# ---- channel_emulator ----
$ cat src/rtl/channel_emulator.sv
// Multi-lane behavioural channel model. Each lane turns a serial bit into a WIDTH-bit
// analog-level code using a bypass, slew, IIR or hold response, with optional noise and a slicer.
module channel_emulator #(
  parameter int unsigned LANES       = 4,
  parameter int unsigned WIDTH       = 8,
  parameter int unsigned SLEW_STEP   = 1,
  parameter int unsigned ALPHA_SHIFT = 3,
  parameter int unsigned THRESHOLD   = 2**(WIDTH-1),
  parameter int unsigned HYST        = 8,
  parameter bit          NOISE_EN    = 1'b0,
  parameter int unsigned NOISE_BITS  = 2,
  parameter logic [15:0] LFSR_SEED   = 16'hACE1
) (
  input  logic                   clk,
  input  logic                   rst,
  input  logic                   en,
  input  logic [1:0]             mode,
  input  logic [LANES-1:0]       in,
  output logic [LANES*WIDTH-1:0] out_level,
  output logic [LANES-1:0]       out_bit,
  output logic                   out_valid
);

  typedef enum logic [1:0] {
    MODE_BYPASS = 2'd0,
    MODE_SLEW   = 2'd1,
    MODE_IIR    = 2'd2,
    MODE_HOLD   = 2'd3
  } mode_e;

  localparam int unsigned      MAX       = (2**WIDTH) - 1;
  localparam logic [WIDTH-1:0] MAX_LVL   = WIDTH'(MAX);
  localparam logic [WIDTH:0]   MAX_EXT   = (WIDTH+1)'(MAX);
  localparam logic [WIDTH:0]   SLEW_EXT  = (WIDTH+1)'(SLEW_STEP);
  localparam int unsigned      HI_INT    = (THRESHOLD + HYST > MAX) ? MAX : THRESHOLD + HYST;
  localparam int unsigned      LO_INT    = (HYST > THRESHOLD) ? 0 : THRESHOLD - HYST;
  localparam logic [WIDTH-1:0] SLICE_HI  = WIDTH'(HI_INT);
  localparam logic [WIDTH-1:0] SLICE_LO  = WIDTH'(LO_INT);
  localparam logic [15:0]      LFSR_TAPS = 16'hB400;

  logic [WIDTH-1:0]       level_q [LANES];
  logic [WIDTH-1:0]       level_d [LANES];
  logic [LANES*WIDTH-1:0] out_level_q, out_level_d;
  logic [LANES-1:0]       out_bit_q, out_bit_d;
  logic                   out_valid_q;
  logic [15:0]            lfsr_q, lfsr_d;
  mode_e                  mode_sel;

  assign mode_sel = mode_e'(mode);

  // Galois form of x^16+x^14+x^13+x^11+1, shifting toward bit 0.
  assign lfsr_d = lfsr_q[0] ? ((lfsr_q >> 1) ^ LFSR_TAPS) : (lfsr_q >> 1);

  for (genvar k = 0; k < LANES; k++) begin : g_lane
    logic [WIDTH-1:0]        target, nxt, shaped;
    logic [WIDTH:0]          lvl_ext, slew_up, slew_dn;
    logic signed [WIDTH:0]   diff, iir_step;
    logic [NOISE_BITS-1:0]   noise;
    logic signed [WIDTH+1:0] noise_ext, noisy;
    logic                    slice_bit;

    assign target  = in[k] ? MAX_LVL : '0;
    assign lvl_ext = {1'b0, level_q[k]};
    assign slew_up = lvl_ext + SLEW_EXT;
    // An underflow below zero shows up as the extra top bit being set.
    assign slew_dn = lvl_ext - SLEW_EXT;
    assign diff    = $signed({1'b0, target}) - $signed(lvl_ext);

    // NOTE: each combinational block assigns its output before any condition, so no latch is inferred.
    always_comb begin
      iir_step = diff >>> ALPHA_SHIFT;
      if (iir_step == '0 && diff != '0) begin
        iir_step = diff[WIDTH] ? '1 : (WIDTH+1)'(1);
      end
    end

    always_comb begin
      nxt = level_q[k];
      case (mode_sel)
        MODE_BYPASS: nxt = target;
        MODE_SLEW: begin
          if (in[k]) nxt = (slew_up > MAX_EXT) ? MAX_LVL : slew_up[WIDTH-1:0];
          else       nxt = slew_dn[WIDTH] ? '0 : slew_dn[WIDTH-1:0];
        end
        MODE_IIR:    nxt = level_q[k] + iir_step[WIDTH-1:0];
        default:     nxt = level_q[k];
      endcase
    end

    assign noise     = lfsr_q[k*NOISE_BITS +: NOISE_BITS];
    assign noise_ext = {{(WIDTH+2-NOISE_BITS){noise[NOISE_BITS-1]}}, noise};
    assign noisy     = $signed({2'b00, nxt}) + noise_ext;

    always_comb begin
      shaped = nxt;
      if (NOISE_EN) begin
        if (noisy[WIDTH+1])  shaped = '0;
        else if (noisy[WIDTH]) shaped = MAX_LVL;
        else                 shaped = noisy[WIDTH-1:0];
      end
    end

    // Inside the hysteresis window the previous decision is kept.
    always_comb begin
      slice_bit = out_bit_q[k];
      if (shaped >= SLICE_HI)     slice_bit = 1'b1;
      else if (shaped < SLICE_LO) slice_bit = 1'b0;
    end

    assign level_d[k]                    = nxt;
    assign out_level_d[k*WIDTH +: WIDTH] = shaped;
    assign out_bit_d[k]                  = slice_bit;
  end

  // NOTE: state registers use non-blocking assignments so every flop samples pre-edge values.
  always_ff @(posedge clk) begin
    if (rst) begin
      // NOTE: the per-lane level array is small and must restart from zero, so it is reset explicitly.
      for (int k = 0; k < LANES; k++) level_q[k] <= '0;
      out_level_q <= '0;
      out_bit_q   <= '0;
      out_valid_q <= 1'b0;
      lfsr_q      <= LFSR_SEED;
    end else begin
      out_valid_q <= en;
      if (en) begin
        level_q     <= level_d;
        out_level_q <= out_level_d;
        out_bit_q   <= out_bit_d;
        lfsr_q      <= lfsr_d;
      end
    end
  end

  assign out_level = out_level_q;
  assign out_bit   = out_bit_q;
  assign out_valid = out_valid_q;

endmodule

$ cat config.mk
export PLATFORM = sky130hd
export DESIGN_NAME = channel_emulator
export DESIGN_NICKNAME = d
export VERILOG_FILES = /design/src/rtl/channel_emulator.sv
export SDC_FILE = /design/constraint.sdc
export NUM_CORES = 1
export LEC_CHECK = 0
export ABC_AREA = 1
export CAP_MARGIN = 20
export CORE_UTILIZATION = 61
export DETAILED_ROUTE_END_ITERATION = 10
export PLACE_DENSITY = 0.83
export REMOVE_ABC_BUFFERS = 1
export SYNTH_ARGS = -nofsm -noshare
export SYNTH_HDL_FRONTEND = slang
export SYNTH_SLANG_ARGS = --single-unit
$ cat constraint.sdc
create_clock -name clk -period 5 [get_ports clk]
set_clock_uncertainty 0.05 [all_clocks]
set_input_delay 0.5 -clock clk [delete_from_list [all_inputs] [get_ports clk]]
set_output_delay 0.5 -clock clk [all_outputs]
set_load 0.02 [all_outputs]
Fig. 1: channel_emulator, PDN straps and rails
The bar under the picture is 20 µm long. Pins as bars on the die edge.
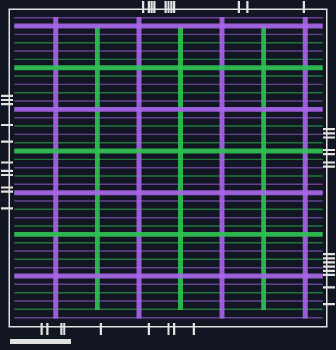
legend:
  green:
    net: VDD
  purple:
    net: VSS
rows: 36
met5 straps: 7
met1 rails: 37
met4 straps: 7
signal pins: 46

==> notes.md <==
Status on the layout run. The run finished with clean final reports. In this run, synthesis inferred 0 flip-flops with an integrated enable. Looking at the gate-level netlist, the highest instance count belongs to nand2_1. Worst-case reg-to-reg path depth landed at 27. The first detailed-routing pass ran for 7 iterations. The synthesis log from Yosys contains 0 warnings.

The layout report lists the non-clock buffer share of cell area as 0.07646. Clock tree synthesis inserted a total of 5 buffers. For this block, the via count after detailed routing is 6762. Endpoints failing hold in the final report were tallied at 0. The number of antenna violations at the first check in global routing is 0.

Adder-cell share of the synthesized area landed at 0.1740. Counting stages on the worst path, the most repeated cell is nand2_1. The timing report attributes the biggest portion of critical-path delay to adder cells.

Share of synthesized cell area in and, or, nand and nor gates landed at 0.3211.
==> state kept, by name, summed over array words and instances, names as in the netlist <==
signal	count
out_valid	1
out_bit	4
out_level	3
g_lane.lvl_ext	29
==> metrics by stage <==
stage	cell area (µm²)	power [µW]	setup WS, ns	util
after global routing	6873	1739	0.2536	0.6967
after global placement	6783	1356	0.4253	0.6876
after CTS	6873	1583	0.6700	0.6967
after floorplan	6091	1107	1.189	-
final	6873	1597	0.6629	0.6967
after detailed placement	6783	1365	0.3760	0.6876
==> worst max path at each step <==
stage	from	endpoint	cells past startpoint
after floorplan	in[3]	out_bit[3]$_SDFFE_PP0P_	24
after global placement	in[2]	out_bit[2]$_SDFFE_PP0P_	25
after detailed placement	in[2]	out_bit[2]$_SDFFE_PP0P_	26
after CTS	in[2]	out_bit[2]$_SDFFE_PP0P_	26
after global routing	in[3]	out_bit[3]$_SDFFE_PP0P_	28
final	in[2]	out_bit[2]$_SDFFE_PP0P_	26
==> routing by layer <==
layer,vias up,track usage,wire length (µm)
li1,3419,-,-
met1,3043,0.4370,7705
met2,273,0.5246,7584
met3,27,0.03661,1287
met4,0,0.07584,220
met5,-,0,0

# ---- prbs_lfsr_core ----
`src/rtl/prbs_lfsr_core.sv`:
```
// Local Fibonacci LFSR for the checker: shifts either the received bit
// (acquisition) or its own prediction (free-run) into the LSB.
module prbs_lfsr_core #(
  parameter int               WIDTH = 7,
  parameter logic [WIDTH-1:0] TAPS  = 7'h60
) (
  input  logic clk,
  input  logic reset_n,
  input  logic i_shift,
  input  logic i_sel_pred,
  input  logic i_bit,
  output logic o_pred,
  output logic o_zero
);

  logic [WIDTH-1:0] r_state;
  logic             w_pred;
  logic             w_shift_bit;

  assign w_pred      = ^(r_state & TAPS);
  assign w_shift_bit = i_sel_pred ? w_pred : i_bit;

  always_ff @(posedge clk or negedge reset_n) begin
    if (!reset_n) begin
      r_state <= '0;
    end else if (i_shift) begin
      r_state <= {r_state[WIDTH-2:0], w_shift_bit};
    end
  end

  assign o_pred = w_pred;
  assign o_zero = (r_state == '0);

endmodule

```
`config.mk`:
```
export PLATFORM = sky130hd
export DESIGN_NAME = prbs_lfsr_core
export DESIGN_NICKNAME = d
export VERILOG_FILES = /design/src/rtl/prbs_lfsr_core.sv
export SDC_FILE = /design/constraint.sdc
export NUM_CORES = 1
export LEC_CHECK = 0
export CAP_MARGIN = 20
export CORE_AREA = 5 5 42 44
export CTS_BUF_LIST = sky130_fd_sc_hd__clkbuf_4 sky130_fd_sc_hd__clkbuf_8
export DETAILED_ROUTE_END_ITERATION = 16
export DIE_AREA = 0 0 47 49
export GPL_TIMING_DRIVEN = 0
export HOLD_SLACK_MARGIN = 0.1
export SETUP_SLACK_MARGIN = 0.2
export SYNTH_ARGS = -nofsm -noshare
export SYNTH_HDL_FRONTEND = slang
export SYNTH_SLANG_ARGS = --single-unit
```
`constraint.sdc`:
```
create_clock -name clk -period 1.5 [get_ports clk]
set_clock_uncertainty 0.2 [all_clocks]
set_input_delay 0.225 -clock clk [delete_from_list [all_inputs] [get_ports clk]]
set_output_delay 0.225 -clock clk [all_outputs]
set_load 0.005 [all_outputs]
```
Fig. 2: prbs_lfsr_core, PDN straps and rails
The bar under the picture is 10 µm long. Pins as bars on the die edge.
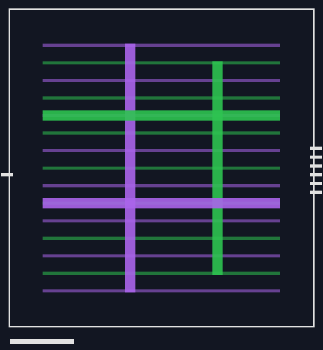
legend:
  green:
    net: VDD
  purple:
    net: VSS
rows: 14
signal pins: 7

Fig. 3: prbs_lfsr_core, placement by cell class
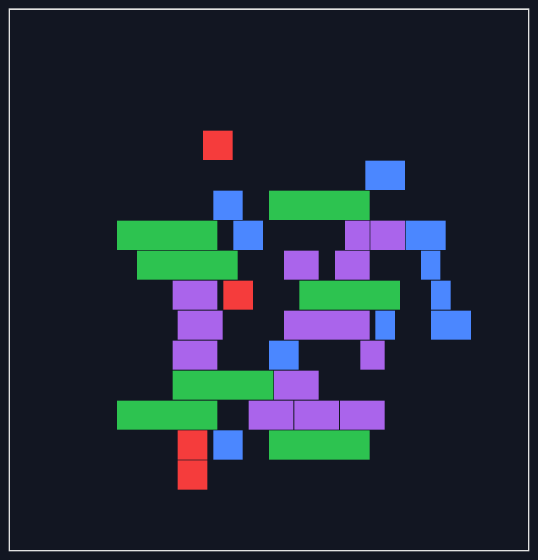
legend:
  blue:
    class: other buffers and delay cells
    cells: 10
    share_of_their_area: 18%
  red:
    class: clock drivers and dummy loads
    cells: 4
    share_of_their_area: 7.2%
  green:
    class: flops
    cells: 7
    share_of_their_area: 42%
  purple:
    class: all other logic
    cells: 13
    share_of_their_area: 33%

-- path summary, 6_finish.rpt --
path | slack [ns] | cells after the start | end
max | -0.36 | 3 | o_zero
min | 0.10 | 1 | r_state[0]$_DFFE_PN0P_
max reg2reg | 0.37 | 2 | r_state[0]$_DFFE_PN0P_
min reg2reg | 0.34 | 1 | r_state[2]$_DFFE_PN0P_
max in group asynchronous | 0.75 | 1 | r_state[4]$_DFFE_PN0P_
min in group clk | 0.16 | 2 | r_state[4]$_DFFE_PN0P_
-- worst max-delay path, cell delays in order (launching register included) --
cell	delay, ns
dfrtp_1	0.37
or4_4	0.54
nor4_4	0.12
buf_2	0.15
-- cells by family after synthesis --
group	after synthesis	synth area share
AOI/OAI and AO/OA	1	0.02823
xor gates and xnor gates	1	0.02823
buffers and inverters	1	0.01611
DFF	7	0.5645
muxes	6	0.2177
and+or+nand+nor	5	0.1452
-- routing by layer --
layer	global-route usage	part of all wire	vias to the layer above
li1	-	-	101
met1	0.08520	0.47	98
met2	0.09050	0.37	10
met3	0.02583	0.11	3
met4	0.06912	0.050	0
met5	0	0	-
==> notes.md <==
Status on the layout run. The run finished, with violations left. The final reports fail on negative setup slack. The layout has 10 buffers outside the clock class. Per the timing report, the most critical flop-to-flop path originates at r_state[6]$_DFFE_PN0P_.

The congestion estimate from routability-driven global placement came to 0.7036. Final worst slack landed at -0.3599 ns. The finished cells cover 439.2 µm². Counting flops with a built-in enable in the synthesized netlist gives 0. The repair_antennas step left the layout with diodes totalling 0. From the final report, the count of setup violators was given as 1. Post-synthesis register bit count landed at 7. Top fanout value on the critical path landed at 2. The design has 7 sequential cells. Transition at the pin with the smallest max-transition slack landed at 0.3340 ns. The largest registers in the layout are r_state x7. Switching power as a fraction of the total was reported as 0.2968. Of the total power, registers draw 0.402. For this block, the routed nets add up to 602 µm of wire. TritonCTS built the clock tree.

# ---- ddr3_app_arbiter ----
[src/rtl/ddr3_app_arbiter.sv]
// Two-port round-robin arbiter in front of the DDR3 controller app interface.
// One full-burst command in flight at a time; read data is routed back through an in-order tag FIFO.
module ddr3_app_arbiter #(
  parameter int ADDR_W    = 28,
  parameter int DATA_W    = 128,
  parameter int TAG_DEPTH = 8
) (
  input  logic                clk,
  input  logic                rst,
  input  logic                init_calib_complete,
  input  logic                p0_req_valid,
  output logic                p0_req_ready,
  input  logic                p0_req_we,
  input  logic [ADDR_W-1:0]   p0_req_addr,
  input  logic [DATA_W-1:0]   p0_req_wdata,
  input  logic [DATA_W/8-1:0] p0_req_wmask,
  output logic                p0_rd_valid,
  output logic [DATA_W-1:0]   p0_rd_data,
  input  logic                p1_req_valid,
  output logic                p1_req_ready,
  input  logic                p1_req_we,
  input  logic [ADDR_W-1:0]   p1_req_addr,
  input  logic [DATA_W-1:0]   p1_req_wdata,
  input  logic [DATA_W/8-1:0] p1_req_wmask,
  output logic                p1_rd_valid,
  output logic [DATA_W-1:0]   p1_rd_data,
  output logic [2:0]          app_cmd,
  output logic                app_cmd_en,
  output logic [ADDR_W-1:0]   app_addr,
  input  logic                app_cmd_rdy,
  output logic [DATA_W-1:0]   app_wdata,
  output logic [DATA_W/8-1:0] app_wdata_mask,
  output logic                app_wdata_en,
  output logic                app_wdata_end,
  input  logic                app_wdata_rdy,
  input  logic [DATA_W-1:0]   app_rd_data,
  input  logic                app_rd_data_valid,
  output logic                tag_overflow
);

  localparam int MASK_W = DATA_W / 8;
  localparam int PTR_W  = $clog2(TAG_DEPTH);
  localparam int CNT_W  = PTR_W + 1;

  typedef enum logic {IDLE, ISSUE} state_t;

  state_t              state_q, state_d;
  logic                grant_q, grant_d;
  logic                we_q, we_d;
  logic [ADDR_W-1:0]   addr_q, addr_d;
  logic [DATA_W-1:0]   wdata_q, wdata_d;
  logic [MASK_W-1:0]   wmask_q, wmask_d;
  logic                rr_q, rr_d;
  logic [TAG_DEPTH-1:0] tag_q, tag_d;
  logic [PTR_W-1:0]    wr_ptr_q, wr_ptr_d;
  logic [PTR_W-1:0]    rd_ptr_q, rd_ptr_d;
  logic [CNT_W-1:0]    count_q, count_d;
  logic                rd_valid0_q, rd_valid0_d;
  logic                rd_valid1_q, rd_valid1_d;
  logic [DATA_W-1:0]   rd_data_q, rd_data_d;
  logic                overflow_q, overflow_d;

  logic full, empty, elig0, elig1, sel, issue, accept, push, pop, head_tag;

  always_comb begin
    full     = (count_q == CNT_W'(TAG_DEPTH));
    empty    = (count_q == '0);
    // Eligibility looks at the occupancy before any push/pop of this cycle.
    elig0    = p0_req_valid & (p0_req_we | ~full);
    elig1    = p1_req_valid & (p1_req_we | ~full);
    sel      = (elig0 & elig1) ? rr_q : elig1;
    issue    = (state_q == ISSUE);
    accept   = issue & app_cmd_rdy & (~we_q | app_wdata_rdy);
    push     = accept & ~we_q;
    pop      = app_rd_data_valid & ~empty;
    head_tag = tag_q[rd_ptr_q];

    state_d    = state_q;
    grant_d    = grant_q;
    we_d       = we_q;
    addr_d     = addr_q;
    wdata_d    = wdata_q;
    wmask_d    = wmask_q;
    rr_d       = rr_q;
    tag_d      = tag_q;
    wr_ptr_d   = wr_ptr_q;
    rd_ptr_d   = rd_ptr_q;
    count_d    = count_q;
    rd_data_d  = rd_data_q;
    overflow_d = overflow_q | (app_rd_data_valid & empty);

    case (state_q)
      IDLE: begin
        if (init_calib_complete & (elig0 | elig1)) begin
          grant_d = sel;
          we_d    = sel ? p1_req_we    : p0_req_we;
          addr_d  = sel ? p1_req_addr  : p0_req_addr;
          wdata_d = sel ? p1_req_wdata : p0_req_wdata;
          wmask_d = sel ? p1_req_wmask : p0_req_wmask;
          state_d = ISSUE;
        end
      end
      ISSUE: begin
        if (accept) begin
          rr_d    = ~grant_q;
          state_d = IDLE;
        end
      end
      default: state_d = IDLE;
    endcase

    if (push) begin
      tag_d[wr_ptr_q] = grant_q;
      wr_ptr_d        = wr_ptr_q + 1'b1;
    end
    if (pop) begin
      rd_ptr_d  = rd_ptr_q + 1'b1;
      rd_data_d = app_rd_data;
    end
    case ({push, pop})
      2'b10:   count_d = count_q + CNT_W'(1);
      2'b01:   count_d = count_q - CNT_W'(1);
      default: count_d = count_q;
    endcase

    rd_valid0_d = pop & ~head_tag;
    rd_valid1_d = pop & head_tag;
  end

  always_ff @(posedge clk or posedge rst) begin
    if (rst) begin
      state_q     <= IDLE;
      grant_q     <= 1'b0;
      we_q        <= 1'b0;
      addr_q      <= '0;
      wdata_q     <= '0;
      wmask_q     <= '0;
      rr_q        <= 1'b0;
      tag_q       <= '0;
      wr_ptr_q    <= '0;
      rd_ptr_q    <= '0;
      count_q     <= '0;
      rd_valid0_q <= 1'b0;
      rd_valid1_q <= 1'b0;
      rd_data_q   <= '0;
      overflow_q  <= 1'b0;
    end else begin
      state_q     <= state_d;
      grant_q     <= grant_d;
      we_q        <= we_d;
      addr_q      <= addr_d;
      wdata_q     <= wdata_d;
      wmask_q     <= wmask_d;
      rr_q        <= rr_d;
      tag_q       <= tag_d;
      wr_ptr_q    <= wr_ptr_d;
      rd_ptr_q    <= rd_ptr_d;
      count_q     <= count_d;
      rd_valid0_q <= rd_valid0_d;
      rd_valid1_q <= rd_valid1_d;
      rd_data_q   <= rd_data_d;
      overflow_q  <= overflow_d;
    end
  end

  assign app_cmd_en     = issue;
  assign app_cmd        = {2'b00, issue & ~we_q};
  assign app_addr       = addr_q;
  assign app_wdata      = wdata_q;
  assign app_wdata_mask = wmask_q;
  assign app_wdata_en   = issue & we_q;
  assign app_wdata_end  = issue & we_q;
  assign p0_req_ready   = accept & ~grant_q;
  assign p1_req_ready   = accept & grant_q;
  assign p0_rd_valid    = rd_valid0_q;
  assign p1_rd_valid    = rd_valid1_q;
  assign p0_rd_data     = rd_data_q;
  assign p1_rd_data     = rd_data_q;
  assign tag_overflow   = overflow_q;

endmodule

[config.mk]
export PLATFORM = sky130hd
export DESIGN_NAME = ddr3_app_arbiter
export DESIGN_NICKNAME = d
export VERILOG_FILES = /design/src/rtl/ddr3_app_arbiter.sv
export SDC_FILE = /design/constraint.sdc
export NUM_CORES = 1
export LEC_CHECK = 0
export CAP_MARGIN = 10
export CORE_AREA = 4 4 361 363
export DETAILED_ROUTE_END_ITERATION = 16
export DIE_AREA = 0 0 365 367
export PLACE_DENSITY_LB_ADDON = 0.1
export SLEW_MARGIN = 40
export SYNTH_ARGS = -nofsm -noshare
export SYNTH_HDL_FRONTEND = slang
export SYNTH_SLANG_ARGS = --single-unit
[constraint.sdc]
create_clock -name clk -period 14.6 [get_ports clk]
set_input_delay 4.38 -clock clk [delete_from_list [all_inputs] [get_ports clk]]
set_output_delay 4.38 -clock clk [all_outputs]
set_load 0.1 [all_outputs]
Fig. 4: ddr3_app_arbiter, PDN straps and rails
The bar under the picture is 100 µm long. Pins as bars on the die edge.
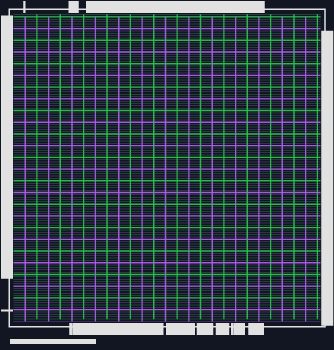
legend:
  green:
    net: VDD
  purple:
    net: VSS
met4 straps: 26
met1 rails: 132
rows: 131
met5 straps: 26

==> notes.md <==
Status on the layout run. Number of cells after detailed placement landed at 4104. Delay of the slowest cell on the worst path landed at 0.50 ns.

Buffers plus inverters on the worst setup path landed at 2. Counting flops with a built-in enable in the synthesized netlist gives 0. In this run the worst path has a maximum fanout of 4.

Worst-case reg-to-reg path depth landed at 11. Per the OpenROAD timing report, the critical path contains 4 cells. The run finished with clean final reports. Minimum clock period landed at 10.50 ns. The floorplan step records an initial core utilization of 0.1232.

Setup slack on the worst path after placement came out at 4.022 ns. Synthesized cell area landed at 0.01565 mm². Mean routed wirelength per cell landed at 21.18 µm.

Final hold analysis gives a worst-case slack of 0.4548 ns. Reg-to-reg setup timing slack landed at 10.96 ns.

According to the floorplan report, the die width is 365 µm. Sorting the synthesized cells by how often they occur yields nand2_1, dfrtp_1, o21ai_0. Number of placement rows landed at 131. In this run the deepest clock path goes through 3 buffers.

Clock tree synthesis inserted a total of 49 buffers. The endpoint identified for the worst register-to-register timing path is count_q[2]$_DFFE_PP0P_. Per-instance average area after synthesis landed at 8.749 µm².

Number of vias per cell after detailed routing landed at 3.885. In the synthesized netlist the dominant register cell turns out to be dfrtp_1. The highest layer touched by signal routing is met5. Via count of the first global-routing pass landed at 16.90k. After routing the design area is 0.02530 mm². The routed design has 89260 µm of wire.

Post-synthesis share of cell area spent on and-or and or-and gates landed at 0.1327. Xor/xnor cell area share of the yosys netlist landed at 0.005036. Number of input and output port buffers inserted landed at 918. Final worst slack landed at 4.100 ns. The startpoint identified for the worst hold timing path is tag_overflow$_DFF_PP0_.

Worst hold path depth landed at 1. Summing over every cut layer, the via total after detailed routing is 16.38k. Once synthesis finished, the tally of register bits stood at 325.

Total I/O pin count landed at 921. For reference, the final report shows the max-slew violation count at 0. Core occupancy in the finished layout landed at 0.1991.

Registers take 0.008133 mm². Antenna violation net count after detailed routing landed at 0. TritonRoute reported its final design rule violation total as 0.

Share of synthesized registers carrying an async set or reset landed at 1.000. Instance tally after logic synthesis landed at 1789. According to the finish report, the design has a final net count of 2981. Clock net sink count landed at 325. Routability-driven placement congestion ratio landed at 0.7389. The area fraction of the largest cell type after synthesis is 0.5196. For the worst-skew pair, the clock arrives at the later sink with an insertion delay of 0.61 ns.

Tally of yosys warning messages landed at 0. Placed instance area landed at 0.02356 mm². Chip footprint landed at 0.1340 mm². The launch point of the worst register-to-register path is recorded as count_q[1]$_DFFE_PP0P_. Post-layout instance count excluding filler cells landed at 4215. Total setup buffers inserted after CTS landed at 0.
==> layout make-up <==
class / count / area share
tap: 1662 / 0.08220
sequential: 325 / 0.3215
clock inverter: 13 / 0.005886
multi-input combinational: 1165 / 0.2323
inverter: 6 / 0.001286
antenna: 20 / 0.001978
clock buffer: 77 / 0.05975
timing repair buffer: 947 / 0.2951
==> sequential cells by signal, indices dropped and copies added (netlist names), 3 cells and up <==
name and count:
app_wdata_mask 16, rd_ptr_q 3, tag_q 8, app_wdata 128
app_addr 28, wr_ptr_q 3, p0_rd_data 128, count_q 4
==> layout by cell type, fill, tap and decap left out, types with 9 or more instances in the layout <==
cell / n
a31oi_1: 173
buf_2: 434
buf_4: 10
buf_6: 9
clkbuf_1: 10
clkbuf_16: 49
clkbuf_8: 18
clkdlybuf4s50_1: 481
dfrtp_1: 325
diode_2: 20
nand2_1: 395
nand3_1: 172
nor3_1: 175
o21ai_0: 176
==> routing by layer <==
layer / global-route usage / up-vias
met5: 0 / -
li1: - / 7521
met4: 0.04789 / 24
met2: 0.2217 / 695
met3: 0.04991 / 129
met1: 0.1365 / 8007

# ---- add32_byte_serial_ctrl ----
File: config.mk
export PLATFORM = sky130hd
export DESIGN_NAME = add32_byte_serial_ctrl
export DESIGN_NICKNAME = d
export VERILOG_FILES = /design/src/rtl/add32_byte_serial_ctrl.sv
export SDC_FILE = /design/constraint.sdc
export NUM_CORES = 1
export LEC_CHECK = 0
export CAP_MARGIN = 10
export CORE_MARGIN = 2
export CORE_UTILIZATION = 45
export CTS_CLUSTER_SIZE = 12
export DETAILED_ROUTE_END_ITERATION = 8
export PLACE_DENSITY_LB_ADDON = 0.05
export SKIP_LAST_GASP = 1
export SLEW_MARGIN = 40
export SYNTH_ARGS = -nofsm -noshare
export SYNTH_HDL_FRONTEND = slang
export SYNTH_SLANG_ARGS = --single-unit
File: constraint.sdc
create_clock -name clk -period 3.3 [get_ports clk]
set_clock_uncertainty 0.1 [all_clocks]
set_input_delay 0.66 -clock clk [delete_from_list [all_inputs] [get_ports clk]]
set_output_delay 0.66 -clock clk [all_outputs]
set_load 0.005 [all_outputs]
File: src/rtl/add32_byte_serial_ctrl.sv
// 32-bit add/subtract sequencer: one 8-bit Kogge-Stone slice reused
// over four cycles, LSB byte first, carry held between bytes.

module ks8_slice (
  input  logic [7:0] a,
  input  logic [7:0] b,
  input  logic       ci,
  output logic [7:0] sum,
  output logic       co
);

  logic [7:0] p;
  logic [7:0] g0;
  logic [7:0] g1;
  logic [7:0] p1;
  logic [7:0] g2;
  logic [7:0] p2;
  logic [7:0] g3;

  // carry-in folded into bit 0 generate; zero fill past bit 0
  assign p  = a ^ b;
  assign g0 = (a & b) | {7'b0, p[0] & ci};
  assign g1 = g0 | (p  & {g0[6:0], 1'b0});
  assign p1 = p  & {p[6:0], 1'b0};
  assign g2 = g1 | (p1 & {g1[5:0], 2'b0});
  assign p2 = p1 & {p1[5:0], 2'b0};
  assign g3 = g2 | (p2 & {g2[3:0], 4'b0});

  assign sum = p ^ {g3[6:0], ci};
  assign co  = g3[7];

endmodule

module add32_byte_serial_ctrl (
  input  logic        clk,
  input  logic        rst_n,
  input  logic        in_valid,
  output logic        in_ready,
  input  logic [31:0] x1,
  input  logic [31:0] x2,
  input  logic        cin,
  input  logic        op_sub,
  output logic        out_valid,
  input  logic        out_ready,
  output logic [31:0] s,
  output logic        cout,
  output logic        ovf,
  output logic        busy
);

  typedef enum logic [1:0] {
    IDLE = 2'd0,
    RUN  = 2'd1,
    DONE = 2'd2
  } state_t;

  state_t      state;
  state_t      state_next;
  logic [1:0]  idx;
  logic [31:0] a;
  logic [31:0] b;
  logic        carry;
  logic        load;
  logic        step;
  logic        last;
  logic [7:0]  a_byte;
  logic [7:0]  b_byte;
  logic [7:0]  sum;
  logic        co;

  assign a_byte = a[{idx, 3'b000} +: 8];
  assign b_byte = b[{idx, 3'b000} +: 8];
  assign last   = (idx == 2'd3);

  ks8_slice u_slice (
    .a   (a_byte),
    .b   (b_byte),
    .ci  (carry),
    .sum (sum),
    .co  (co)
  );

  always_comb begin
    state_next = state;
    load       = 1'b0;
    step       = 1'b0;
    unique case (state)
      IDLE: begin
        if (in_valid) begin
          load       = 1'b1;
          state_next = RUN;
        end
      end
      RUN: begin
        step = 1'b1;
        if (last) state_next = DONE;
      end
      DONE: begin
        if (out_ready) state_next = IDLE;
      end
      default: state_next = IDLE;
    endcase
  end

  always_ff @(posedge clk or negedge rst_n) begin
    if (!rst_n) begin
      state <= IDLE;
      idx   <= 2'd0;
      a     <= 32'd0;
      b     <= 32'd0;
      carry <= 1'b0;
      s     <= 32'd0;
      cout  <= 1'b0;
      ovf   <= 1'b0;
    end else begin
      state <= state_next;
      if (load) begin
        a     <= x1;
        b     <= op_sub ? ~x2 : x2;
        carry <= op_sub | cin;
        idx   <= 2'd0;
      end
      if (step) begin
        s[{idx, 3'b000} +: 8] <= sum;
        carry <= co;
        idx   <= idx + 2'd1;
        if (last) begin
          cout <= co;
          ovf  <= (a_byte[7] == b_byte[7]) && (sum[7] != a_byte[7]);
        end
      end
    end
  end

  assign in_ready  = (state == IDLE);
  assign out_valid = (state == DONE);
  assign busy      = (state != IDLE);

endmodule

==> notes.md <==
Status on the layout run. The layout has 11 clock buffers. TritonCTS built the clock tree. Input and output buffers added on the ports amount to 106.

Global-route wire length before repair landed at 17930 µm. For reference, the placement row count at floorplan is 38. Final-report setup violation count landed at 0.

The switching portion of total power comes to 0.4211. Count of instances resized after the clock tree is built landed at 0. Ratio of cells with drive above 1 in the final layout landed at 0.09591.

Looking at the cell usage after synthesis, the top flip-flop cell is dfrtp_1. Count of plain and timing-repair buffers in the layout landed at 113. Number of nets in the layout landed at 643. Per-instance average area after synthesis landed at 10.72 µm². Net switching power landed at 2602 µW. The launch point of the worst register-to-register path is recorded as idx[0]$_DFFE_PN0P_. Delay of the slowest cell on the worst path landed at 0.56 ns. Post-synthesis share of cell area spent on and-or and or-and gates landed at 0.1098. The cell-mix breakdown from Yosys lists the adder-cell area share as 0.04137. The worst setup path is launched from a flop. Total setup buffers inserted after CTS landed at 0.

Portion of synthesized cell area occupied by the leading cell type landed at 0.5260. The share of the Yosys chip area taken by registers is 0.5260. Core outline area landed at 0.01075 mm². The detailed router reported a total wirelength of 10900 µm. The flow ran to the end, and the final reports show no timing, DRC or antenna violations. Total I/O pin count landed at 107. Insertion delay of the later-clocked pin in the worst-skew pair landed at 0.36 ns.

Post-synthesis register bit count landed at 103. Measured on the final layout, buffering overhead outside the clock network stands at 0.1798. In this run the VDD rail shows a maximum IR drop of 508.4 µV. According to the cell report, flip-flops and latches in the layout number 103.

Per the CTS log, the root buffer master is clkbuf_8. The number of antenna violations at the first check in global routing came to 0. The via count of the first global-routing pass was 3529. The first detailed-routing pass took 4 iterations.

H-tree depth landed at 3. Counting cells, the worst reg-to-reg path comes to 8. By area the synthesized netlist is led by dfrtp_1, nand2_1, mux4_2.

The worst pin sits at a relative slew slack of 0.6251. Post-route cell area landed at 0.006304 mm². The worst setup path is of the reg2reg kind. Total number of vias landed at 3571. DRC violations left landed at 0.

Number of warnings the tools reported landed at 31. According to the dpl log, the detail-placed design has an HPWL of 8229 µm. Clock distribution power landed at 814 µW.
==> layer usage <==
metal  up-vias  track usage  routed length [µm]
li1       1751            -                   -
met1      1717       0.2549                4842
met2        90       0.3473                5478
met3        13      0.03255                 405
met4         0      0.06410                 172
met5         -            0                   0
==> registers in the layout (all words and copies together), names as in the netlist <==
| signal | count |
|---|---|
| s | 32 |
| ovf | 1 |
| carry | 1 |
| state | 2 |
| a | 32 |
| cout | 1 |
| idx | 2 |
| b | 32 |
==> stage by stage <==
stage / total power, µW / util / worst slack [ns] / hold slack [ns] / cells
floorplan: 4283 / - / 0.5365 / 0.2644 / 457
global placement: 5323 / 0.5672 / 0.4802 / 0.3568 / 687
detailed placement: 5414 / 0.5672 / 0.3994 / 0.3607 / 687
CTS: 6234 / 0.5864 / 0.3902 / 0.1815 / 703
global route: 6671 / 0.5866 / 0.2036 / 0.1969 / 703
finish: 6180 / 0.5866 / 0.3979 / 0.1854 / 703
==> worst register-to-register path: stages (launching register included) <==
cell and delay (ns):
dfrtp_1 0.56, buf_4 0.28, mux4_2 0.53, ha_1 0.40, nand4_1 0.12, a21oi_1 0.15
and3b_1 0.23, xnor2_1 0.30, a22o_1 0.18
Fig. 5: add32_byte_serial_ctrl, PDN straps and rails
The bar under the picture is 20 µm long. Pins as bars on the die edge.
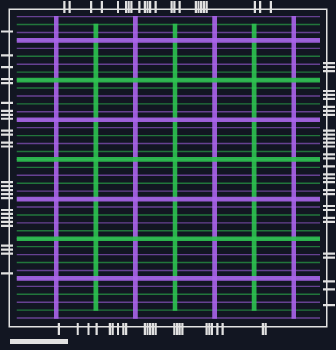
legend:
  purple:
    net: VSS
  green:
    net: VDD
signal pins: 107
met4 straps: 7
met5 straps: 7
met1 rails: 39

Fig. 6: add32_byte_serial_ctrl, placement by cell class
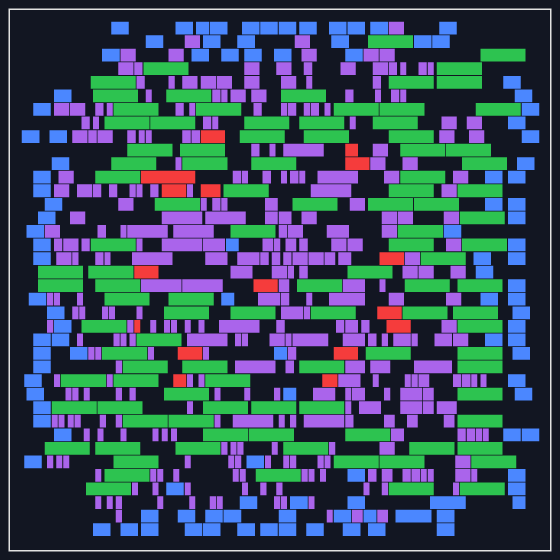
legend:
  green:
    class: flops
    cells: 103
    share_of_their_area: 42%
  blue:
    class: other buffers and delay cells
    cells: 113
    share_of_their_area: 18%
  red:
    class: clock drivers and dummy loads
    cells: 16
    share_of_their_area: 3.4%
  purple:
    class: all other logic
    cells: 331
    share_of_their_area: 36%


# ---- pc_reg ----
[config.mk]
export PLATFORM = sky130hd
export DESIGN_NAME = pc_reg
export DESIGN_NICKNAME = d
export VERILOG_FILES = /design/src/rtl/pc_reg_pkg.sv /design/src/rtl/pc_reg.sv
export SDC_FILE = /design/constraint.sdc
export NUM_CORES = 1
export LEC_CHECK = 0
export ABC_CLOCK_PERIOD_IN_PS = 4430
export CELL_PAD_IN_SITES_DETAIL_PLACEMENT = 1
export CELL_PAD_IN_SITES_GLOBAL_PLACEMENT = 2
export CORE_ASPECT_RATIO = 0.5
export CORE_MARGIN = 8
export CORE_UTILIZATION = 20
export DETAILED_ROUTE_END_ITERATION = 8
export GPL_TIMING_DRIVEN = 0
export MAX_ROUTING_LAYER = met4
export PLACE_DENSITY = 0.91
export SETUP_SLACK_MARGIN = 0.2
export SYNTH_ARGS = -nofsm -noshare
export SYNTH_HDL_FRONTEND = slang
export SYNTH_SLANG_ARGS = --single-unit
[constraint.sdc]
create_clock -name clk -period 4.43 [get_ports clk]
set_clock_uncertainty 0.1 [all_clocks]
set_input_delay 1.1075 -clock clk [delete_from_list [all_inputs] [get_ports clk]]
set_output_delay 1.1075 -clock clk [all_outputs]
set_load 0.03 [all_outputs]
[src/rtl/pc_reg_pkg.sv]
// Shared constants and address type for the program-counter register.
package pc_reg_pkg;

    localparam int PC_WIDTH      = 64;
    localparam int PC_INCR       = 4;
    localparam int PC_ALIGN_BITS = 2;

    typedef logic [PC_WIDTH-1:0] addr_t;

endpackage : pc_reg_pkg

[src/rtl/pc_reg.sv]
// Program-counter register: loads IN every clock outside reset and exposes
// the current PC, its sequential successor, an alignment flag and a valid flag.
module pc_reg
    import pc_reg_pkg::*;
#(
    parameter int               WIDTH       = PC_WIDTH,
    parameter logic [WIDTH-1:0] RESET_VALUE = '0,
    parameter int               ALIGN_BITS  = PC_ALIGN_BITS
) (
    input  logic             clk,
    input  logic             rst,
    input  logic [WIDTH-1:0] IN,
    output logic [WIDTH-1:0] OUT,
    output logic [WIDTH-1:0] PC_NEXT_SEQ,
    output logic             MISALIGNED,
    output logic             VALID
);

    if (WIDTH <= ALIGN_BITS) begin : g_chk_align
        $error("pc_reg: WIDTH must be greater than ALIGN_BITS");
    end
    if (WIDTH < 3) begin : g_chk_width
        $error("pc_reg: WIDTH must be at least 3");
    end

    logic [WIDTH-1:0] out_q;
    logic [WIDTH-1:0] out_d;
    logic             valid_q;
    logic             valid_d;

    always_comb begin
        out_d   = IN;
        valid_d = 1'b1;
    end

    always_ff @(posedge clk or posedge rst) begin
        if (rst) begin
            out_q   <= RESET_VALUE;
            valid_q <= 1'b0;
        end else begin
            out_q   <= out_d;
            valid_q <= valid_d;
        end
    end

    assign OUT         = out_q;
    assign VALID       = valid_q;
    // Wraps naturally modulo 2^WIDTH.
    assign PC_NEXT_SEQ = out_q + WIDTH'(PC_INCR);

    if (ALIGN_BITS == 0) begin : g_no_align
        assign MISALIGNED = 1'b0;
    end else begin : g_align
        assign MISALIGNED = |out_q[ALIGN_BITS-1:0];
    end

endmodule : pc_reg

Fig. 7: pc_reg, PDN straps and rails
The bar under the picture is 50 µm long. Pins as bars on the die edge.
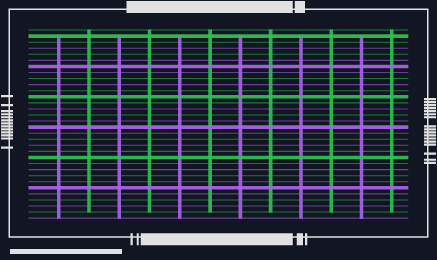
legend:
  green:
    net: VDD
  purple:
    net: VSS
rows: 31
signal pins: 196
met5 straps: 6
met1 rails: 32
met4 straps: 12

==> notes.md <==
Status on the layout run. The timing report gives the clock slew at the launch and capture registers of the worst setup and hold paths as 0.05 ns. Of the total power, the clock network draws 0.378. The power report puts the leakage power at 0.002282 µW. Routability-driven placement finished with a final weighted congestion of 0.7424. After detailed routing, the average wire length per cell comes to 18.46 µm. Number of clock buffers in the layout landed at 12.

Clock distribution power landed at 632 µW. Buffer share of cell area landed at 0.3659. Vertical extent of the die landed at 101.5 µm.

Looking at the clock tree report, the H-tree level count equals 3. Synthesized cell area landed at 0.002922 mm². Net switching power landed at 496.4 µW. In this run, placement finished with an instance count of 653.

Tracing the worst setup path back leads to its startpoint at OUT[6]$_DFF_PP0_. Final worst slack landed at 0.2936 ns. Yosys chip area landed at 0.002922 mm². Summed over all layers, the global routing overflow is 0. The detailed router placed 2778 vias in this run. Sorting the synthesized cells by area gives the leading types as dfrtp_1, xnor2_1, xor2_1. The run finished with clean final reports. Placed instance area landed at 0.005124 mm². Setup repair after global routing left no endpoint under its margin. Entering global routing, the biggest net connects 66 pins. Core outline area landed at 0.01435 mm². The root buffer cell chosen for the clock tree is clkbuf_16. TritonRoute reported its final design rule violation total as 0. For this block, the initial DRC count from the detailed router was 62. 196 I/O pins were placed.

Number of vias per cell after detailed routing landed at 4.140. Count of instances resized after the clock tree is built landed at 77.
Fig. 8: pc_reg, placement by cell class
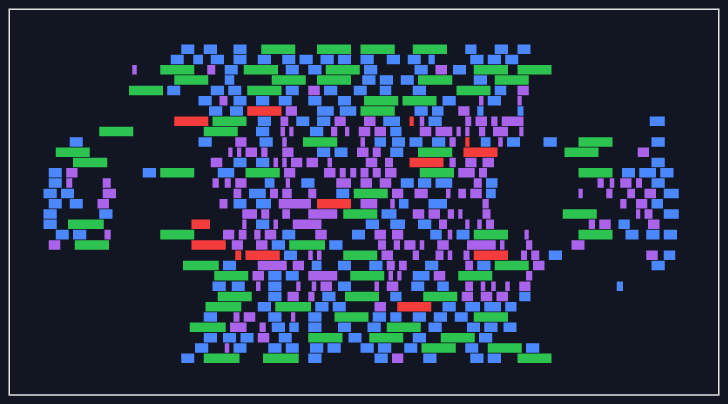
legend:
  blue:
    class: other buffers and delay cells
    cells: 204
    share_of_their_area: 38%
  green:
    class: flops
    cells: 65
    share_of_their_area: 31%
  red:
    class: clock drivers and dummy loads
    cells: 13
    share_of_their_area: 4.8%
  purple:
    class: all other logic
    cells: 191
    share_of_their_area: 26%

path summary, 6_finish.rpt:
path	to	slack (ns)	cells past startpoint
setup / recovery	PC_NEXT_SEQ[57]	0.29	7
max in group asynchronous	OUT[7]$_DFF_PP0_	2.42	2
hold / removal	OUT[4]$_DFF_PP0_	1.11	1
min in group asynchronous	OUT[17]$_DFF_PP0_	1.21	2
layer usage:
| layer | vias up | track usage | wire length (µm) |
|---|---|---|---|
| met2 | 57 | 0.2620 | 7221 |
| met1 | 1387 | 0.1238 | 4427 |
| met3 | 24 | 0.02715 | 347 |
| met5 | - | - | 0 |
| met4 | 0 | 0.06428 | 394 |
| li1 | 1310 | - | - |
kinds of logic (layout without fill, tap and decap cells):
family        Yosys count  after routing  share of synthesized area
other cells             1              1                   0.001284
simple gates          120            120                     0.2334
buf+inv                13            226                    0.02184
fa+ha+maj               1              1                   0.004282
xor+xnor               60             60                     0.1824
flops                  65             65                     0.5567
flip-flops by register name, summed over array words and instances, names as in the netlist:
name / count
OUT: 64
VALID: 1
critical path, stage by stage (launching register included):
cell	delay (ns)
dfrtp_2	0.43
nand4_4	0.16
or4_4	0.54
buf_6	0.15
or4_4	0.58
or3_4	0.40
xnor2_2	0.11
buf_2	0.21

# ---- lcd_time_writer_flat ----
Fig. 9: lcd_time_writer_flat, PDN straps and rails
The bar under the picture is 20 µm long. Pins as bars on the die edge.
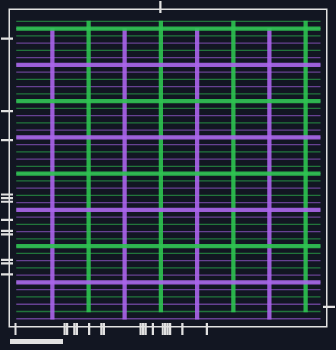
Fig. 10: lcd_time_writer_flat, placement by cell class
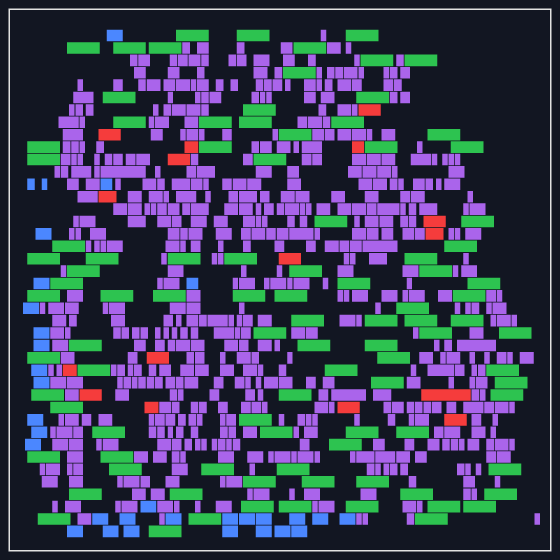
===== src/rtl/lcd_pkg.sv =====
// Shared constants, state encodings and byte payload type for the HD44780 time writer.
package lcd_pkg;

    localparam int unsigned CNT_W = 20;
    localparam int unsigned IDX_W = 4;

    localparam logic [7:0] CMD_FUNC_SET = 8'h38;
    localparam logic [7:0] CMD_DISP_ON  = 8'h0C;
    localparam logic [7:0] CMD_CLEAR    = 8'h01;
    localparam logic [7:0] CMD_ENTRY    = 8'h06;
    localparam logic [7:0] CMD_HOME     = 8'h80;

    localparam logic [7:0] CH_COLON = 8'h3A;
    localparam logic [7:0] CH_DASH  = 8'h2D;
    localparam logic [7:0] CH_SPACE = 8'h20;
    localparam logic [7:0] CH_A     = 8'h41;
    localparam logic [7:0] CH_B     = 8'h42;
    localparam logic [7:0] CH_ZERO  = 8'h30;

    typedef enum logic [1:0] {ST_POWERON, ST_INIT, ST_IDLE, ST_FRAME} lcd_state_t;
    typedef enum logic [1:0] {TX_IDLE, TX_SETUP, TX_PULSE, TX_WAIT} tx_state_t;

    typedef struct packed {
        logic             rs;
        logic [7:0]       data;
        logic [CNT_W-1:0] wait_cyc;
    } lcd_byte_t;

    // BCD digit to ASCII; out-of-range codes render as '-'
    function automatic logic [7:0] bcd_char(input logic [3:0] x);
        return (x <= 4'd9) ? (CH_ZERO + {4'h0, x}) : CH_DASH;
    endfunction

endpackage


===== src/rtl/lcd_time_writer_if.sv =====
// HD44780 8-bit parallel bus as seen from the controller (master) and the panel (slave).
interface lcd_time_writer_if;
    logic       lcd_rs;
    logic       lcd_rw;
    logic       lcd_e;
    logic [7:0] lcd_data;

    modport master (output lcd_rs, lcd_rw, lcd_e, lcd_data);
    modport slave  (input  lcd_rs, lcd_rw, lcd_e, lcd_data);
endinterface


===== src/rtl/lcd_byte_tx.sv =====
// One HD44780 byte write: setup cycle, E_PULSE_CYC enable-high cycles, then wait_cyc idle cycles.
// done_c marks the last wait cycle so the caller can chain the next byte with no gap.
module lcd_byte_tx
    import lcd_pkg::*;
#(
    parameter int unsigned E_PULSE_CYC = 12
) (
    input  logic             clk,
    input  logic             reset,
    input  logic             start,
    input  logic             rs,
    input  logic [7:0]       data_in,
    input  logic [CNT_W-1:0] wait_cyc,
    output logic             lcd_rs,
    output logic             lcd_e,
    output logic [7:0]       lcd_data,
    output logic             done_c
);

    tx_state_t        state;
    logic [CNT_W-1:0] cnt;
    logic [CNT_W-1:0] wait_q;
    logic             load;

    assign done_c = (state == TX_WAIT) && (cnt == wait_q - CNT_W'(1));
    assign load   = start && ((state == TX_IDLE) || done_c);

    always_ff @(posedge clk) begin
        if (reset) begin
            state    <= TX_IDLE;
            cnt      <= '0;
            wait_q   <= '0;
            lcd_rs   <= 1'b0;
            lcd_e    <= 1'b0;
            lcd_data <= 8'h00;
        end else if (load) begin
            // rs/data latched here stay put until the next load
            state    <= TX_SETUP;
            cnt      <= '0;
            wait_q   <= wait_cyc;
            lcd_rs   <= rs;
            lcd_data <= data_in;
            lcd_e    <= 1'b0;
        end else begin
            case (state)
                TX_SETUP: begin
                    lcd_e <= 1'b1;
                    cnt   <= '0;
                    state <= TX_PULSE;
                end
                TX_PULSE: begin
                    if (cnt == CNT_W'(E_PULSE_CYC - 1)) begin
                        lcd_e <= 1'b0;
                        cnt   <= '0;
                        state <= TX_WAIT;
                    end else begin
                        cnt <= cnt + CNT_W'(1);
                    end
                end
                TX_WAIT: begin
                    if (done_c) begin
                        state <= TX_IDLE;
                    end else begin
                        cnt <= cnt + CNT_W'(1);
                    end
                end
                default: state <= TX_IDLE;
            endcase
        end
    end

endmodule


===== src/rtl/lcd_time_writer.sv =====
// Chess-clock time writer: power-on wait, HD44780 init, then rewrites "MM:SS" whenever the digits change.
// Build option PLAYER_TAG_EN prefixes the frame with the active player letter and a space.
module lcd_time_writer
    import lcd_pkg::*;
#(
    parameter int unsigned POWERON_CYC    = 750000,
    parameter int unsigned E_PULSE_CYC    = 12,
    parameter int unsigned CHAR_WAIT_CYC  = 2500,
    parameter int unsigned CLEAR_WAIT_CYC = 100000
) (
    input  logic                clk,
    input  logic                reset,
    input  logic [3:0]          m,
    input  logic [3:0]          c,
    input  logic [3:0]          d,
    input  logic [3:0]          u,
    input  logic                jugador,
    lcd_time_writer_if.master   lcd,
    output logic                ready,
    output logic                frame_done
);

    localparam int unsigned INIT_LEN = 4;
`ifdef PLAYER_TAG_EN
    localparam int unsigned FRAME_LEN = 8;
`else
    localparam int unsigned FRAME_LEN = 6;
`endif

    lcd_state_t       state;
    logic [CNT_W-1:0] pon_cnt;
    logic [IDX_W-1:0] idx;
    logic [IDX_W-1:0] idx_next;
    logic [3:0]       snap_m, snap_c, snap_d, snap_u;
    logic             changed;
    logic             start_c;
    lcd_byte_t        nxt_c;
    logic             done_c;
    logic             tx_rs, tx_e;
    logic [7:0]       tx_data;

`ifdef PLAYER_TAG_EN
    logic snap_j;
    assign changed = ({m, c, d, u, jugador} != {snap_m, snap_c, snap_d, snap_u, snap_j});
`else
    logic unused_jugador;
    assign unused_jugador = jugador;
    assign changed = ({m, c, d, u} != {snap_m, snap_c, snap_d, snap_u});
`endif

    // Index of the byte the transmitter will take at the coming edge
    assign idx_next = done_c ? (idx + IDX_W'(1)) : idx;

    always_comb begin
        start_c       = 1'b0;
        nxt_c.rs      = 1'b0;
        nxt_c.data    = 8'h00;
        nxt_c.wait_cyc = CNT_W'(CHAR_WAIT_CYC);
        case (state)
            ST_INIT: begin
                start_c = (idx_next < IDX_W'(INIT_LEN));
                case (idx_next)
                    4'd0:    nxt_c.data = CMD_FUNC_SET;
                    4'd1:    nxt_c.data = CMD_DISP_ON;
                    4'd2:    nxt_c.data = CMD_CLEAR;
                    default: nxt_c.data = CMD_ENTRY;
                endcase
                if (nxt_c.data == CMD_CLEAR) begin
                    nxt_c.wait_cyc = CNT_W'(CLEAR_WAIT_CYC);
                end
            end
            ST_FRAME: begin
                start_c  = (idx_next < IDX_W'(FRAME_LEN));
                nxt_c.rs = (idx_next != '0);
                case (idx_next)
`ifdef PLAYER_TAG_EN
                    4'd0:    nxt_c.data = CMD_HOME;
                    4'd1:    nxt_c.data = snap_j ? CH_B : CH_A;
                    4'd2:    nxt_c.data = CH_SPACE;
                    4'd3:    nxt_c.data = bcd_char(snap_m);
                    4'd4:    nxt_c.data = bcd_char(snap_c);
                    4'd5:    nxt_c.data = CH_COLON;
                    4'd6:    nxt_c.data = bcd_char(snap_d);
                    default: nxt_c.data = bcd_char(snap_u);
`else
                    4'd0:    nxt_c.data = CMD_HOME;
                    4'd1:    nxt_c.data = bcd_char(snap_m);
                    4'd2:    nxt_c.data = bcd_char(snap_c);
                    4'd3:    nxt_c.data = CH_COLON;
                    4'd4:    nxt_c.data = bcd_char(snap_d);
                    default: nxt_c.data = bcd_char(snap_u);
`endif
                endcase
            end
            default: ;
        endcase
    end

    lcd_byte_tx #(
        .E_PULSE_CYC (E_PULSE_CYC)
    ) u_byte_tx (
        .clk      (clk),
        .reset    (reset),
        .start    (start_c),
        .rs       (nxt_c.rs),
        .data_in  (nxt_c.data),
        .wait_cyc (nxt_c.wait_cyc),
        .lcd_rs   (tx_rs),
        .lcd_e    (tx_e),
        .lcd_data (tx_data),
        .done_c   (done_c)
    );

    assign lcd.lcd_rs   = tx_rs;
    assign lcd.lcd_e    = tx_e;
    assign lcd.lcd_data = tx_data;
    assign lcd.lcd_rw   = 1'b0;

    // Sequencer: the frame is built only from the snapshot taken on entry to FRAME
    always_ff @(posedge clk) begin
        if (reset) begin
            state      <= ST_POWERON;
            pon_cnt    <= '0;
            idx        <= '0;
            snap_m     <= '0;
            snap_c     <= '0;
            snap_d     <= '0;
            snap_u     <= '0;
`ifdef PLAYER_TAG_EN
            snap_j     <= 1'b0;
`endif
            ready      <= 1'b0;
            frame_done <= 1'b0;
        end else begin
            frame_done <= 1'b0;
            case (state)
                ST_POWERON: begin
                    if (pon_cnt == CNT_W'(POWERON_CYC - 1)) begin
                        pon_cnt <= '0;
                        idx     <= '0;
                        state   <= ST_INIT;
                    end else begin
                        pon_cnt <= pon_cnt + CNT_W'(1);
                    end
                end
                ST_INIT: begin
                    if (done_c) begin
                        if (idx == IDX_W'(INIT_LEN - 1)) begin
                            ready  <= 1'b1;
                            idx    <= '0;
                            snap_m <= m;
                            snap_c <= c;
                            snap_d <= d;
                            snap_u <= u;
`ifdef PLAYER_TAG_EN
                            snap_j <= jugador;
`endif
                            state  <= ST_FRAME;
                        end else begin
                            idx <= idx_next;
                        end
                    end
                end
                ST_IDLE: begin
                    if (changed) begin
                        idx    <= '0;
                        snap_m <= m;
                        snap_c <= c;
                        snap_d <= d;
                        snap_u <= u;
`ifdef PLAYER_TAG_EN
                        snap_j <= jugador;
`endif
                        state  <= ST_FRAME;
                    end
                end
                ST_FRAME: begin
                    if (done_c) begin
                        if (idx == IDX_W'(FRAME_LEN - 1)) begin
                            frame_done <= 1'b1;
                            idx        <= '0;
                            state      <= ST_IDLE;
                        end else begin
                            idx <= idx_next;
                        end
                    end
                end
                default: state <= ST_POWERON;
            endcase
        end
    end

endmodule


===== src/flat_wrapper.sv =====
// flat-port wrapper written by rule: the top's interface ports become plain ports
module lcd_time_writer_flat import lcd_pkg::*;
#(
    parameter int unsigned POWERON_CYC    = 750000,
    parameter int unsigned E_PULSE_CYC    = 12,
    parameter int unsigned CHAR_WAIT_CYC  = 2500,
    parameter int unsigned CLEAR_WAIT_CYC = 100000
)
  (clk, reset, m, c, d, u, jugador, ready, frame_done, lcd_lcd_rs, lcd_lcd_rw, lcd_lcd_e, lcd_lcd_data);
  lcd_time_writer_if lcd_i ();
  input  logic clk;
  input  logic reset;
  input  logic [3:0] m;
  input  logic [3:0] c;
  input  logic [3:0] d;
  input  logic [3:0] u;
  input  logic jugador;
  output logic ready;
  output logic frame_done;
  output wire logic [$bits(lcd_i.lcd_rs)-1:0] lcd_lcd_rs;
  output wire logic [$bits(lcd_i.lcd_rw)-1:0] lcd_lcd_rw;
  output wire logic [$bits(lcd_i.lcd_e)-1:0] lcd_lcd_e;
  output wire logic [$bits(lcd_i.lcd_data)-1:0] lcd_lcd_data;
  assign lcd_lcd_rs = lcd_i.lcd_rs;
  assign lcd_lcd_rw = lcd_i.lcd_rw;
  assign lcd_lcd_e = lcd_i.lcd_e;
  assign lcd_lcd_data = lcd_i.lcd_data;
  lcd_time_writer #(.POWERON_CYC(POWERON_CYC), .E_PULSE_CYC(E_PULSE_CYC), .CHAR_WAIT_CYC(CHAR_WAIT_CYC), .CLEAR_WAIT_CYC(CLEAR_WAIT_CYC)) u_core (.clk(clk), .reset(reset), .m(m), .c(c), .d(d), .u(u), .jugador(jugador), .lcd(lcd_i), .ready(ready), .frame_done(frame_done));
endmodule

===== config.mk =====
export PLATFORM = sky130hd
export DESIGN_NAME = lcd_time_writer_flat
export DESIGN_NICKNAME = d
export VERILOG_FILES = /design/src/rtl/lcd_pkg.sv /design/src/rtl/lcd_time_writer_if.sv /design/src/rtl/lcd_byte_tx.sv /design/src/rtl/lcd_time_writer.sv /design/src/flat_wrapper.sv
export SDC_FILE = /design/constraint.sdc
export NUM_CORES = 1
export LEC_CHECK = 0
export CORE_MARGIN = 2
export CORE_UTILIZATION = 45
export CTS_BUF_LIST = sky130_fd_sc_hd__clkbuf_8
export DETAILED_ROUTE_END_ITERATION = 10
export RECOVER_POWER = 25
export SYNTH_ARGS = -nofsm -noshare
export SYNTH_HDL_FRONTEND = slang
export SYNTH_HIERARCHICAL = 1
export SYNTH_SLANG_ARGS = --single-unit

===== constraint.sdc =====
create_clock -name clk -period 7.7 [get_ports clk]
set_clock_uncertainty 0.15 [all_clocks]
set_input_delay 1.155 -clock clk [delete_from_list [all_inputs] [get_ports clk]]
set_output_delay 1.155 -clock clk [all_outputs]
set_load 0.02 [all_outputs]

==> notes.md <==
Status on the layout run. The first global-routing pass estimated 23030 µm of wire. TritonCTS built the clock tree. The largest cell class by area is logic gates. Placed instance area landed at 0.006228 mm². Per the final report, the share of cell area in non-clock buffers is 0.04726. Largest buffer count on any clock path landed at 2. Mean routed wirelength per cell landed at 15.38 µm. In the final layout, the registers with the most flip-flops are u_core/pon_cnt x20, u_core/u_byte_tx/cnt x20, u_core/u_byte_tx/wait_q x20. Registers represent a cell area share of 0.2987. Number of placement rows landed at 41. The logs give a warning total of 32.

The launch point of the critical path was reported as u_core/u_byte_tx/wait_q[0]$_SDFFE_PP0P_. The layout summary lists the proportion of cells stronger than drive strength 1 as 0.06069. Across all layers, the routed design uses 5045 vias.

Total congestion overflow after global routing landed at 0. Remaining max-slew budget at the tightest pin landed at -0.8992. Clock net sink count landed at 96.

The data arrival time reported for the critical path is 5.35 ns. In this run, the synthesized area fraction spent on and/or/nand/nor cells is recorded as 0.2586. The synthesized instance count is 704. The floorplan step set the die height to 118.5 µm. For the worst reg-to-reg path, the endpoint reported by OpenROAD is u_core/u_byte_tx/wait_q[11]$_SDFFE_PP0P_. Per-instance average area after synthesis landed at 8.378 µm². The run finished, with violations left. Per the cell usage report, the commonest logic cells after layout are nor2_1, dfxtp_1, mux2i_1. Overall global routing resource usage landed at 0.2012. Counting flops with an async set or reset pin after synthesis yields a share of 0.

In this run the remaining antenna-violating nets after routing total 0. Ranked by total cell area, the synthesized netlist is headed by dfxtp_1, mux2i_1, nor2_1. Measured on the finished design, the core utilization comes to 0.5057. Final hold slack landed at 0.3441 ns.

The completed layout was analyzed and its total power is 890.9 µW. STA classifies the critical path startpoint as a flop. Entering global routing, the biggest net connects 65 pins. On the worst path, the slowest cell contributes a delay of 0.51 ns.

Clock buffer count from CTS landed at 9. The via count of the first global-routing pass is 4590. Across the run, the number of max-cap violations was 1. The worst setup path is captured at a flop. CTS built an H-tree with a depth of 3. Top fanout value on the critical path landed at 29.

Before CTS, the worst setup slack after placement is 2.499 ns. Number of nets in the layout landed at 749. Distinct cell type count of the synthesized netlist landed at 82. Multiplexer fraction of the synthesized cell area landed at 0.08358. In the final layout, the clock buffer count is 9. Core outline area landed at 0.01272 mm². The most used flip-flop cell after synthesis is dfxtp_1. For this run, the detailed router's first-pass iteration total came to 5. Period utilization landed at 0.6926. Per the placement log, port buffering inserted 29 buffers. The routed design shows a via density per instance of 5.624.

The final timing report lists a hold violation count of 0. The synthesis report lists the Yosys warning total as 6. After synthesis, the design contains 704 cells according to Yosys. The launch point of the worst min-delay path is recorded as u_core/pon_cnt[1]$_SDFFE_PP0N_. Die width landed at 118.5 µm. The checks that failed: max-capacitance violations, max-slew violations.

Synthesized cell area landed at 0.005898 mm². Initial detailed-routing violation count landed at 284. The critical path is of the reg2reg type. Per the layout report, the design carries 1266 filler cells. The area fraction of the largest cell type after synthesis is 0.3258. Total setup buffers inserted after CTS landed at 0. For reference, the final report shows the max-slew violation count at 65. Total stage count of the critical path landed at 17. In this run, the synthesized area fraction spent on xor and xnor cells is recorded as 0.1069.
Notes on Fig. 9 above:
legend:
  green:
    net: VDD
  purple:
    net: VSS
met5 straps: 8
signal pins: 32

Notes on Fig. 10 above:
legend:
  purple:
    class: all other logic
    cells: 581
    share_of_their_area: 61%
  blue:
    class: other buffers and delay cells
    cells: 32
    share_of_their_area: 4.9%
  green:
    class: flops
    cells: 96
    share_of_their_area: 31%
  red:
    class: clock drivers and dummy loads
    cells: 16
    share_of_their_area: 3.4%

-- per-layer routing --
metal	global-route usage	routed length [µm]	vias up
met5	0	0	-
met4	0.05878	172	0
met3	0.04102	510	14
met2	0.3049	6155	92
met1	0.2879	6960	2399
li1	-	-	2540
-- cells in the mapped netlist (2+ instances only) --
cell	n
mux2i_1	47
o22ai_1	5
buf_4	3
inv_1	18
or4_1	12
conb_1	2
a211oi_1	4
nand3_1	20
or2_2	2
nor4b_1	8
and4_1	3
o21ai_0	35
o211ai_1	3
a2bb2oi_1	2
nand2_1	39
ha_1	10
nand3b_1	5
o21bai_1	2
clkbuf_8	2
nor4_1	12
o31a_1	2
a311oi_1	2
mux2_2	2
and2_1	4
o2111ai_1	5
nor3_1	14
o21a_1	2
xor2_1	29
a21oi_1	35
nor2_1	109
xnor2_1	43
o31ai_1	7
buf_2	11
and3_1	7
nor2b_1	4
a22o_1	2
dfxtp_1	96
o2bb2ai_1	3
clkbuf_1	15
a31oi_1	10
or3_1	7
buf_6	7
nand4_1	15
-- power breakdown --
group	total (µW)	internal, µW	switching [µW]
Clock	363	158	205
Combinational	29.0	13.5	15.5
Sequential	499	498	1.46
Total	891	669	222

# ---- led_breath_pwm ----
Fig. 11: led_breath_pwm, PDN straps and rails
The bar under the picture is 20 µm long. Pins as bars on the die edge.
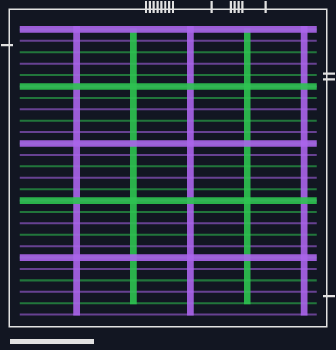
Fig. 12: led_breath_pwm, placement by cell class
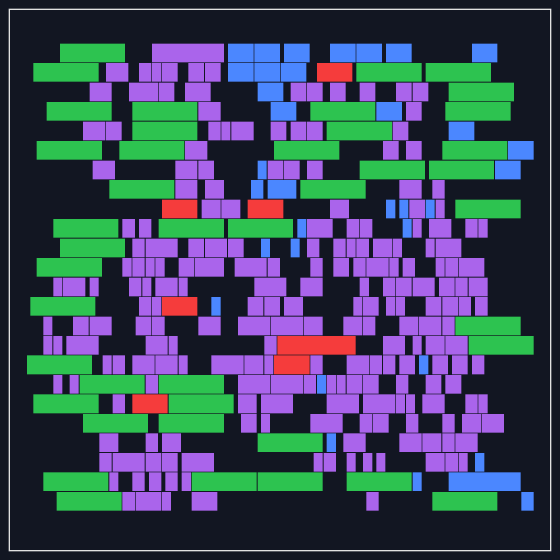
File: config.mk
export PLATFORM = sky130hd
export DESIGN_NAME = led_breath_pwm
export DESIGN_NICKNAME = d
export VERILOG_FILES = /design/src/rtl/led_breath_pwm.sv
export SDC_FILE = /design/constraint.sdc
export NUM_CORES = 1
export LEC_CHECK = 0
export CORE_MARGIN = 2
export CORE_UTILIZATION = 50
export DETAILED_ROUTE_END_ITERATION = 8
export GPL_TIMING_DRIVEN = 0
export PLACE_DENSITY = 0.7
export SETUP_SLACK_MARGIN = 0.4
export SKIP_CTS_REPAIR_TIMING = 1
export SYNTH_ARGS = -nofsm -noshare
export SYNTH_HDL_FRONTEND = slang
export SYNTH_SLANG_ARGS = --single-unit
File: constraint.sdc
create_clock -name clk -period 6.3 [get_ports clk]
set_input_delay 0.63 -clock clk [delete_from_list [all_inputs] [get_ports clk]]
set_output_delay 0.63 -clock clk [all_outputs]
set_load 0.02 [all_outputs]
File: src/rtl/led_breath_pwm.sv
// Breathing PWM LED driver: each change of the one-hot select runs one
// rise / hold-at-peak / fall brightness cycle on the selected LED, then goes dark.
module led_breath_pwm #(
   parameter int PWM_BITS     = 8,
   parameter int STEP_PERIODS = 4,
   parameter int HOLD_STEPS   = 32
) (
   input  logic       clk,
   input  logic       rst_n,
   input  logic [7:0] led_select,
   output logic [7:0] led
);

   localparam int PERIOD_W = (STEP_PERIODS > 1) ? $clog2(STEP_PERIODS) : 1;
   localparam int HOLD_W   = (HOLD_STEPS > 1) ? $clog2(HOLD_STEPS) : 1;

   localparam logic [PWM_BITS-1:0] MAX         = '1;
   localparam logic [PWM_BITS-1:0] MAX_M1      = MAX - 1'b1;
   localparam logic [PWM_BITS-1:0] DUTY_ONE    = 1;
   localparam logic [PERIOD_W-1:0] PERIOD_LAST = PERIOD_W'(STEP_PERIODS - 1);
   localparam logic [HOLD_W-1:0]   HOLD_LAST   = HOLD_W'(HOLD_STEPS - 1);

   typedef enum logic [2:0] {
      IDLE,
      RISE,
      PEAK,
      FALL,
      DARK
   } state_t;

   state_t              state;
   logic [7:0]          sel_q;
   logic [PWM_BITS-1:0] pwm_cnt;
   logic [PERIOD_W-1:0] period_cnt;
   logic [PWM_BITS-1:0] duty;
   logic [HOLD_W-1:0]   hold_cnt;

   logic valid;
   logic restart;
   logic pwm_wrap;
   logic step;

   // Exactly one bit set: non-zero and clearing the lowest set bit leaves nothing.
   assign valid    = (led_select != 8'h00) &&
                     ((led_select & (led_select - 8'd1)) == 8'h00);
   assign restart  = valid && (led_select != sel_q);
   assign pwm_wrap = (pwm_cnt == MAX);
   assign step     = pwm_wrap && (period_cnt == PERIOD_LAST);

   // NOTE: every register, including led, is cleared by the asynchronous reset
   // and updated only with non-blocking assignments so all reads see pre-edge values.
   always_ff @(posedge clk or negedge rst_n) begin
      if (!rst_n) begin
         state      <= IDLE;
         sel_q      <= 8'h00;
         pwm_cnt    <= '0;
         period_cnt <= '0;
         duty       <= '0;
         hold_cnt   <= '0;
         led        <= 8'h00;
      end else begin
         sel_q <= led_select;

         if (!valid) begin
            state      <= IDLE;
            pwm_cnt    <= '0;
            period_cnt <= '0;
            duty       <= '0;
            hold_cnt   <= '0;
            led        <= 8'h00;
         end else if (restart) begin
            state      <= RISE;
            pwm_cnt    <= '0;
            period_cnt <= '0;
            duty       <= '0;
            hold_cnt   <= '0;
            led        <= 8'h00;
         end else begin
            pwm_cnt <= pwm_cnt + 1'b1;
            if (pwm_wrap) begin
               period_cnt <= (period_cnt == PERIOD_LAST) ? '0 : period_cnt + 1'b1;
            end

            // Duty only moves on a period boundary, so each PWM period is glitch-free.
            led <= led_select & {8{pwm_cnt < duty}};

            if (step) begin
               case (state)
                  RISE: begin
                     duty <= duty + 1'b1;
                     if (duty == MAX_M1) begin
                        state <= PEAK;
                     end
                  end
                  PEAK: begin
                     if (hold_cnt == HOLD_LAST) begin
                        hold_cnt <= '0;
                        duty     <= MAX_M1;
                        state    <= FALL;
                     end else begin
                        hold_cnt <= hold_cnt + 1'b1;
                     end
                  end
                  FALL: begin
                     duty <= duty - 1'b1;
                     if (duty == DUTY_ONE) begin
                        state <= DARK;
                     end
                  end
                  DARK: begin
                     duty <= '0;
                  end
                  default: begin
                     state <= state;
                  end
               endcase
            end
         end
      end
   end

endmodule

==> notes.md <==
Status on the layout run. TritonCTS built the clock tree. Distinct cell type count of the synthesized netlist landed at 51. Measured on the finished design, the core utilization comes to 0.6094. For reference, the critical path cell chain is clkdlybuf4s50_1 > or4_4 > o21ai_0 > a31oi_1 > or4_1 > buf_2 > clkbuf_1 > a21oi_1.

Setup slack on the worst path after placement came out at 2.935 ns. Pin count of the biggest net entering global routing landed at 25. Number of placement rows landed at 25. CTS built an H-tree with a depth of 2. Power in combinational cells landed at 28.1 µW. Switching fraction of total power landed at 0.2044. The violation tally recorded at the end of detailed-routing iteration 0 is 180.

Top fanout value on the critical path landed at 10. The flow ran to the end, and the final reports show no timing, DRC or antenna violations. Wire segments on met2 add up to 2480 µm in the final route.

Count of flip-flops with a built-in enable after synthesis landed at 0. STA classifies the critical path endpoint as a flop. The layout has 34 buffers outside the clock class.

The startpoint identified for the worst register-to-register timing path is hold_cnt[0]$_DFFE_PN0P_. Summed over all sequential cells, the power is 273 µW. Portion of total power attributed to the clock network landed at 0.417. The fraction of cell area in sequential cells is reported as 0.3581. The worst-case max-slew headroom was logged as 0.3867. Max-cap check violation count landed at 0. Counting every net in the synthesized netlist gives 300. Of the total power, combinational logic draws 0.054.

Sequential cell area fraction in the yosys report landed at 0.4128. Clock distribution power landed at 216 µW. Largest voltage drop on the vdd net landed at 142.8 µV. The number of placed instances, taps included, is 360. The initial utilization of the core area, before any placement, comes to 0.5286.

Placed wire-length estimate landed at 4168 µm. Reg-to-reg setup timing slack landed at 3.81 ns. Aggregate negative setup slack landed at 0 ns. Per-instance average area after synthesis landed at 9.259 µm². Sum of routed wire segments on met1 landed at 2796 µm. Per the synth log, the flip-flop and latch total comes to 42. Number of antenna violations at the first check in global routing landed at 0. For this run, the total global-route usage over all layers was measured as 0.2213. Number of input and output port buffers inserted landed at 17.

Area used by sequential logic in the layout landed at 0.001051 mm². RePlAce ended its routability-driven mode at a weighted congestion of 0.8896. The area fraction of the largest cell type after synthesis is 0.4128. Count of pins over their slew limit landed at 0.

Per the final report, the share of cell area in clock cells is 0.03836. For this run, the final setup violation count is recorded as 0. STA shows the worst reg2reg path with a cell count of 8.

In this run the cell area measured after placement is 0.002823 mm². Minimum clock period landed at 3.068 ns. The main area contributors are dfrtp_1, ha_1, xnor2_1. Clock tree synthesis inserted a total of 5 buffers.

Final hold slack landed at 0.2782 ns. The layout summary lists the proportion of cells stronger than drive strength 1 as 0.05333. The first global-routing pass estimated 9432 µm of wire.

STA classifies the critical path startpoint as an input port. The final timing summary puts the cycle share of the worst path at 0.4871. The worst register-to-register path ends at duty[5]$_DFFE_PN0P_. In the detailed route, the total length drawn on met3 is 261 µm.

Tracing the worst setup path back leads to its startpoint at led_select[2]. The most critical setup path has its endpoint at period_cnt[0]$_DFFE_PN0P_. Vertical extent of the die landed at 75.36 µm.

In the final layout, the fill cell count is 439. Number of sequential storage elements landed at 42. For the final database, setup skew stands at 0.009950 ns. Per the STA report, the cell with the highest stage delay on the worst path is or4_4.

After synthesis the cells add up to 0.002546 mm². Buffers plus inverters on the worst setup path landed at 3.
## Picture notes: Fig. 11
legend:
  purple:
    net: VSS
  green:
    net: VDD
met5 straps: 5
met1 rails: 26
met4 straps: 5
signal pins: 18

## Picture notes: Fig. 12
legend:
  blue:
    class: other buffers and delay cells
    cells: 34
    share_of_their_area: 9.2%
  red:
    class: clock drivers and dummy loads
    cells: 7
    share_of_their_area: 3.9%
  green:
    class: flops
    cells: 42
    share_of_their_area: 37%
  purple:
    class: all other logic
    cells: 217
    share_of_their_area: 50%

[synthesized netlist by cell type, drive strengths merged (2+ instances only)]
cell and count:
o2111ai 2, a211oi 4, a21oi 19, ha 15, nand2b 13, nand4 8
and3 6, a21o 2, a2111oi 2, nand3 12, dfrtp 42, nor3 11
nand2 15, buf 3, mux2i 2, inv 9, xnor2 14, a31oi 2
and4 2, xor2 5, or4 4, o21a 2, nor2 22, o21ai 9
nor4 11, clkbuf 13, nor2b 3, nor3b 3, a22oi 3
[flip-flops by register name, indices dropped and copies added, names as in the netlist]
signal and cells:
state 3, period_cnt 2, led 8, duty 8, sel_q 8, pwm_cnt 8
hold_cnt 5
[per-layer routing]
| layer | vias to the layer above | GRT usage |
|---|---|---|
| li1 | 1054 | - |
| met1 | 1005 | 0.3376 |
| met2 | 59 | 0.3208 |
| met3 | 10 | 0.04365 |
| met4 | 0 | 0.06238 |
| met5 | - | 0 |
[kinds of logic after synthesis]
kind of cell    Yosys count  share of synthesized area
simple gates            117                     0.2506
compound gates           54                     0.1455
flops                    42                     0.4128
buf+inv                  25                    0.04029
xor+xnor                 19                    0.06536
fa+ha+maj                16                    0.07764
mux                       2                   0.007863

# ---- alu_seq ----
Fig. 13: alu_seq, PDN straps and rails
The bar under the picture is 50 µm long. Pins as bars on the die edge.
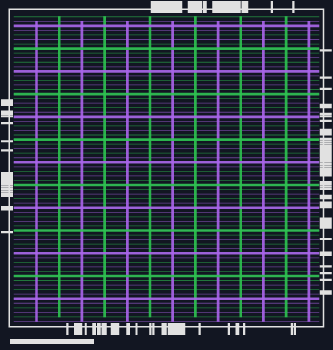
===== src/rtl/alu_pkg.sv =====
// ============================================================================
//  alu_pkg
//  Shared ALUctrl codes, FSM encoding and multiplier step size for alu_seq.
//  Build option: ALU_MUL_RADIX4_EN selects a 2-bit-per-cycle multiplier.
//  Revision: 1.0
// ============================================================================
`default_nettype none

package alu_pkg;

    localparam logic [5:0] ALU_AND    = 6'h00;
    localparam logic [5:0] ALU_OR     = 6'h01;
    localparam logic [5:0] ALU_ADD    = 6'h02;
    localparam logic [5:0] ALU_ADDU   = 6'h03;
    localparam logic [5:0] ALU_XOR    = 6'h04;
    localparam logic [5:0] ALU_SUB    = 6'h06;
    localparam logic [5:0] ALU_SLT    = 6'h07;
    localparam logic [5:0] ALU_SLTU   = 6'h08;
    localparam logic [5:0] ALU_LUI    = 6'h09;
    localparam logic [5:0] ALU_SLL1   = 6'h0A;
    localparam logic [5:0] ALU_SLL2   = 6'h0B;
    localparam logic [5:0] ALU_SLL8   = 6'h0C;
    localparam logic [5:0] ALU_SRL1   = 6'h0D;
    localparam logic [5:0] ALU_SRL2   = 6'h0E;
    localparam logic [5:0] ALU_SRL8   = 6'h0F;
    localparam logic [5:0] ALU_SRA1   = 6'h10;
    localparam logic [5:0] ALU_SRA2   = 6'h11;
    localparam logic [5:0] ALU_SRA8   = 6'h12;
    localparam logic [5:0] ALU_MULTU  = 6'h13;
    localparam logic [5:0] ALU_RSVD14 = 6'h14;

    typedef enum logic [1:0] {
        ST_IDLE = 2'd0,
        ST_EXEC = 2'd1,
        ST_MUL  = 2'd2,
        ST_DONE = 2'd3
    } alu_state_t;

    // Multiplier bits retired per iteration; iteration count is WIDTH / this.
`ifdef ALU_MUL_RADIX4_EN
    localparam int ALU_MUL_STEP_BITS = 2;
`else
    localparam int ALU_MUL_STEP_BITS = 1;
`endif

endpackage

`default_nettype wire


===== src/rtl/alu_mul_seq.sv =====
// ============================================================================
//  alu_mul_seq
//  Iterative unsigned shift-add multiplier, 1 or 2 multiplier bits per step.
//  Revision: 1.0
// ============================================================================
`default_nettype none

module alu_mul_seq #(
    parameter int WIDTH     = 32,
    parameter int ITERS     = 32,
    parameter int STEP_BITS = 1
) (
    input  logic                 clk,
    input  logic                 rst,
    input  logic                 i_load,
    input  logic                 i_step,
    input  logic [WIDTH-1:0]     i_a,
    input  logic [WIDTH-1:0]     i_b,
    output logic                 o_last,
    output logic [2*WIDTH-1:0]   o_prod_next
);

    localparam int CNT_W = $clog2(ITERS + 1);

    logic [WIDTH-1:0]   r_mcand;
    logic [2*WIDTH-1:0] r_acc;
    logic [CNT_W-1:0]   r_cnt;
    logic [1:0]         w_digit;
    logic [WIDTH+1:0]   w_pp;
    logic [WIDTH+1:0]   w_sum;

    // Accumulator holds {partial high word, unconsumed multiplier bits}.
    always_comb begin
        w_digit = (STEP_BITS == 2) ? r_acc[1:0] : {1'b0, r_acc[0]};
        case (w_digit)
            2'd0:    w_pp = '0;
            2'd1:    w_pp = {2'b00, r_mcand};
            2'd2:    w_pp = {1'b0, r_mcand, 1'b0};
            default: w_pp = {2'b00, r_mcand} + {1'b0, r_mcand, 1'b0};
        endcase
        w_sum       = {2'b00, r_acc[2*WIDTH-1:WIDTH]} + w_pp;
        o_prod_next = (2*WIDTH)'({w_sum, r_acc[WIDTH-1:0]} >> STEP_BITS);
    end

    always_ff @(posedge clk or posedge rst) begin
        if (rst) begin
            r_mcand <= '0;
            r_acc   <= '0;
            r_cnt   <= '0;
        end else if (i_load) begin
            r_mcand <= i_a;
            r_acc   <= {{WIDTH{1'b0}}, i_b};
            r_cnt   <= CNT_W'(ITERS);
        end else if (i_step) begin
            r_acc   <= o_prod_next;
            r_cnt   <= r_cnt - CNT_W'(1);
        end
    end

    assign o_last = (r_cnt == CNT_W'(1));

endmodule

`default_nettype wire


===== src/rtl/alu_seq.sv =====
// ============================================================================
//  alu_seq
//  Multi-cycle MIPS EX-stage ALU: single-cycle ops plus iterative MULTU.
//  Build option: ALU_MUL_RADIX4_EN (radix-4 multiplier, MULTU done at t+17).
//  Revision: 1.0
// ============================================================================
`default_nettype none

module alu_seq
    import alu_pkg::*;
#(
    parameter int WIDTH      = 32,
    parameter int MUL_CYCLES = 32
) (
    input  logic             clk,
    input  logic             reset,
    input  logic [5:0]       ALUctrl,
    input  logic [WIDTH-1:0] a,
    input  logic [WIDTH-1:0] b,
    input  logic             start,
    output logic             busy,
    output logic             done,
    output logic [WIDTH-1:0] result,
    output logic             zero,
    output logic             ovf,
    output logic [WIDTH-1:0] hi,
    output logic [WIDTH-1:0] lo
);

    localparam int MUL_ITERS = MUL_CYCLES / ALU_MUL_STEP_BITS;

    alu_state_t         r_state;
    alu_state_t         w_state_next;
    logic               w_is_mul;
    logic               w_accept;
    logic               w_mul_step;
    logic               w_mul_last;
    logic [2*WIDTH-1:0] w_prod_next;
    logic [WIDTH-1:0]   w_sum;
    logic [WIDTH-1:0]   w_res;
    logic               w_ovf;
    logic [WIDTH-1:0]   r_result;
    logic [WIDTH-1:0]   r_hi;
    logic [WIDTH-1:0]   r_lo;
    logic               r_zero;
    logic               r_ovf;

    assign w_is_mul   = (ALUctrl == ALU_MULTU);
    assign w_accept   = start && (r_state == ST_IDLE);
    assign w_mul_step = (r_state == ST_MUL);

    always_ff @(posedge clk or posedge reset) begin
        if (reset) r_state <= ST_IDLE;
        else       r_state <= w_state_next;
    end

    always_comb begin
        w_state_next = r_state;
        case (r_state)
            ST_IDLE: if (start) w_state_next = w_is_mul ? ST_MUL : ST_EXEC;
            ST_EXEC: w_state_next = ST_IDLE;
            ST_MUL:  if (w_mul_last) w_state_next = ST_DONE;
            ST_DONE: w_state_next = ST_IDLE;
            default: w_state_next = ST_IDLE;
        endcase
    end

    // Single-cycle ops are evaluated on the accepting edge so the registered
    // result is already valid during the following (EXEC/done) cycle.
    always_comb begin
        w_sum = a + b;
        w_res = '0;
        w_ovf = 1'b0;
        case (ALUctrl)
            ALU_AND:  w_res = a & b;
            ALU_OR:   w_res = a | b;
            ALU_XOR:  w_res = a ^ b;
            ALU_ADD: begin
                w_res = w_sum;
                w_ovf = (a[WIDTH-1] == b[WIDTH-1]) && (w_sum[WIDTH-1] != a[WIDTH-1]);
            end
            ALU_ADDU: w_res = w_sum;
            ALU_SUB:  w_res = a - b;
            ALU_SLT:  w_res = {{(WIDTH-1){1'b0}}, ($signed(a) < $signed(b))};
            ALU_SLTU: w_res = {{(WIDTH-1){1'b0}}, (a < b)};
            ALU_LUI:  w_res = {{(WIDTH-16){1'b0}}, b[15:0]} << 16;
            ALU_SLL1: w_res = b << 1;
            ALU_SLL2: w_res = b << 2;
            ALU_SLL8: w_res = b << 8;
            ALU_SRL1: w_res = b >> 1;
            ALU_SRL2: w_res = b >> 2;
            ALU_SRL8: w_res = b >> 8;
            ALU_SRA1: w_res = $signed(b) >>> 1;
            ALU_SRA2: w_res = $signed(b) >>> 2;
            ALU_SRA8: w_res = $signed(b) >>> 8;
            default:  w_res = '0;
        endcase
    end

    alu_mul_seq #(
        .WIDTH     (WIDTH),
        .ITERS     (MUL_ITERS),
        .STEP_BITS (ALU_MUL_STEP_BITS)
    ) u_mul (
        .clk         (clk),
        .rst         (reset),
        .i_load      (w_accept && w_is_mul),
        .i_step      (w_mul_step),
        .i_a         (a),
        .i_b         (b),
        .o_last      (w_mul_last),
        .o_prod_next (w_prod_next)
    );

    always_ff @(posedge clk or posedge reset) begin
        if (reset) begin
            r_result <= '0;
            r_zero   <= 1'b1;
            r_ovf    <= 1'b0;
            r_hi     <= '0;
            r_lo     <= '0;
        end else if (w_accept && !w_is_mul) begin
            r_result <= w_res;
            r_zero   <= (w_res == '0);
            r_ovf    <= w_ovf;
        end else if (w_mul_step && w_mul_last) begin
            r_hi     <= w_prod_next[2*WIDTH-1:WIDTH];
            r_lo     <= w_prod_next[WIDTH-1:0];
            r_result <= w_prod_next[WIDTH-1:0];
            r_zero   <= (w_prod_next[WIDTH-1:0] == '0);
            r_ovf    <= 1'b0;
        end
    end

    assign busy   = (r_state != ST_IDLE);
    assign done   = (r_state == ST_EXEC) || (r_state == ST_DONE);
    assign result = r_result;
    assign zero   = r_zero;
    assign ovf    = r_ovf;
    assign hi     = r_hi;
    assign lo     = r_lo;

endmodule

`default_nettype wire

===== config.mk =====
export PLATFORM = sky130hd
export DESIGN_NAME = alu_seq
export DESIGN_NICKNAME = d
export VERILOG_FILES = /design/src/rtl/alu_pkg.sv /design/src/rtl/alu_mul_seq.sv /design/src/rtl/alu_seq.sv
export SDC_FILE = /design/constraint.sdc
export NUM_CORES = 1
export LEC_CHECK = 0
export CORE_AREA = 2 2 185 187
export CTS_CLUSTER_DIAMETER = 60
export DETAILED_ROUTE_END_ITERATION = 6
export DIE_AREA = 0 0 187 189
export HOLD_SLACK_MARGIN = 0.08
export PLACE_DENSITY_LB_ADDON = 0.2
export SYNTH_ARGS = -nofsm -noshare
export SYNTH_HDL_FRONTEND = slang
export SYNTH_SLANG_ARGS = --single-unit

===== constraint.sdc =====
create_clock -name clk -period 6.6 [get_ports clk]
set_clock_uncertainty 0.1 [all_clocks]
set_input_delay 0.99 -clock clk [delete_from_list [all_inputs] [get_ports clk]]
set_output_delay 0.99 -clock clk [all_outputs]
set_load 0.05 [all_outputs]

==> notes.md <==
Status on the layout run. Max-cap check violation count landed at 0. The pre-CTS setup check shows a worst slack of 0.4897 ns. TritonCTS built the clock tree. Top fanout value on the critical path landed at 22. In this run, CTS created clock tree buffers numbering 20.

The script parses the final routing iteration and logs DRC violations as 2. The run finished, with violations left. Detailed placement reports a standard cell area of 0.01865 mm².

Overall power consumption after layout is estimated at 4010 µW. Aggregate negative setup slack landed at 0 ns. Post-route cell area landed at 0.01937 mm². The checks that failed: design-rule violations.

In this run the worst hold path is classified as reg2reg. Power in combinational cells landed at 1250 µW. The Yosys step of the flow raised 0 warnings. Sequential cell area fraction in the yosys report landed at 0.3056.

Per the post-synthesis stats, the area per cell is 8.138 µm². Number of sequential storage elements landed at 202. Pin count of the biggest net entering global routing landed at 84. In the floorplan report the effective utilization is 0.4971. Looking at area per cell type in the netlist, the leader is dfrtp_1. Adder-cell share of the synthesized area landed at 0.1080.

Reg-to-reg setup timing slack landed at 2.02 ns. The worst-case max-slew headroom was logged as 0.09206. Yosys stat counts 2033 cells in the synthesized netlist. Number of hold-repair buffers added at the cts stage landed at 0. Number of warnings the tools reported landed at 99. Clock distribution power landed at 1240 µW. Clock tree synthesis selected as its root buffer the cell clkbuf_16. Flip-flop count of the largest register, all copies and words added landed at 64. Overall global routing resource usage landed at 0.3534.

Post-synth net total landed at 2247. Relative area change from synthesis to final layout landed at 17.08%. Count of instances resized after the clock tree is built landed at 0. The worst setup path is captured at a flop. The region available for standard cell placement spans 0.03328 mm².

Of the total power, combinational logic draws 0.312. Period utilization landed at 0.8856. The largest register by flop count is u_mul.r_acc. H-tree depth landed at 1. Routability-driven placement congestion ratio landed at 1.017. Transition at the pin with the smallest max-transition slack landed at 1.328 ns. Required time of the worst setup path landed at 6.92 ns.

After the first detailed-routing iteration, the DRC count stood at 2043. Ratio of cells with drive above 1 in the final layout landed at 0.07319. Including well taps, the total number of placed cells is 2557. Using the TritonRoute via totals, the vias-per-cell ratio works out to 6.577. Ratio of total power to cell area landed at 207.0 mW/mm². Count of pins over their slew limit landed at 0. Area used by sequential logic in the layout landed at 0.005056 mm². Total I/O pin count landed at 173. Static leakage landed at 0.008987 µW. In this run the core area contains 67 standard-cell rows.
## Picture notes: Fig. 13
legend:
  green:
    net: VDD
  purple:
    net: VSS
met5 straps: 13
met1 rails: 68

worst paths after layout:
| path | cells past startpoint | to | from |
|---|---|---|---|
| min reg2reg | 2 | hi[10]$_DFFE_PP0P_ | hi[10]$_DFFE_PP0P_ |
| min | 2 | hi[10]$_DFFE_PP0P_ | hi[10]$_DFFE_PP0P_ |
| max in group asynchronous | 3 | lo[2]$_DFFE_PP0P_ | reset |
| min in group asynchronous | 2 | u_mul.r_acc[60]$_DFFE_PP0P_ | reset |
| max | 13 | zero$_DFFE_PP1P_ | ALUctrl[4] |
| max reg2reg | 14 | hi[28]$_DFFE_PP0P_ | u_mul.r_acc[0]$_DFFE_PP0P_ |
worst register-to-register path, delay by kind of cell, from the launching register on:
| family | cells | cell delay, ns |
|---|---|---|
| buffers and inverters | 1 | 0.11 |
| adders and majority gates | 1 | 0.24 |
| AOI/OAI and AO/OA | 7 | 2.18 |
| muxes | 1 | 0.27 |
| DFF | 1 | 0.93 |
| xor gates and xnor gates | 1 | 0.10 |
| and+or+nand+nor | 3 | 0.54 |
routing by layer:
metal	share of wire	global-route usage	vias up
met5	0	0	-
met1	0.42	0.4915	8134
li1	-	-	7595
met4	0.051	0.1569	0
met2	0.43	0.5367	1094
met3	0.10	0.06562	238

# ---- seg7_scan_ascii ----
<file path="src/rtl/seg7_scan_ascii.sv">
// ---------------------------------------------------------------------------
// seg7_scan_ascii
//   Snoops a multiplexed 7-segment display bus, debounces each digit strobe,
//   collects one full scan frame, and streams it out as ASCII over
//   valid/ready. The leftmost digit goes first. An optional terminator byte
//   follows each frame.
//
// Ports
//   clk, rst_n  : clock, asynchronous active-low reset
//   seg_in      : segments {a,b,c,d,e,f,g}, a = MSB (polarity set by parameter)
//   dig_sel     : one strobe per digit, bit NUM_DIGITS-1 = leftmost digit
//   alpha_mode  : 1 = ambiguous glyphs decode as 'O'/'S', 0 = as '0'/'5'
//   out_data    : ASCII byte
//   out_valid   : out_data is valid
//   out_ready   : sink accepts the byte on a clock edge with out_valid high
//   out_last    : marks the final byte of a frame
//   overrun     : one-cycle pulse when a completed frame is dropped
//   drop_cnt    : saturating count of dropped frames
//   busy        : emitter is streaming a frame
// ---------------------------------------------------------------------------
module seg7_scan_ascii #(
    parameter int         NUM_DIGITS     = 4,
    parameter bit         SEG_ACTIVE_LOW = 1'b1,
    parameter bit         DIG_ACTIVE_LOW = 1'b0,
    parameter int         STABLE_CYC     = 3,
    parameter bit         CHANGE_ONLY    = 1'b1,
    parameter bit         TERM_EN        = 1'b1,
    parameter logic [7:0] TERM_CHAR      = 8'h0A,
    parameter logic [7:0] UNKNOWN_CHAR   = 8'h3F
) (
    input  logic                  clk,
    input  logic                  rst_n,
    input  logic [6:0]            seg_in,
    input  logic [NUM_DIGITS-1:0] dig_sel,
    input  logic                  alpha_mode,
    output logic [7:0]            out_data,
    output logic                  out_valid,
    input  logic                  out_ready,
    output logic                  out_last,
    output logic                  overrun,
    output logic [7:0]            drop_cnt,
    output logic                  busy
);

    localparam int CW = (STABLE_CYC < 2) ? 1 : $clog2(STABLE_CYC + 1);
    localparam int IW = (NUM_DIGITS < 2) ? 1 : $clog2(NUM_DIGITS);

    typedef enum logic [1:0] {IDLE, SEND, TERM} state_t;

    function automatic logic [7:0] decode(input logic [6:0] s, input logic alpha);
        case (s)
            7'b1111110: decode = alpha ? "O" : "0";
            7'b0110000: decode = "1";
            7'b1101101: decode = "2";
            7'b1111001: decode = "3";
            7'b0110011: decode = "4";
            7'b1011011: decode = alpha ? "S" : "5";
            7'b1011111: decode = "6";
            7'b1110000: decode = "7";
            7'b1111111: decode = "8";
            7'b1111011: decode = "9";
            7'b1110111: decode = "A";
            7'b0011111: decode = "b";
            7'b1001110: decode = "C";
            7'b0111101: decode = "d";
            7'b1001111: decode = "E";
            7'b1000111: decode = "F";
            7'b0110111: decode = "H";
            7'b0001110: decode = "L";
            7'b1100111: decode = "P";
            7'b0111110: decode = "U";
            7'b0000001: decode = "-";
            7'b0000000: decode = " ";
            default:    decode = UNKNOWN_CHAR;
        endcase
    endfunction

    // ---------------- capture side ----------------
    logic [6:0]                  seg_n, prev_seg;
    logic [NUM_DIGITS-1:0]       dig_n, prev_dig;
    logic [CW-1:0]               cnt, cnt_next;
    logic [NUM_DIGITS-1:0]       mask, mask_next;
    logic [NUM_DIGITS-1:0][6:0]  dig_reg;
    logic [IW-1:0]               dig_idx;
    logic                        strobe_ok, pair_changed, capture, frame_full;

    assign seg_n        = SEG_ACTIVE_LOW ? ~seg_in : seg_in;
    assign dig_n        = DIG_ACTIVE_LOW ? ~dig_sel : dig_sel;
    assign strobe_ok    = $onehot(dig_n);
    assign pair_changed = {dig_n, seg_n} != {prev_dig, prev_seg};
    assign frame_full   = &mask;

    // NOTE: every variable driven here gets a default first, so no path
    // leaves it unassigned and no latch is inferred.
    always_comb begin
        dig_idx = '0;
        for (int i = 0; i < NUM_DIGITS; i++) begin
            if (dig_n[i]) dig_idx = IW'(i);
        end

        if (!strobe_ok)                   cnt_next = '0;
        else if (pair_changed)            cnt_next = CW'(1);
        else if (cnt == CW'(STABLE_CYC))  cnt_next = cnt;
        else                              cnt_next = cnt + CW'(1);

        // Capture only on the edge that reaches the threshold; a new dwell
        // that reaches it immediately (STABLE_CYC == 1) also counts.
        capture = strobe_ok && (cnt_next == CW'(STABLE_CYC)) &&
                  ((cnt != CW'(STABLE_CYC)) || pair_changed);

        // A capture on the frame-hand-off edge belongs to the next frame.
        mask_next = frame_full ? '0 : mask;
        if (capture) mask_next[dig_idx] = 1'b1;
    end

    // NOTE: the digit store is a handful of flops, so it is reset with the
    // rest of the state; a real RAM would be left unreset.
    always_ff @(posedge clk or negedge rst_n) begin
        if (!rst_n) begin
            prev_seg <= '0;
            prev_dig <= '0;
            cnt      <= '0;
            mask     <= '0;
            dig_reg  <= '0;
        end else begin
            // NOTE: sequential state uses non-blocking assignments so every
            // flop samples pre-edge values regardless of statement order.
            prev_seg <= seg_n;
            prev_dig <= dig_n;
            cnt      <= cnt_next;
            mask     <= mask_next;
            if (capture) dig_reg[dig_idx] <= seg_n;
        end
    end

    // ---------------- emitter side ----------------
    state_t                      state, state_next;
    logic [IW-1:0]               idx, idx_next;
    // The frame being sent is also the last-sent reference: both are only
    // ever written when a frame is accepted for sending.
    logic [NUM_DIGITS-1:0][6:0]  sent_digits;
    logic                        sent_alpha;
    logic                        first_frame;
    logic                        accept, load_frame, drop_frame, same_frame;

    assign accept     = out_valid && out_ready;
    assign same_frame = ({alpha_mode, dig_reg} == {sent_alpha, sent_digits});

    always_comb begin
        state_next = state;
        idx_next   = idx;
        load_frame = 1'b0;
        drop_frame = 1'b0;
        out_valid  = 1'b0;
        out_data   = 8'h00;
        out_last   = 1'b0;
        case (state)
            IDLE: begin
                if (frame_full && !(CHANGE_ONLY && !first_frame && same_frame)) begin
                    load_frame = 1'b1;
                    state_next = SEND;
                    idx_next   = IW'(NUM_DIGITS - 1);
                end
            end
            SEND: begin
                drop_frame = frame_full;
                out_valid  = 1'b1;
                out_data   = decode(sent_digits[idx], sent_alpha);
                out_last   = !TERM_EN && (idx == '0);
                if (accept) begin
                    if (idx == '0) state_next = TERM_EN ? TERM : IDLE;
                    else           idx_next   = idx - IW'(1);
                end
            end
            TERM: begin
                drop_frame = frame_full;
                out_valid  = 1'b1;
                out_data   = TERM_CHAR;
                out_last   = 1'b1;
                if (accept) state_next = IDLE;
            end
            default: state_next = IDLE;
        endcase
    end

    assign busy = (state != IDLE);

    always_ff @(posedge clk or negedge rst_n) begin
        if (!rst_n) begin
            state       <= IDLE;
            idx         <= '0;
            sent_digits <= '0;
            sent_alpha  <= 1'b0;
            first_frame <= 1'b1;
            overrun     <= 1'b0;
            drop_cnt    <= '0;
        end else begin
            state   <= state_next;
            idx     <= idx_next;
            overrun <= drop_frame;
            if (drop_frame && drop_cnt != 8'hFF) drop_cnt <= drop_cnt + 8'd1;
            if (load_frame) begin
                sent_digits <= dig_reg;
                sent_alpha  <= alpha_mode;
                first_frame <= 1'b0;
            end
        end
    end

endmodule

</file>
<file path="config.mk">
export PLATFORM = sky130hd
export DESIGN_NAME = seg7_scan_ascii
export DESIGN_NICKNAME = d
export VERILOG_FILES = /design/src/rtl/seg7_scan_ascii.sv
export SDC_FILE = /design/constraint.sdc
export NUM_CORES = 1
export LEC_CHECK = 0
export CORE_MARGIN = 2
export CORE_UTILIZATION = 53
export CTS_CLUSTER_DIAMETER = 50
export CTS_CLUSTER_SIZE = 12
export DETAILED_ROUTE_END_ITERATION = 6
export PLACE_DENSITY = 0.76
export SYNTH_ARGS = -nofsm -noshare
export SYNTH_HDL_FRONTEND = slang
export SYNTH_SLANG_ARGS = --single-unit
</file>
<file path="constraint.sdc">
create_clock -name clk -period 2.5 [get_ports clk]
set_input_delay 0.25 -clock clk [delete_from_list [all_inputs] [get_ports clk]]
set_output_delay 0.25 -clock clk [all_outputs]
set_load 0.02 [all_outputs]
</file>
Fig. 14: seg7_scan_ascii, PDN straps and rails
The bar under the picture is 20 µm long. Pins as bars on the die edge.
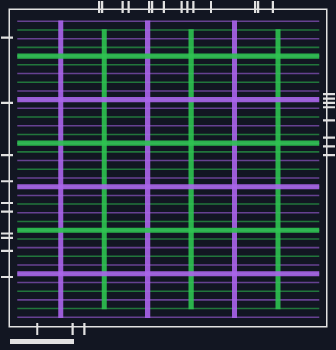
legend:
  green:
    net: VDD
  purple:
    net: VSS
rows: 34
signal pins: 35
met1 rails: 35
met5 straps: 6

==> notes.md <==
Status on the layout run. Counting the warning lines in the Yosys log gives 0. After layout, the worst setup slack is -0.8063 ns. The endpoint identified for the worst register-to-register timing path is dig_reg[12]$_DFFE_PN0P_.

The final reports fail on negative setup slack. In the hold report, the worst path ends at prev_dig[0]$_DFF_PN0_. The run finished, with violations left.

The critical path starts at idx[1]$_DFFE_PN0P_. In this design, the stage delay of the slowest critical-path cell is 0.70 ns. For this run, the final setup violation count is recorded as 22.

In this run the clock root is driven by a clkbuf_8. Transition at the pin with the smallest max-transition slack landed at 0.5619 ns. Setup repair after global routing could not meet its margin everywhere.

After the last flow step, the layout net total stands at 573. Number of warnings the tools reported landed at 32. IR analysis of the VDD net gives a maximum drop of 448.8 µV. Minimum clock period landed at 3.306 ns. Power consumption landed at 3507 µW.
worst register-to-register path: cells and delay by family (launching register included):
family	cells	cell delay (ns)
XOR/XNOR	1	0.26
multiplexers	1	0.33
AND/OR/NAND/NOR	5	1.34
flip-flops	1	0.40
layout make-up:
class                           instances  area (µm²)
Inverter                               28       115.1
Timing Repair Buffer                  134        1159
Clock inverter                          5       105.1
Tap cell                              108       135.1
Multi-Input combinational cell        288        2641
Fill cell                             533        2223
Clock buffer                           10       137.6
Sequential cell                        88        2205
timing repair:
| item | in CTS | in global routing |
|---|---|---|
| setup buffers | 5 | 7 |
| endpoints found under the setup margin | 39 | 54 |
| gates cloned | 1 | 4 |
| hold buffers | 1 | 0 |
| gates resized | 74 | 18 |
| endpoints found under the hold margin | 37 | 0 |
| pin swaps | 12 | 13 |
cells by family (layout without fill, tap and decap cells):
kind of cell,Yosys count,after routing
DFF,88,88
adders and majority gates,9,9
xor gates and xnor gates,49,49
muxes,57,61
other,1,1
buffers and inverters,45,177
and+or+nand+nor,112,112
AOI/OAI and AO/OA,56,56
routing by layer:
layer,global-route usage,vias to the layer above
met5,0,-
met4,0.09800,0
met3,0.02411,24
met2,0.4328,109
met1,0.3202,1918
li1,-,1759

# ---- hazard_forward_unit ----
Fig. 15: hazard_forward_unit, PDN straps and rails
The bar under the picture is 20 µm long. Pins as bars on the die edge.
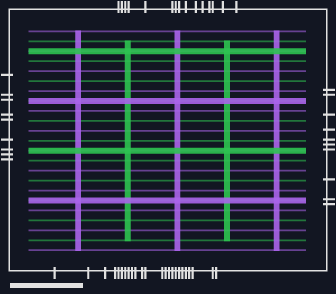
Fig. 16: hazard_forward_unit, placement by cell class
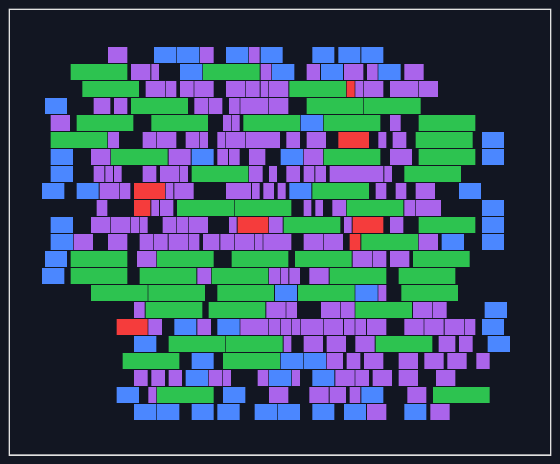
`src/rtl/hazard_forward_unit.sv`:
```
// Hazard/forwarding controller: shadow scoreboard of in-flight instructions drives operand forwarding, load-use stalls and jump flushes.
// Zero-cycle combinational outputs from registered scoreboard; a stall holds decode and injects one bubble per cycle.
module hazard_forward_unit #(
  parameter int REG_AW     = 4,
  parameter int DEPTH      = 3,
  parameter int LOAD_READY = 1,
  parameter int JMP_STAGE  = 1,
  parameter int R0_ZERO    = 0,
  parameter int CNT_W      = 32,
  localparam int SEL_W     = $clog2(DEPTH + 1)
) (
  input  logic              clk,
  input  logic              rst,
  input  logic              dec_valid,
  input  logic [REG_AW-1:0] dec_ra,
  input  logic [REG_AW-1:0] dec_rb,
  input  logic              dec_use_a,
  input  logic              dec_use_b,
  input  logic [REG_AW-1:0] dec_dest,
  input  logic              dec_wreg,
  input  logic              dec_load,
  input  logic              jmp_taken,
  output logic              stall,
  output logic              flush,
  output logic [SEL_W-1:0]  fwd_a_sel,
  output logic [SEL_W-1:0]  fwd_b_sel,
  output logic [CNT_W-1:0]  stall_cnt
);

  typedef struct packed {
    logic              v;
    logic              wreg;
    logic              load;
    logic [REG_AW-1:0] dest;
  } sb_entry_t;

  sb_entry_t        sb [DEPTH];
  logic             hz_a, hz_b;
  logic [DEPTH-1:0] kill;

  function automatic logic src_match(input sb_entry_t e, input logic [REG_AW-1:0] r,
                                     input logic rd);
    return e.v && e.wreg && rd && (e.dest == r) && (R0_ZERO == 0 || r != '0);
  endfunction

  // Walk from oldest to youngest so the youngest producer overwrites the result.
  always_comb begin
    fwd_a_sel = '0;
    fwd_b_sel = '0;
    hz_a      = 1'b0;
    hz_b      = 1'b0;
    for (int i = DEPTH - 1; i >= 0; i--) begin
      if (src_match(sb[i], dec_ra, dec_use_a)) begin
        fwd_a_sel = SEL_W'(i + 1);
        hz_a      = sb[i].load && (i < LOAD_READY);
      end
      if (src_match(sb[i], dec_rb, dec_use_b)) begin
        fwd_b_sel = SEL_W'(i + 1);
        hz_b      = sb[i].load && (i < LOAD_READY);
      end
    end
  end

  assign flush = jmp_taken;
  assign stall = dec_valid && !jmp_taken && (hz_a || hz_b);

  always_comb begin
    kill = '0;
    for (int i = 0; i < DEPTH; i++) begin
      kill[i] = flush && (i < JMP_STAGE);
    end
  end

  always_ff @(posedge clk or posedge rst) begin
    if (rst) begin
      for (int i = 0; i < DEPTH; i++) begin
        sb[i] <= '0;
      end
      stall_cnt <= '0;
    end else begin
      if (flush || stall) begin
        sb[0] <= '0;
      end else begin
        sb[0] <= '{v: dec_valid, wreg: dec_wreg, load: dec_load, dest: dec_dest};
      end
      for (int i = 1; i < DEPTH; i++) begin
        sb[i] <= '{v: sb[i-1].v && !kill[i-1], wreg: sb[i-1].wreg,
                   load: sb[i-1].load, dest: sb[i-1].dest};
      end
      if (stall && stall_cnt != '1) begin
        stall_cnt <= stall_cnt + 1'b1;
      end
    end
  end

endmodule

```
`config.mk`:
```
export PLATFORM = sky130hd
export DESIGN_NAME = hazard_forward_unit
export DESIGN_NICKNAME = d
export VERILOG_FILES = /design/src/rtl/hazard_forward_unit.sv
export SDC_FILE = /design/constraint.sdc
export NUM_CORES = 1
export LEC_CHECK = 0
export CORE_ASPECT_RATIO = 0.8
export CORE_MARGIN = 5
export CORE_UTILIZATION = 54
export DETAILED_ROUTE_END_ITERATION = 8
export HOLD_SLACK_MARGIN = 0.03
export PLACE_DENSITY = 0.94
export SYNTH_ARGS = -nofsm -noshare
export SYNTH_HDL_FRONTEND = slang
export SYNTH_SLANG_ARGS = --single-unit
```
`constraint.sdc`:
```
create_clock -name clk -period 6.3 [get_ports clk]
set_input_delay 1.89 -clock clk [delete_from_list [all_inputs] [get_ports clk]]
set_output_delay 1.89 -clock clk [all_outputs]
set_load 0.01 [all_outputs]
```
==> notes.md <==
Status on the layout run. The run finished with clean final reports. The via count of the first global-routing pass is 1908. The worst hold path belongs to the class reg2reg. Global-route wire length before repair landed at 9301 µm.

The run reported a max-capacitance violation count of 0. For the worst min-delay path, the startpoint reported by OpenROAD is sb[13]$_DFF_PP0_. Overall global routing resource usage landed at 0.1946. The tree is rooted in a clkbuf_8.

Instance tally after logic synthesis landed at 230. Count of pins over their slew limit landed at 0. Largest buffer count on any clock path landed at 2.

Final hold slack landed at 0.4110 ns. The iteration count recorded for the first detailed-route pass is 4. In the layout the commonest cells are clkdlybuf4s50_1, dfrtp_1, xor2_1. For reference, the clock transition at the flip-flops on the worst setup and hold paths is 0.09 ns.

Post-layout instance count excluding filler cells landed at 350. Net switching power landed at 132.2 µW. The CTS log lists the clock sinks for this run as 51. Share of synthesized cell area in and, or, nand and nor gates landed at 0.2556. Total congestion overflow after global routing landed at 0.

Sequential fraction of total cell area landed at 0.3980. Insertion delay of the later-clocked pin in the worst-skew pair landed at 0.31 ns. The critical path is of the in2out type. Leaving out buffers and inverters, the combinational logic in the layout accounts for 0.001192 mm². Transition at the pin with the smallest max-transition slack landed at 1.016 ns. OpenSTA lists the critical path endpoint as fwd_a_sel[1]. Number of sequential storage elements landed at 51. Detailed routing inserted a total of 1900 vias. The largest total area in the synthesized netlist belongs to dfrtp_1. Non-clock inverter total of the final layout landed at 2. The largest share of the power goes to sequential cells. The synthesis report names the predominant flop master as dfrtp_1. Share of synthesized registers carrying an async set or reset landed at 1.000. Per-instance average area after synthesis landed at 10.96 µm². Ratio of cells with drive above 1 in the final layout landed at 0.06552.
Notes on Fig. 15 above:
legend:
  green:
    net: VDD
  purple:
    net: VSS
met5 straps: 4
met1 rails: 23

Notes on Fig. 16 above:
legend:
  purple:
    class: all other logic
    cells: 174
    share_of_their_area: 38%
  red:
    class: clock drivers and dummy loads
    cells: 8
    share_of_their_area: 2.7%
  blue:
    class: other buffers and delay cells
    cells: 57
    share_of_their_area: 18%
  green:
    class: flops
    cells: 51
    share_of_their_area: 41%

## metrics by stage
| step | instance area, µm² | setup slack (ns) | total power [µW] |
|---|---|---|---|
| 2_1_floorplan | 2521 | 1.555 | 364.5 |
| 3_3_place_gp | 3122 | 0.5697 | 385.5 |
| 3_5_place_dp | 3122 | 0.5452 | 386.8 |
| 4_1_cts | 3207 | 0.5209 | 565.9 |
| 5_1_grt | 3207 | 0.4225 | 584.0 |
| 6_report | 3207 | 0.5388 | 563.8 |
## layer usage
layer | part of all wire | wire (µm) | vias to the layer above | track usage
li1 | - | - | 918 | -
met1 | 0.45 | 2606 | 915 | 0.2766
met5 | 0 | 0 | - | 0
met3 | 0.063 | 361 | 9 | 0.04540
met2 | 0.47 | 2707 | 58 | 0.2946
met4 | 0.017 | 100 | 0 | 0.06401
## worst max-delay path, delay by kind of cell
family                 cells  cell delay, ns
XOR/XNOR                   1            0.15
buffers and inverters      2            1.07
AND/OR/NAND/NOR            4            0.75
## sequential cells by signal (all words and copies together) (netlist names)
register,count
sb,19
stall_cnt,32

# ---- mem_test_initiator ----
File: src/rtl/mem_test_pkg.sv
`default_nettype none
// ============================================================================
// Module      : mem_test_pkg
// Description : Shared types and helpers for the RAM built-in self-test
//               initiator. It holds the FSM state encoding and the
//               expected-data pattern function.
// Revision    : 1.0 - initial release
// ============================================================================
package mem_test_pkg;

  localparam int STATE_W = 3;

  typedef enum logic [STATE_W-1:0] {
    S_IDLE  = 3'd0,
    S_WRITE = 3'd1,
    S_READ  = 3'd2,
    S_DRAIN = 3'd3,
    S_DONE  = 3'd4
  } state_e;

  // Pattern word for one address. The caller truncates the result to its
  // data width, which gives the mod 2^DW wrap. When inv is set, the result is
  // the bitwise complement, so the second pass drives every bit to the
  // opposite polarity.
  function automatic logic [31:0] exp_data(input logic [31:0] seed,
                                           input logic [31:0] addr,
                                           input logic [31:0] step,
                                           input logic        inv);
    logic [31:0] v;
    v = seed + addr * step;
    return inv ? ~v : v;
  endfunction

endpackage
`default_nettype wire

File: src/rtl/mem_test_checker.sv
`default_nettype none
// ============================================================================
// Module      : mem_test_checker
// Description : One-stage compare pipeline for the RAM self-test. It carries
//               the address and expected word of each read issue for one cycle,
//               so the compare lines up with the registered RAM read data. It
//               also holds the saturating error counter and the first-error
//               address latch.
// Revision    : 1.0 - initial release
// ============================================================================
module mem_test_checker #(
  parameter int AW    = 2,
  parameter int DW    = 8,
  parameter int ERR_W = 8
) (
  input  logic             clk,
  input  logic             rst_n,
  input  logic             clr_i,
  input  logic             issue_i,
  input  logic [AW-1:0]    addr_i,
  input  logic [DW-1:0]    exp_i,
  input  logic [DW-1:0]    rdata_i,
  output logic [ERR_W-1:0] err_cnt_o,
  output logic [AW-1:0]    first_err_addr_o,
  output logic             clean_next_o
);

  logic             valid_q;
  logic [AW-1:0]    paddr_q;
  logic [DW-1:0]    pexp_q;
  logic [ERR_W-1:0] err_cnt_q, err_cnt_d;
  logic [AW-1:0]    first_q, first_d;
  logic             seen_q, seen_d;
  logic             w_mismatch;

  // Compare against the word issued in the previous cycle. The case-inequality
  // makes X read data count as a mismatch.
  always_comb begin
    err_cnt_d  = err_cnt_q;
    first_d    = first_q;
    seen_d     = seen_q;
    w_mismatch = valid_q && (rdata_i !== pexp_q);
    if (clr_i) begin
      err_cnt_d = '0;
      first_d   = '0;
      seen_d    = 1'b0;
    end else if (w_mismatch) begin
      if (err_cnt_q != {ERR_W{1'b1}}) begin
        err_cnt_d = err_cnt_q + 1'b1;
      end
      if (!seen_q) begin
        first_d = paddr_q;
        seen_d  = 1'b1;
      end
    end
  end

  // Pipeline stage and result registers.
  always_ff @(posedge clk or negedge rst_n) begin
    if (!rst_n) begin
      valid_q   <= 1'b0;
      paddr_q   <= '0;
      pexp_q    <= '0;
      err_cnt_q <= '0;
      first_q   <= '0;
      seen_q    <= 1'b0;
    end else begin
      valid_q   <= issue_i && !clr_i;
      paddr_q   <= addr_i;
      pexp_q    <= exp_i;
      err_cnt_q <= err_cnt_d;
      first_q   <= first_d;
      seen_q    <= seen_d;
    end
  end

  assign err_cnt_o        = err_cnt_q;
  assign first_err_addr_o = first_q;
  // Error-free status that includes the compare resolving this cycle. The
  // top level uses it to load pass on entry to DONE.
  assign clean_next_o     = (err_cnt_d == '0);

endmodule
`default_nettype wire

File: src/rtl/mem_test_initiator.sv
`default_nettype none
// ============================================================================
// Module      : mem_test_initiator
// Description : Built-in self-test sequencer for a single-port synchronous
//               RAM. It writes seed + a*STEP to every address, reads each one
//               back through a one-cycle compare pipeline, and reports pass and
//               an error count.
//               Define MEM_TEST_INVERT_PASS_EN to add a second pass that uses
//               the complemented pattern.
// Revision    : 1.0 - initial release
// ============================================================================
module mem_test_initiator
  import mem_test_pkg::*;
#(
  parameter int DEPTH = 4,
  parameter int AW    = 2,
  parameter int DW    = 8,
  parameter int STEP  = 11,
  parameter int ERR_W = 8
) (
  input  logic             clk,
  input  logic             rst_n,
  input  logic             start,
  input  logic [DW-1:0]    seed,
  output logic             busy,
  output logic             done,
  output logic             pass,
  output logic [ERR_W-1:0] err_cnt,
  output logic [AW-1:0]    first_err_addr,
  output logic             mem_we,
  output logic [AW-1:0]    mem_addr,
  output logic [DW-1:0]    mem_wdata,
  input  logic [DW-1:0]    mem_rdata
);

  state_e        state_q, state_d;
  logic [AW-1:0] addr_q, addr_d;
  logic [DW-1:0] seed_q, seed_d;
  logic          inv_q, inv_d;
  logic          pass_q, pass_d;
  logic          busy_q, done_q, mem_we_q;
  logic [DW-1:0] mem_wdata_q, mem_wdata_d;
  logic          w_last, w_clr, w_issue, w_clean_next;
  logic [DW-1:0] w_rd_exp;

  // Next-state and address sequencing. The transition is keyed on the last
  // address, not on counter overflow.
  always_comb begin
    state_d = state_q;
    addr_d  = addr_q;
    seed_d  = seed_q;
    inv_d   = inv_q;
    pass_d  = pass_q;
    w_clr   = 1'b0;
    w_last  = (addr_q == AW'(DEPTH - 1));
    case (state_q)
      S_IDLE: begin
        if (start) begin
          state_d = S_WRITE;
          addr_d  = '0;
          seed_d  = seed;
          inv_d   = 1'b0;
          pass_d  = 1'b0;
          w_clr   = 1'b1;
        end
      end
      S_WRITE: begin
        addr_d = addr_q + 1'b1;
        if (w_last) begin
          state_d = S_READ;
          addr_d  = '0;
        end
      end
      S_READ: begin
        addr_d = addr_q + 1'b1;
        if (w_last) begin
          state_d = S_DRAIN;
          addr_d  = '0;
        end
      end
      S_DRAIN: begin
`ifdef MEM_TEST_INVERT_PASS_EN
        if (!inv_q) begin
          state_d = S_WRITE;
          inv_d   = 1'b1;
        end else begin
          state_d = S_DONE;
          pass_d  = w_clean_next;
        end
`else
        state_d = S_DONE;
        pass_d  = w_clean_next;
`endif
      end
      S_DONE:  state_d = S_IDLE;
      default: state_d = S_IDLE;
    endcase
  end

  // The RAM-facing outputs are computed from next state so that they come
  // straight from flops and line up with the state register.
  always_comb begin
    mem_wdata_d = '0;
    if (state_d == S_WRITE) begin
      mem_wdata_d = DW'(exp_data(32'(seed_d), 32'(addr_d), 32'(STEP), inv_d));
    end
  end

  assign w_issue  = (state_q == S_READ);
  assign w_rd_exp = DW'(exp_data(32'(seed_q), 32'(addr_q), 32'(STEP), inv_q));

  // State, sequencing and output registers.
  always_ff @(posedge clk or negedge rst_n) begin
    if (!rst_n) begin
      state_q     <= S_IDLE;
      addr_q      <= '0;
      seed_q      <= '0;
      inv_q       <= 1'b0;
      pass_q      <= 1'b0;
      busy_q      <= 1'b0;
      done_q      <= 1'b0;
      mem_we_q    <= 1'b0;
      mem_wdata_q <= '0;
    end else begin
      state_q     <= state_d;
      addr_q      <= addr_d;
      seed_q      <= seed_d;
      inv_q       <= inv_d;
      pass_q      <= pass_d;
      busy_q      <= (state_d == S_WRITE) || (state_d == S_READ) || (state_d == S_DRAIN);
      done_q      <= (state_d == S_DONE);
      mem_we_q    <= (state_d == S_WRITE);
      mem_wdata_q <= mem_wdata_d;
    end
  end

  mem_test_checker #(
    .AW    (AW),
    .DW    (DW),
    .ERR_W (ERR_W)
  ) u_checker (
    .clk              (clk),
    .rst_n            (rst_n),
    .clr_i            (w_clr),
    .issue_i          (w_issue),
    .addr_i           (addr_q),
    .exp_i            (w_rd_exp),
    .rdata_i          (mem_rdata),
    .err_cnt_o        (err_cnt),
    .first_err_addr_o (first_err_addr),
    .clean_next_o     (w_clean_next)
  );

  assign busy      = busy_q;
  assign done      = done_q;
  assign pass      = pass_q;
  assign mem_we    = mem_we_q;
  assign mem_addr  = addr_q;
  assign mem_wdata = mem_wdata_q;

endmodule
`default_nettype wire

File: config.mk
export PLATFORM = sky130hd
export DESIGN_NAME = mem_test_initiator
export DESIGN_NICKNAME = d
export VERILOG_FILES = /design/src/rtl/mem_test_pkg.sv /design/src/rtl/mem_test_checker.sv /design/src/rtl/mem_test_initiator.sv
export SDC_FILE = /design/constraint.sdc
export NUM_CORES = 1
export LEC_CHECK = 0
export CAP_MARGIN = 20
export CORE_AREA = 2 2 57 112
export DETAILED_ROUTE_END_ITERATION = 8
export DIE_AREA = 0 0 59 114
export PLACE_DENSITY = 0.7
export SYNTH_ARGS = -nofsm -noshare
export SYNTH_HDL_FRONTEND = slang
export SYNTH_HIERARCHICAL = 1
export SYNTH_SLANG_ARGS = --single-unit
export TNS_END_PERCENT = 50
File: constraint.sdc
create_clock -name clk -period 3.58 [get_ports clk]
set_input_delay 0.716 -clock clk [delete_from_list [all_inputs] [get_ports clk]]
set_output_delay 0.716 -clock clk [all_outputs]
set_load 0.02 [all_outputs]
==> notes.md <==
Status on the layout run. Synthesized cell area landed at 0.002853 mm². The number of antenna violations at the first check in global routing came to 0. Power consumption landed at 3723 µW. After global routing the overflow that remains totals 0. The startpoint identified for the worst register-to-register timing path is mem_addr[0]$_DFF_PN0_. Counting endpoints that fail hold in the final report gives 0.

The run reported a max-capacitance violation count of 0. Global route summary, busiest routing layer listed as met2. After routing the design area is 0.003530 mm². At the worst endpoint, the required time is 3.80 ns. Traced cell by cell, the critical path runs through clkdlybuf4s50_1 > or4b_4 > buf_4 > nand2_1 > nand2_1 > ha_1 > inv_1 > fa_1 > nor2b_1 > o21ai_0 > a21o_1 > mux2i_1.

Portion of synthesized cell area occupied by the leading cell type landed at 0.4211. After layout, the setup clock skew is reported as 0.004829 ns. The timing report shows that the slowest cell on the worst path is clkdlybuf4s50_1. Largest voltage drop on the vdd net landed at 729.4 µV. Count of instances resized after the clock tree is built landed at 0. The script reports the combined buffer and inverter count of the critical path as 3. Detailed-routing iteration count for the pre-antenna-repair pass landed at 4. The critical path ends at mem_wdata[5]$_DFF_PN0_.

Reg-to-reg setup timing slack landed at 0.57 ns. Met2 demand-to-capacity share in global routing landed at 0.3193. After detailed routing, the wire length on met1 is 2405 µm. The run finished with clean final reports.

Chip footprint landed at 0.006726 mm². Per the cell usage report, the commonest logic cell in the layout is dfrtp_1. Routing resource usage on met1 recorded by global route was 0.2259. Via count of the first global-routing pass landed at 2238. Post-synthesis cell count from yosys landed at 278.

Routed wire length on met3 landed at 234 µm. The transition time recorded at the tightest slew-check pin is 0.9498 ns. On the worst setup and hold paths after CTS, the clock-pin slew comes to 0.06 ns. H-tree depth landed at 2. Number of vias per cell after detailed routing landed at 5.504. The critical path is of the in2reg type. Routability-driven placement congestion ratio landed at 0.8730.
## power by group
part	switching, µW	total [µW]	internal [µW]
Sequential	141	917	775
Clock	195	489	293
Combinational	1190	2320	1120
## metrics by stage
stage / instances / setup WS (ns) / util / hold WS [ns]
3_5_place_dp: 383 / -0.01828 / 0.5684 / 0.4835
2_1_floorplan: 278 / 0.2839 / - / 0.4204
3_3_place_gp: 383 / 0.06489 / 0.5684 / 0.4730
6_report: 391 / 0.2624 / 0.5977 / 0.2873
5_1_grt: 391 / 0.08521 / 0.5977 / 0.2958
4_1_cts: 390 / 0.2526 / 0.5943 / 0.4990
## cell type report
| cell class | count | area (µm²) | share of cell area |
|---|---|---|---|
| well taps | 63 | 78.83 | 0.02233 |
| flip-flops and latches | 48 | 1201 | 0.3403 |
| inverters | 12 | 45.04 | 0.01276 |
| multi-input cells | 208 | 1541 | 0.4367 |
| clock buffers | 7 | 152.6 | 0.04325 |
| repair buffers | 53 | 510.5 | 0.1446 |
Fig. 17: mem_test_initiator, PDN straps and rails
The bar under the picture is 20 µm long. Pins as bars on the die edge.
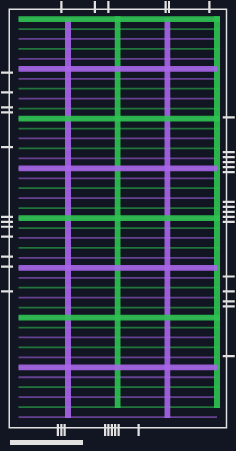
legend:
  purple:
    net: VSS
  green:
    net: VDD
met4 straps: 4
met1 rails: 41
signal pins: 43
rows: 40
met5 straps: 8

Fig. 18: mem_test_initiator, placement by cell class
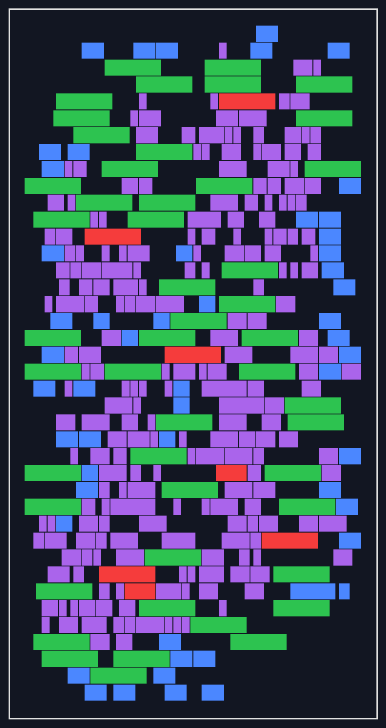
legend:
  purple:
    class: all other logic
    cells: 220
    share_of_their_area: 46%
  green:
    class: flops
    cells: 48
    share_of_their_area: 35%
  blue:
    class: other buffers and delay cells
    cells: 53
    share_of_their_area: 15%
  red:
    class: clock drivers and dummy loads
    cells: 7
    share_of_their_area: 4.4%



==> gallery <==
Clock nets.
panel A
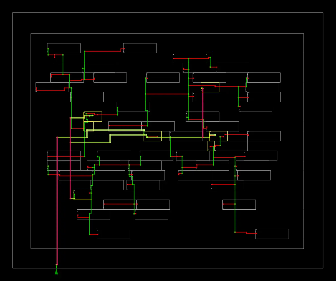
panel B
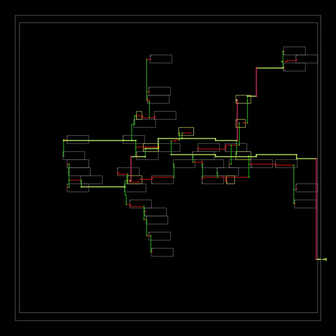
panel C
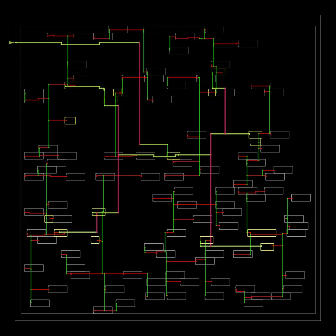
panel D
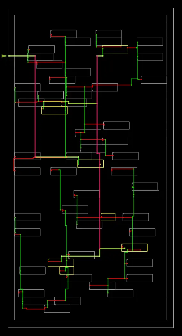
panel E
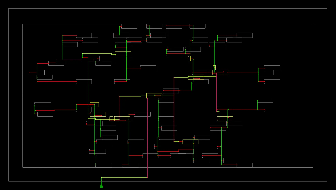
panel F
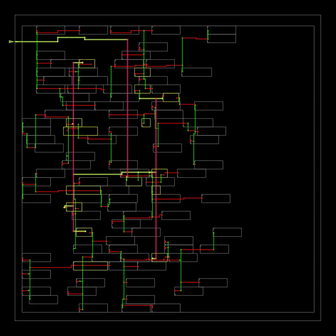
- fewest sequential cells: panel B
- panel F = seg7_scan_ascii
- panel B = channel_emulator
- panel D = mem_test_initiator
- panel C = lcd_time_writer_flat
- panel E = pc_reg
- panel A = hazard_forward_unit


## Gallery

Metal layers overlaid.
image #1
The bar under the picture is 10 µm long.
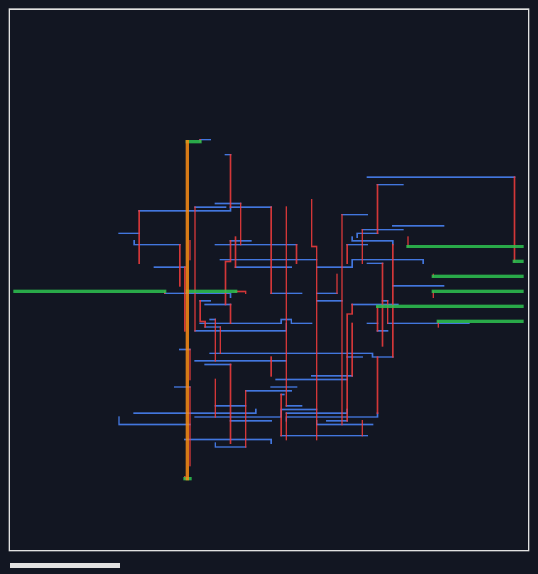
image #2
The bar under the picture is 50 µm long.
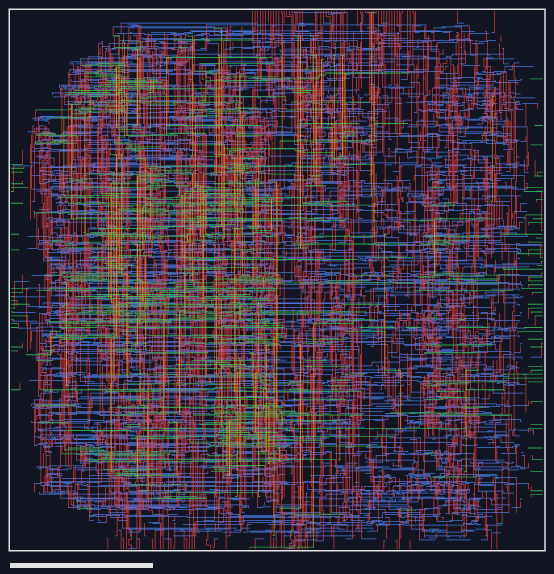
image #3
The bar under the picture is 50 µm long.
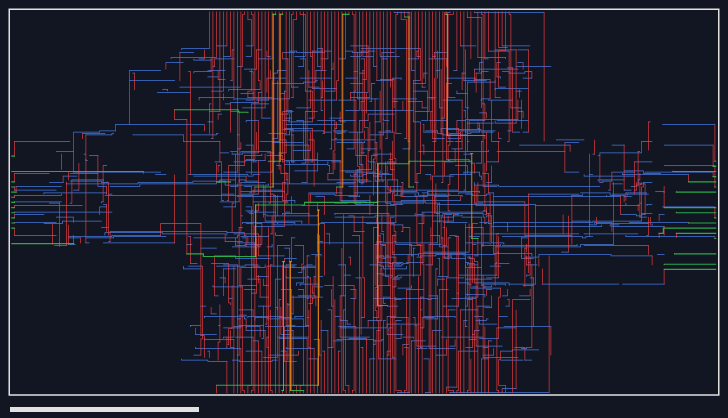
image #4
The bar under the picture is 20 µm long.
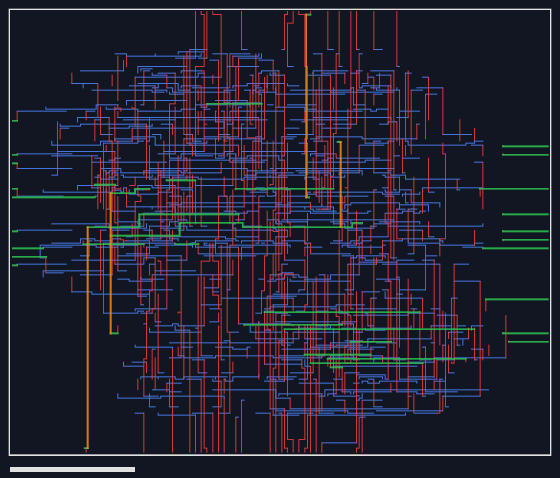
image #5
The bar under the picture is 20 µm long.
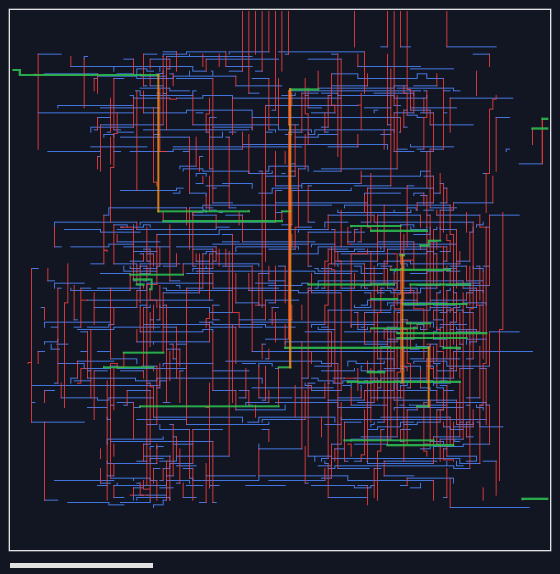
image #6
The bar under the picture is 20 µm long.
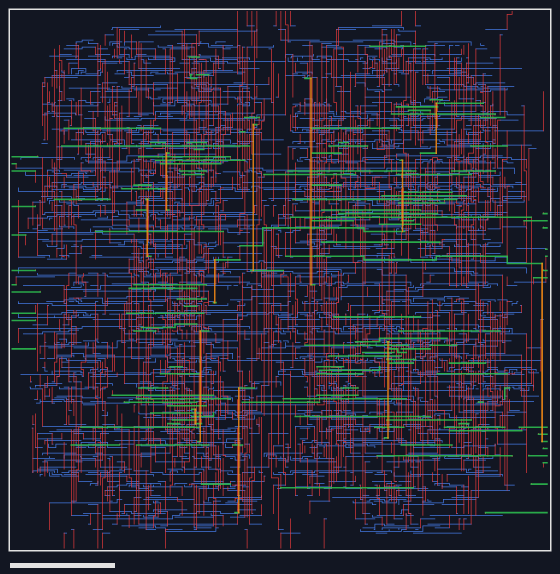
Image #3 is pc_reg.
Image #1 is prbs_lfsr_core.
Image #6 is channel_emulator.
Image #2 is alu_seq.
Image #5 is led_breath_pwm.
Image #4 is hazard_forward_unit.
Of these, smallest die: image #1
Of these, least wire: image #1

Key to image #6:
legend:
  red:
    layer: met2
    wire_length: 7580 µm
  orange:
    layer: met4
    wire_length: 220 µm
  green:
    layer: met3
    wire_length: 1290 µm
  blue:
    layer: met1
    wire_length: 7710 µm

Power figures rest on the tool's default switching activity, not on a simulated workload.
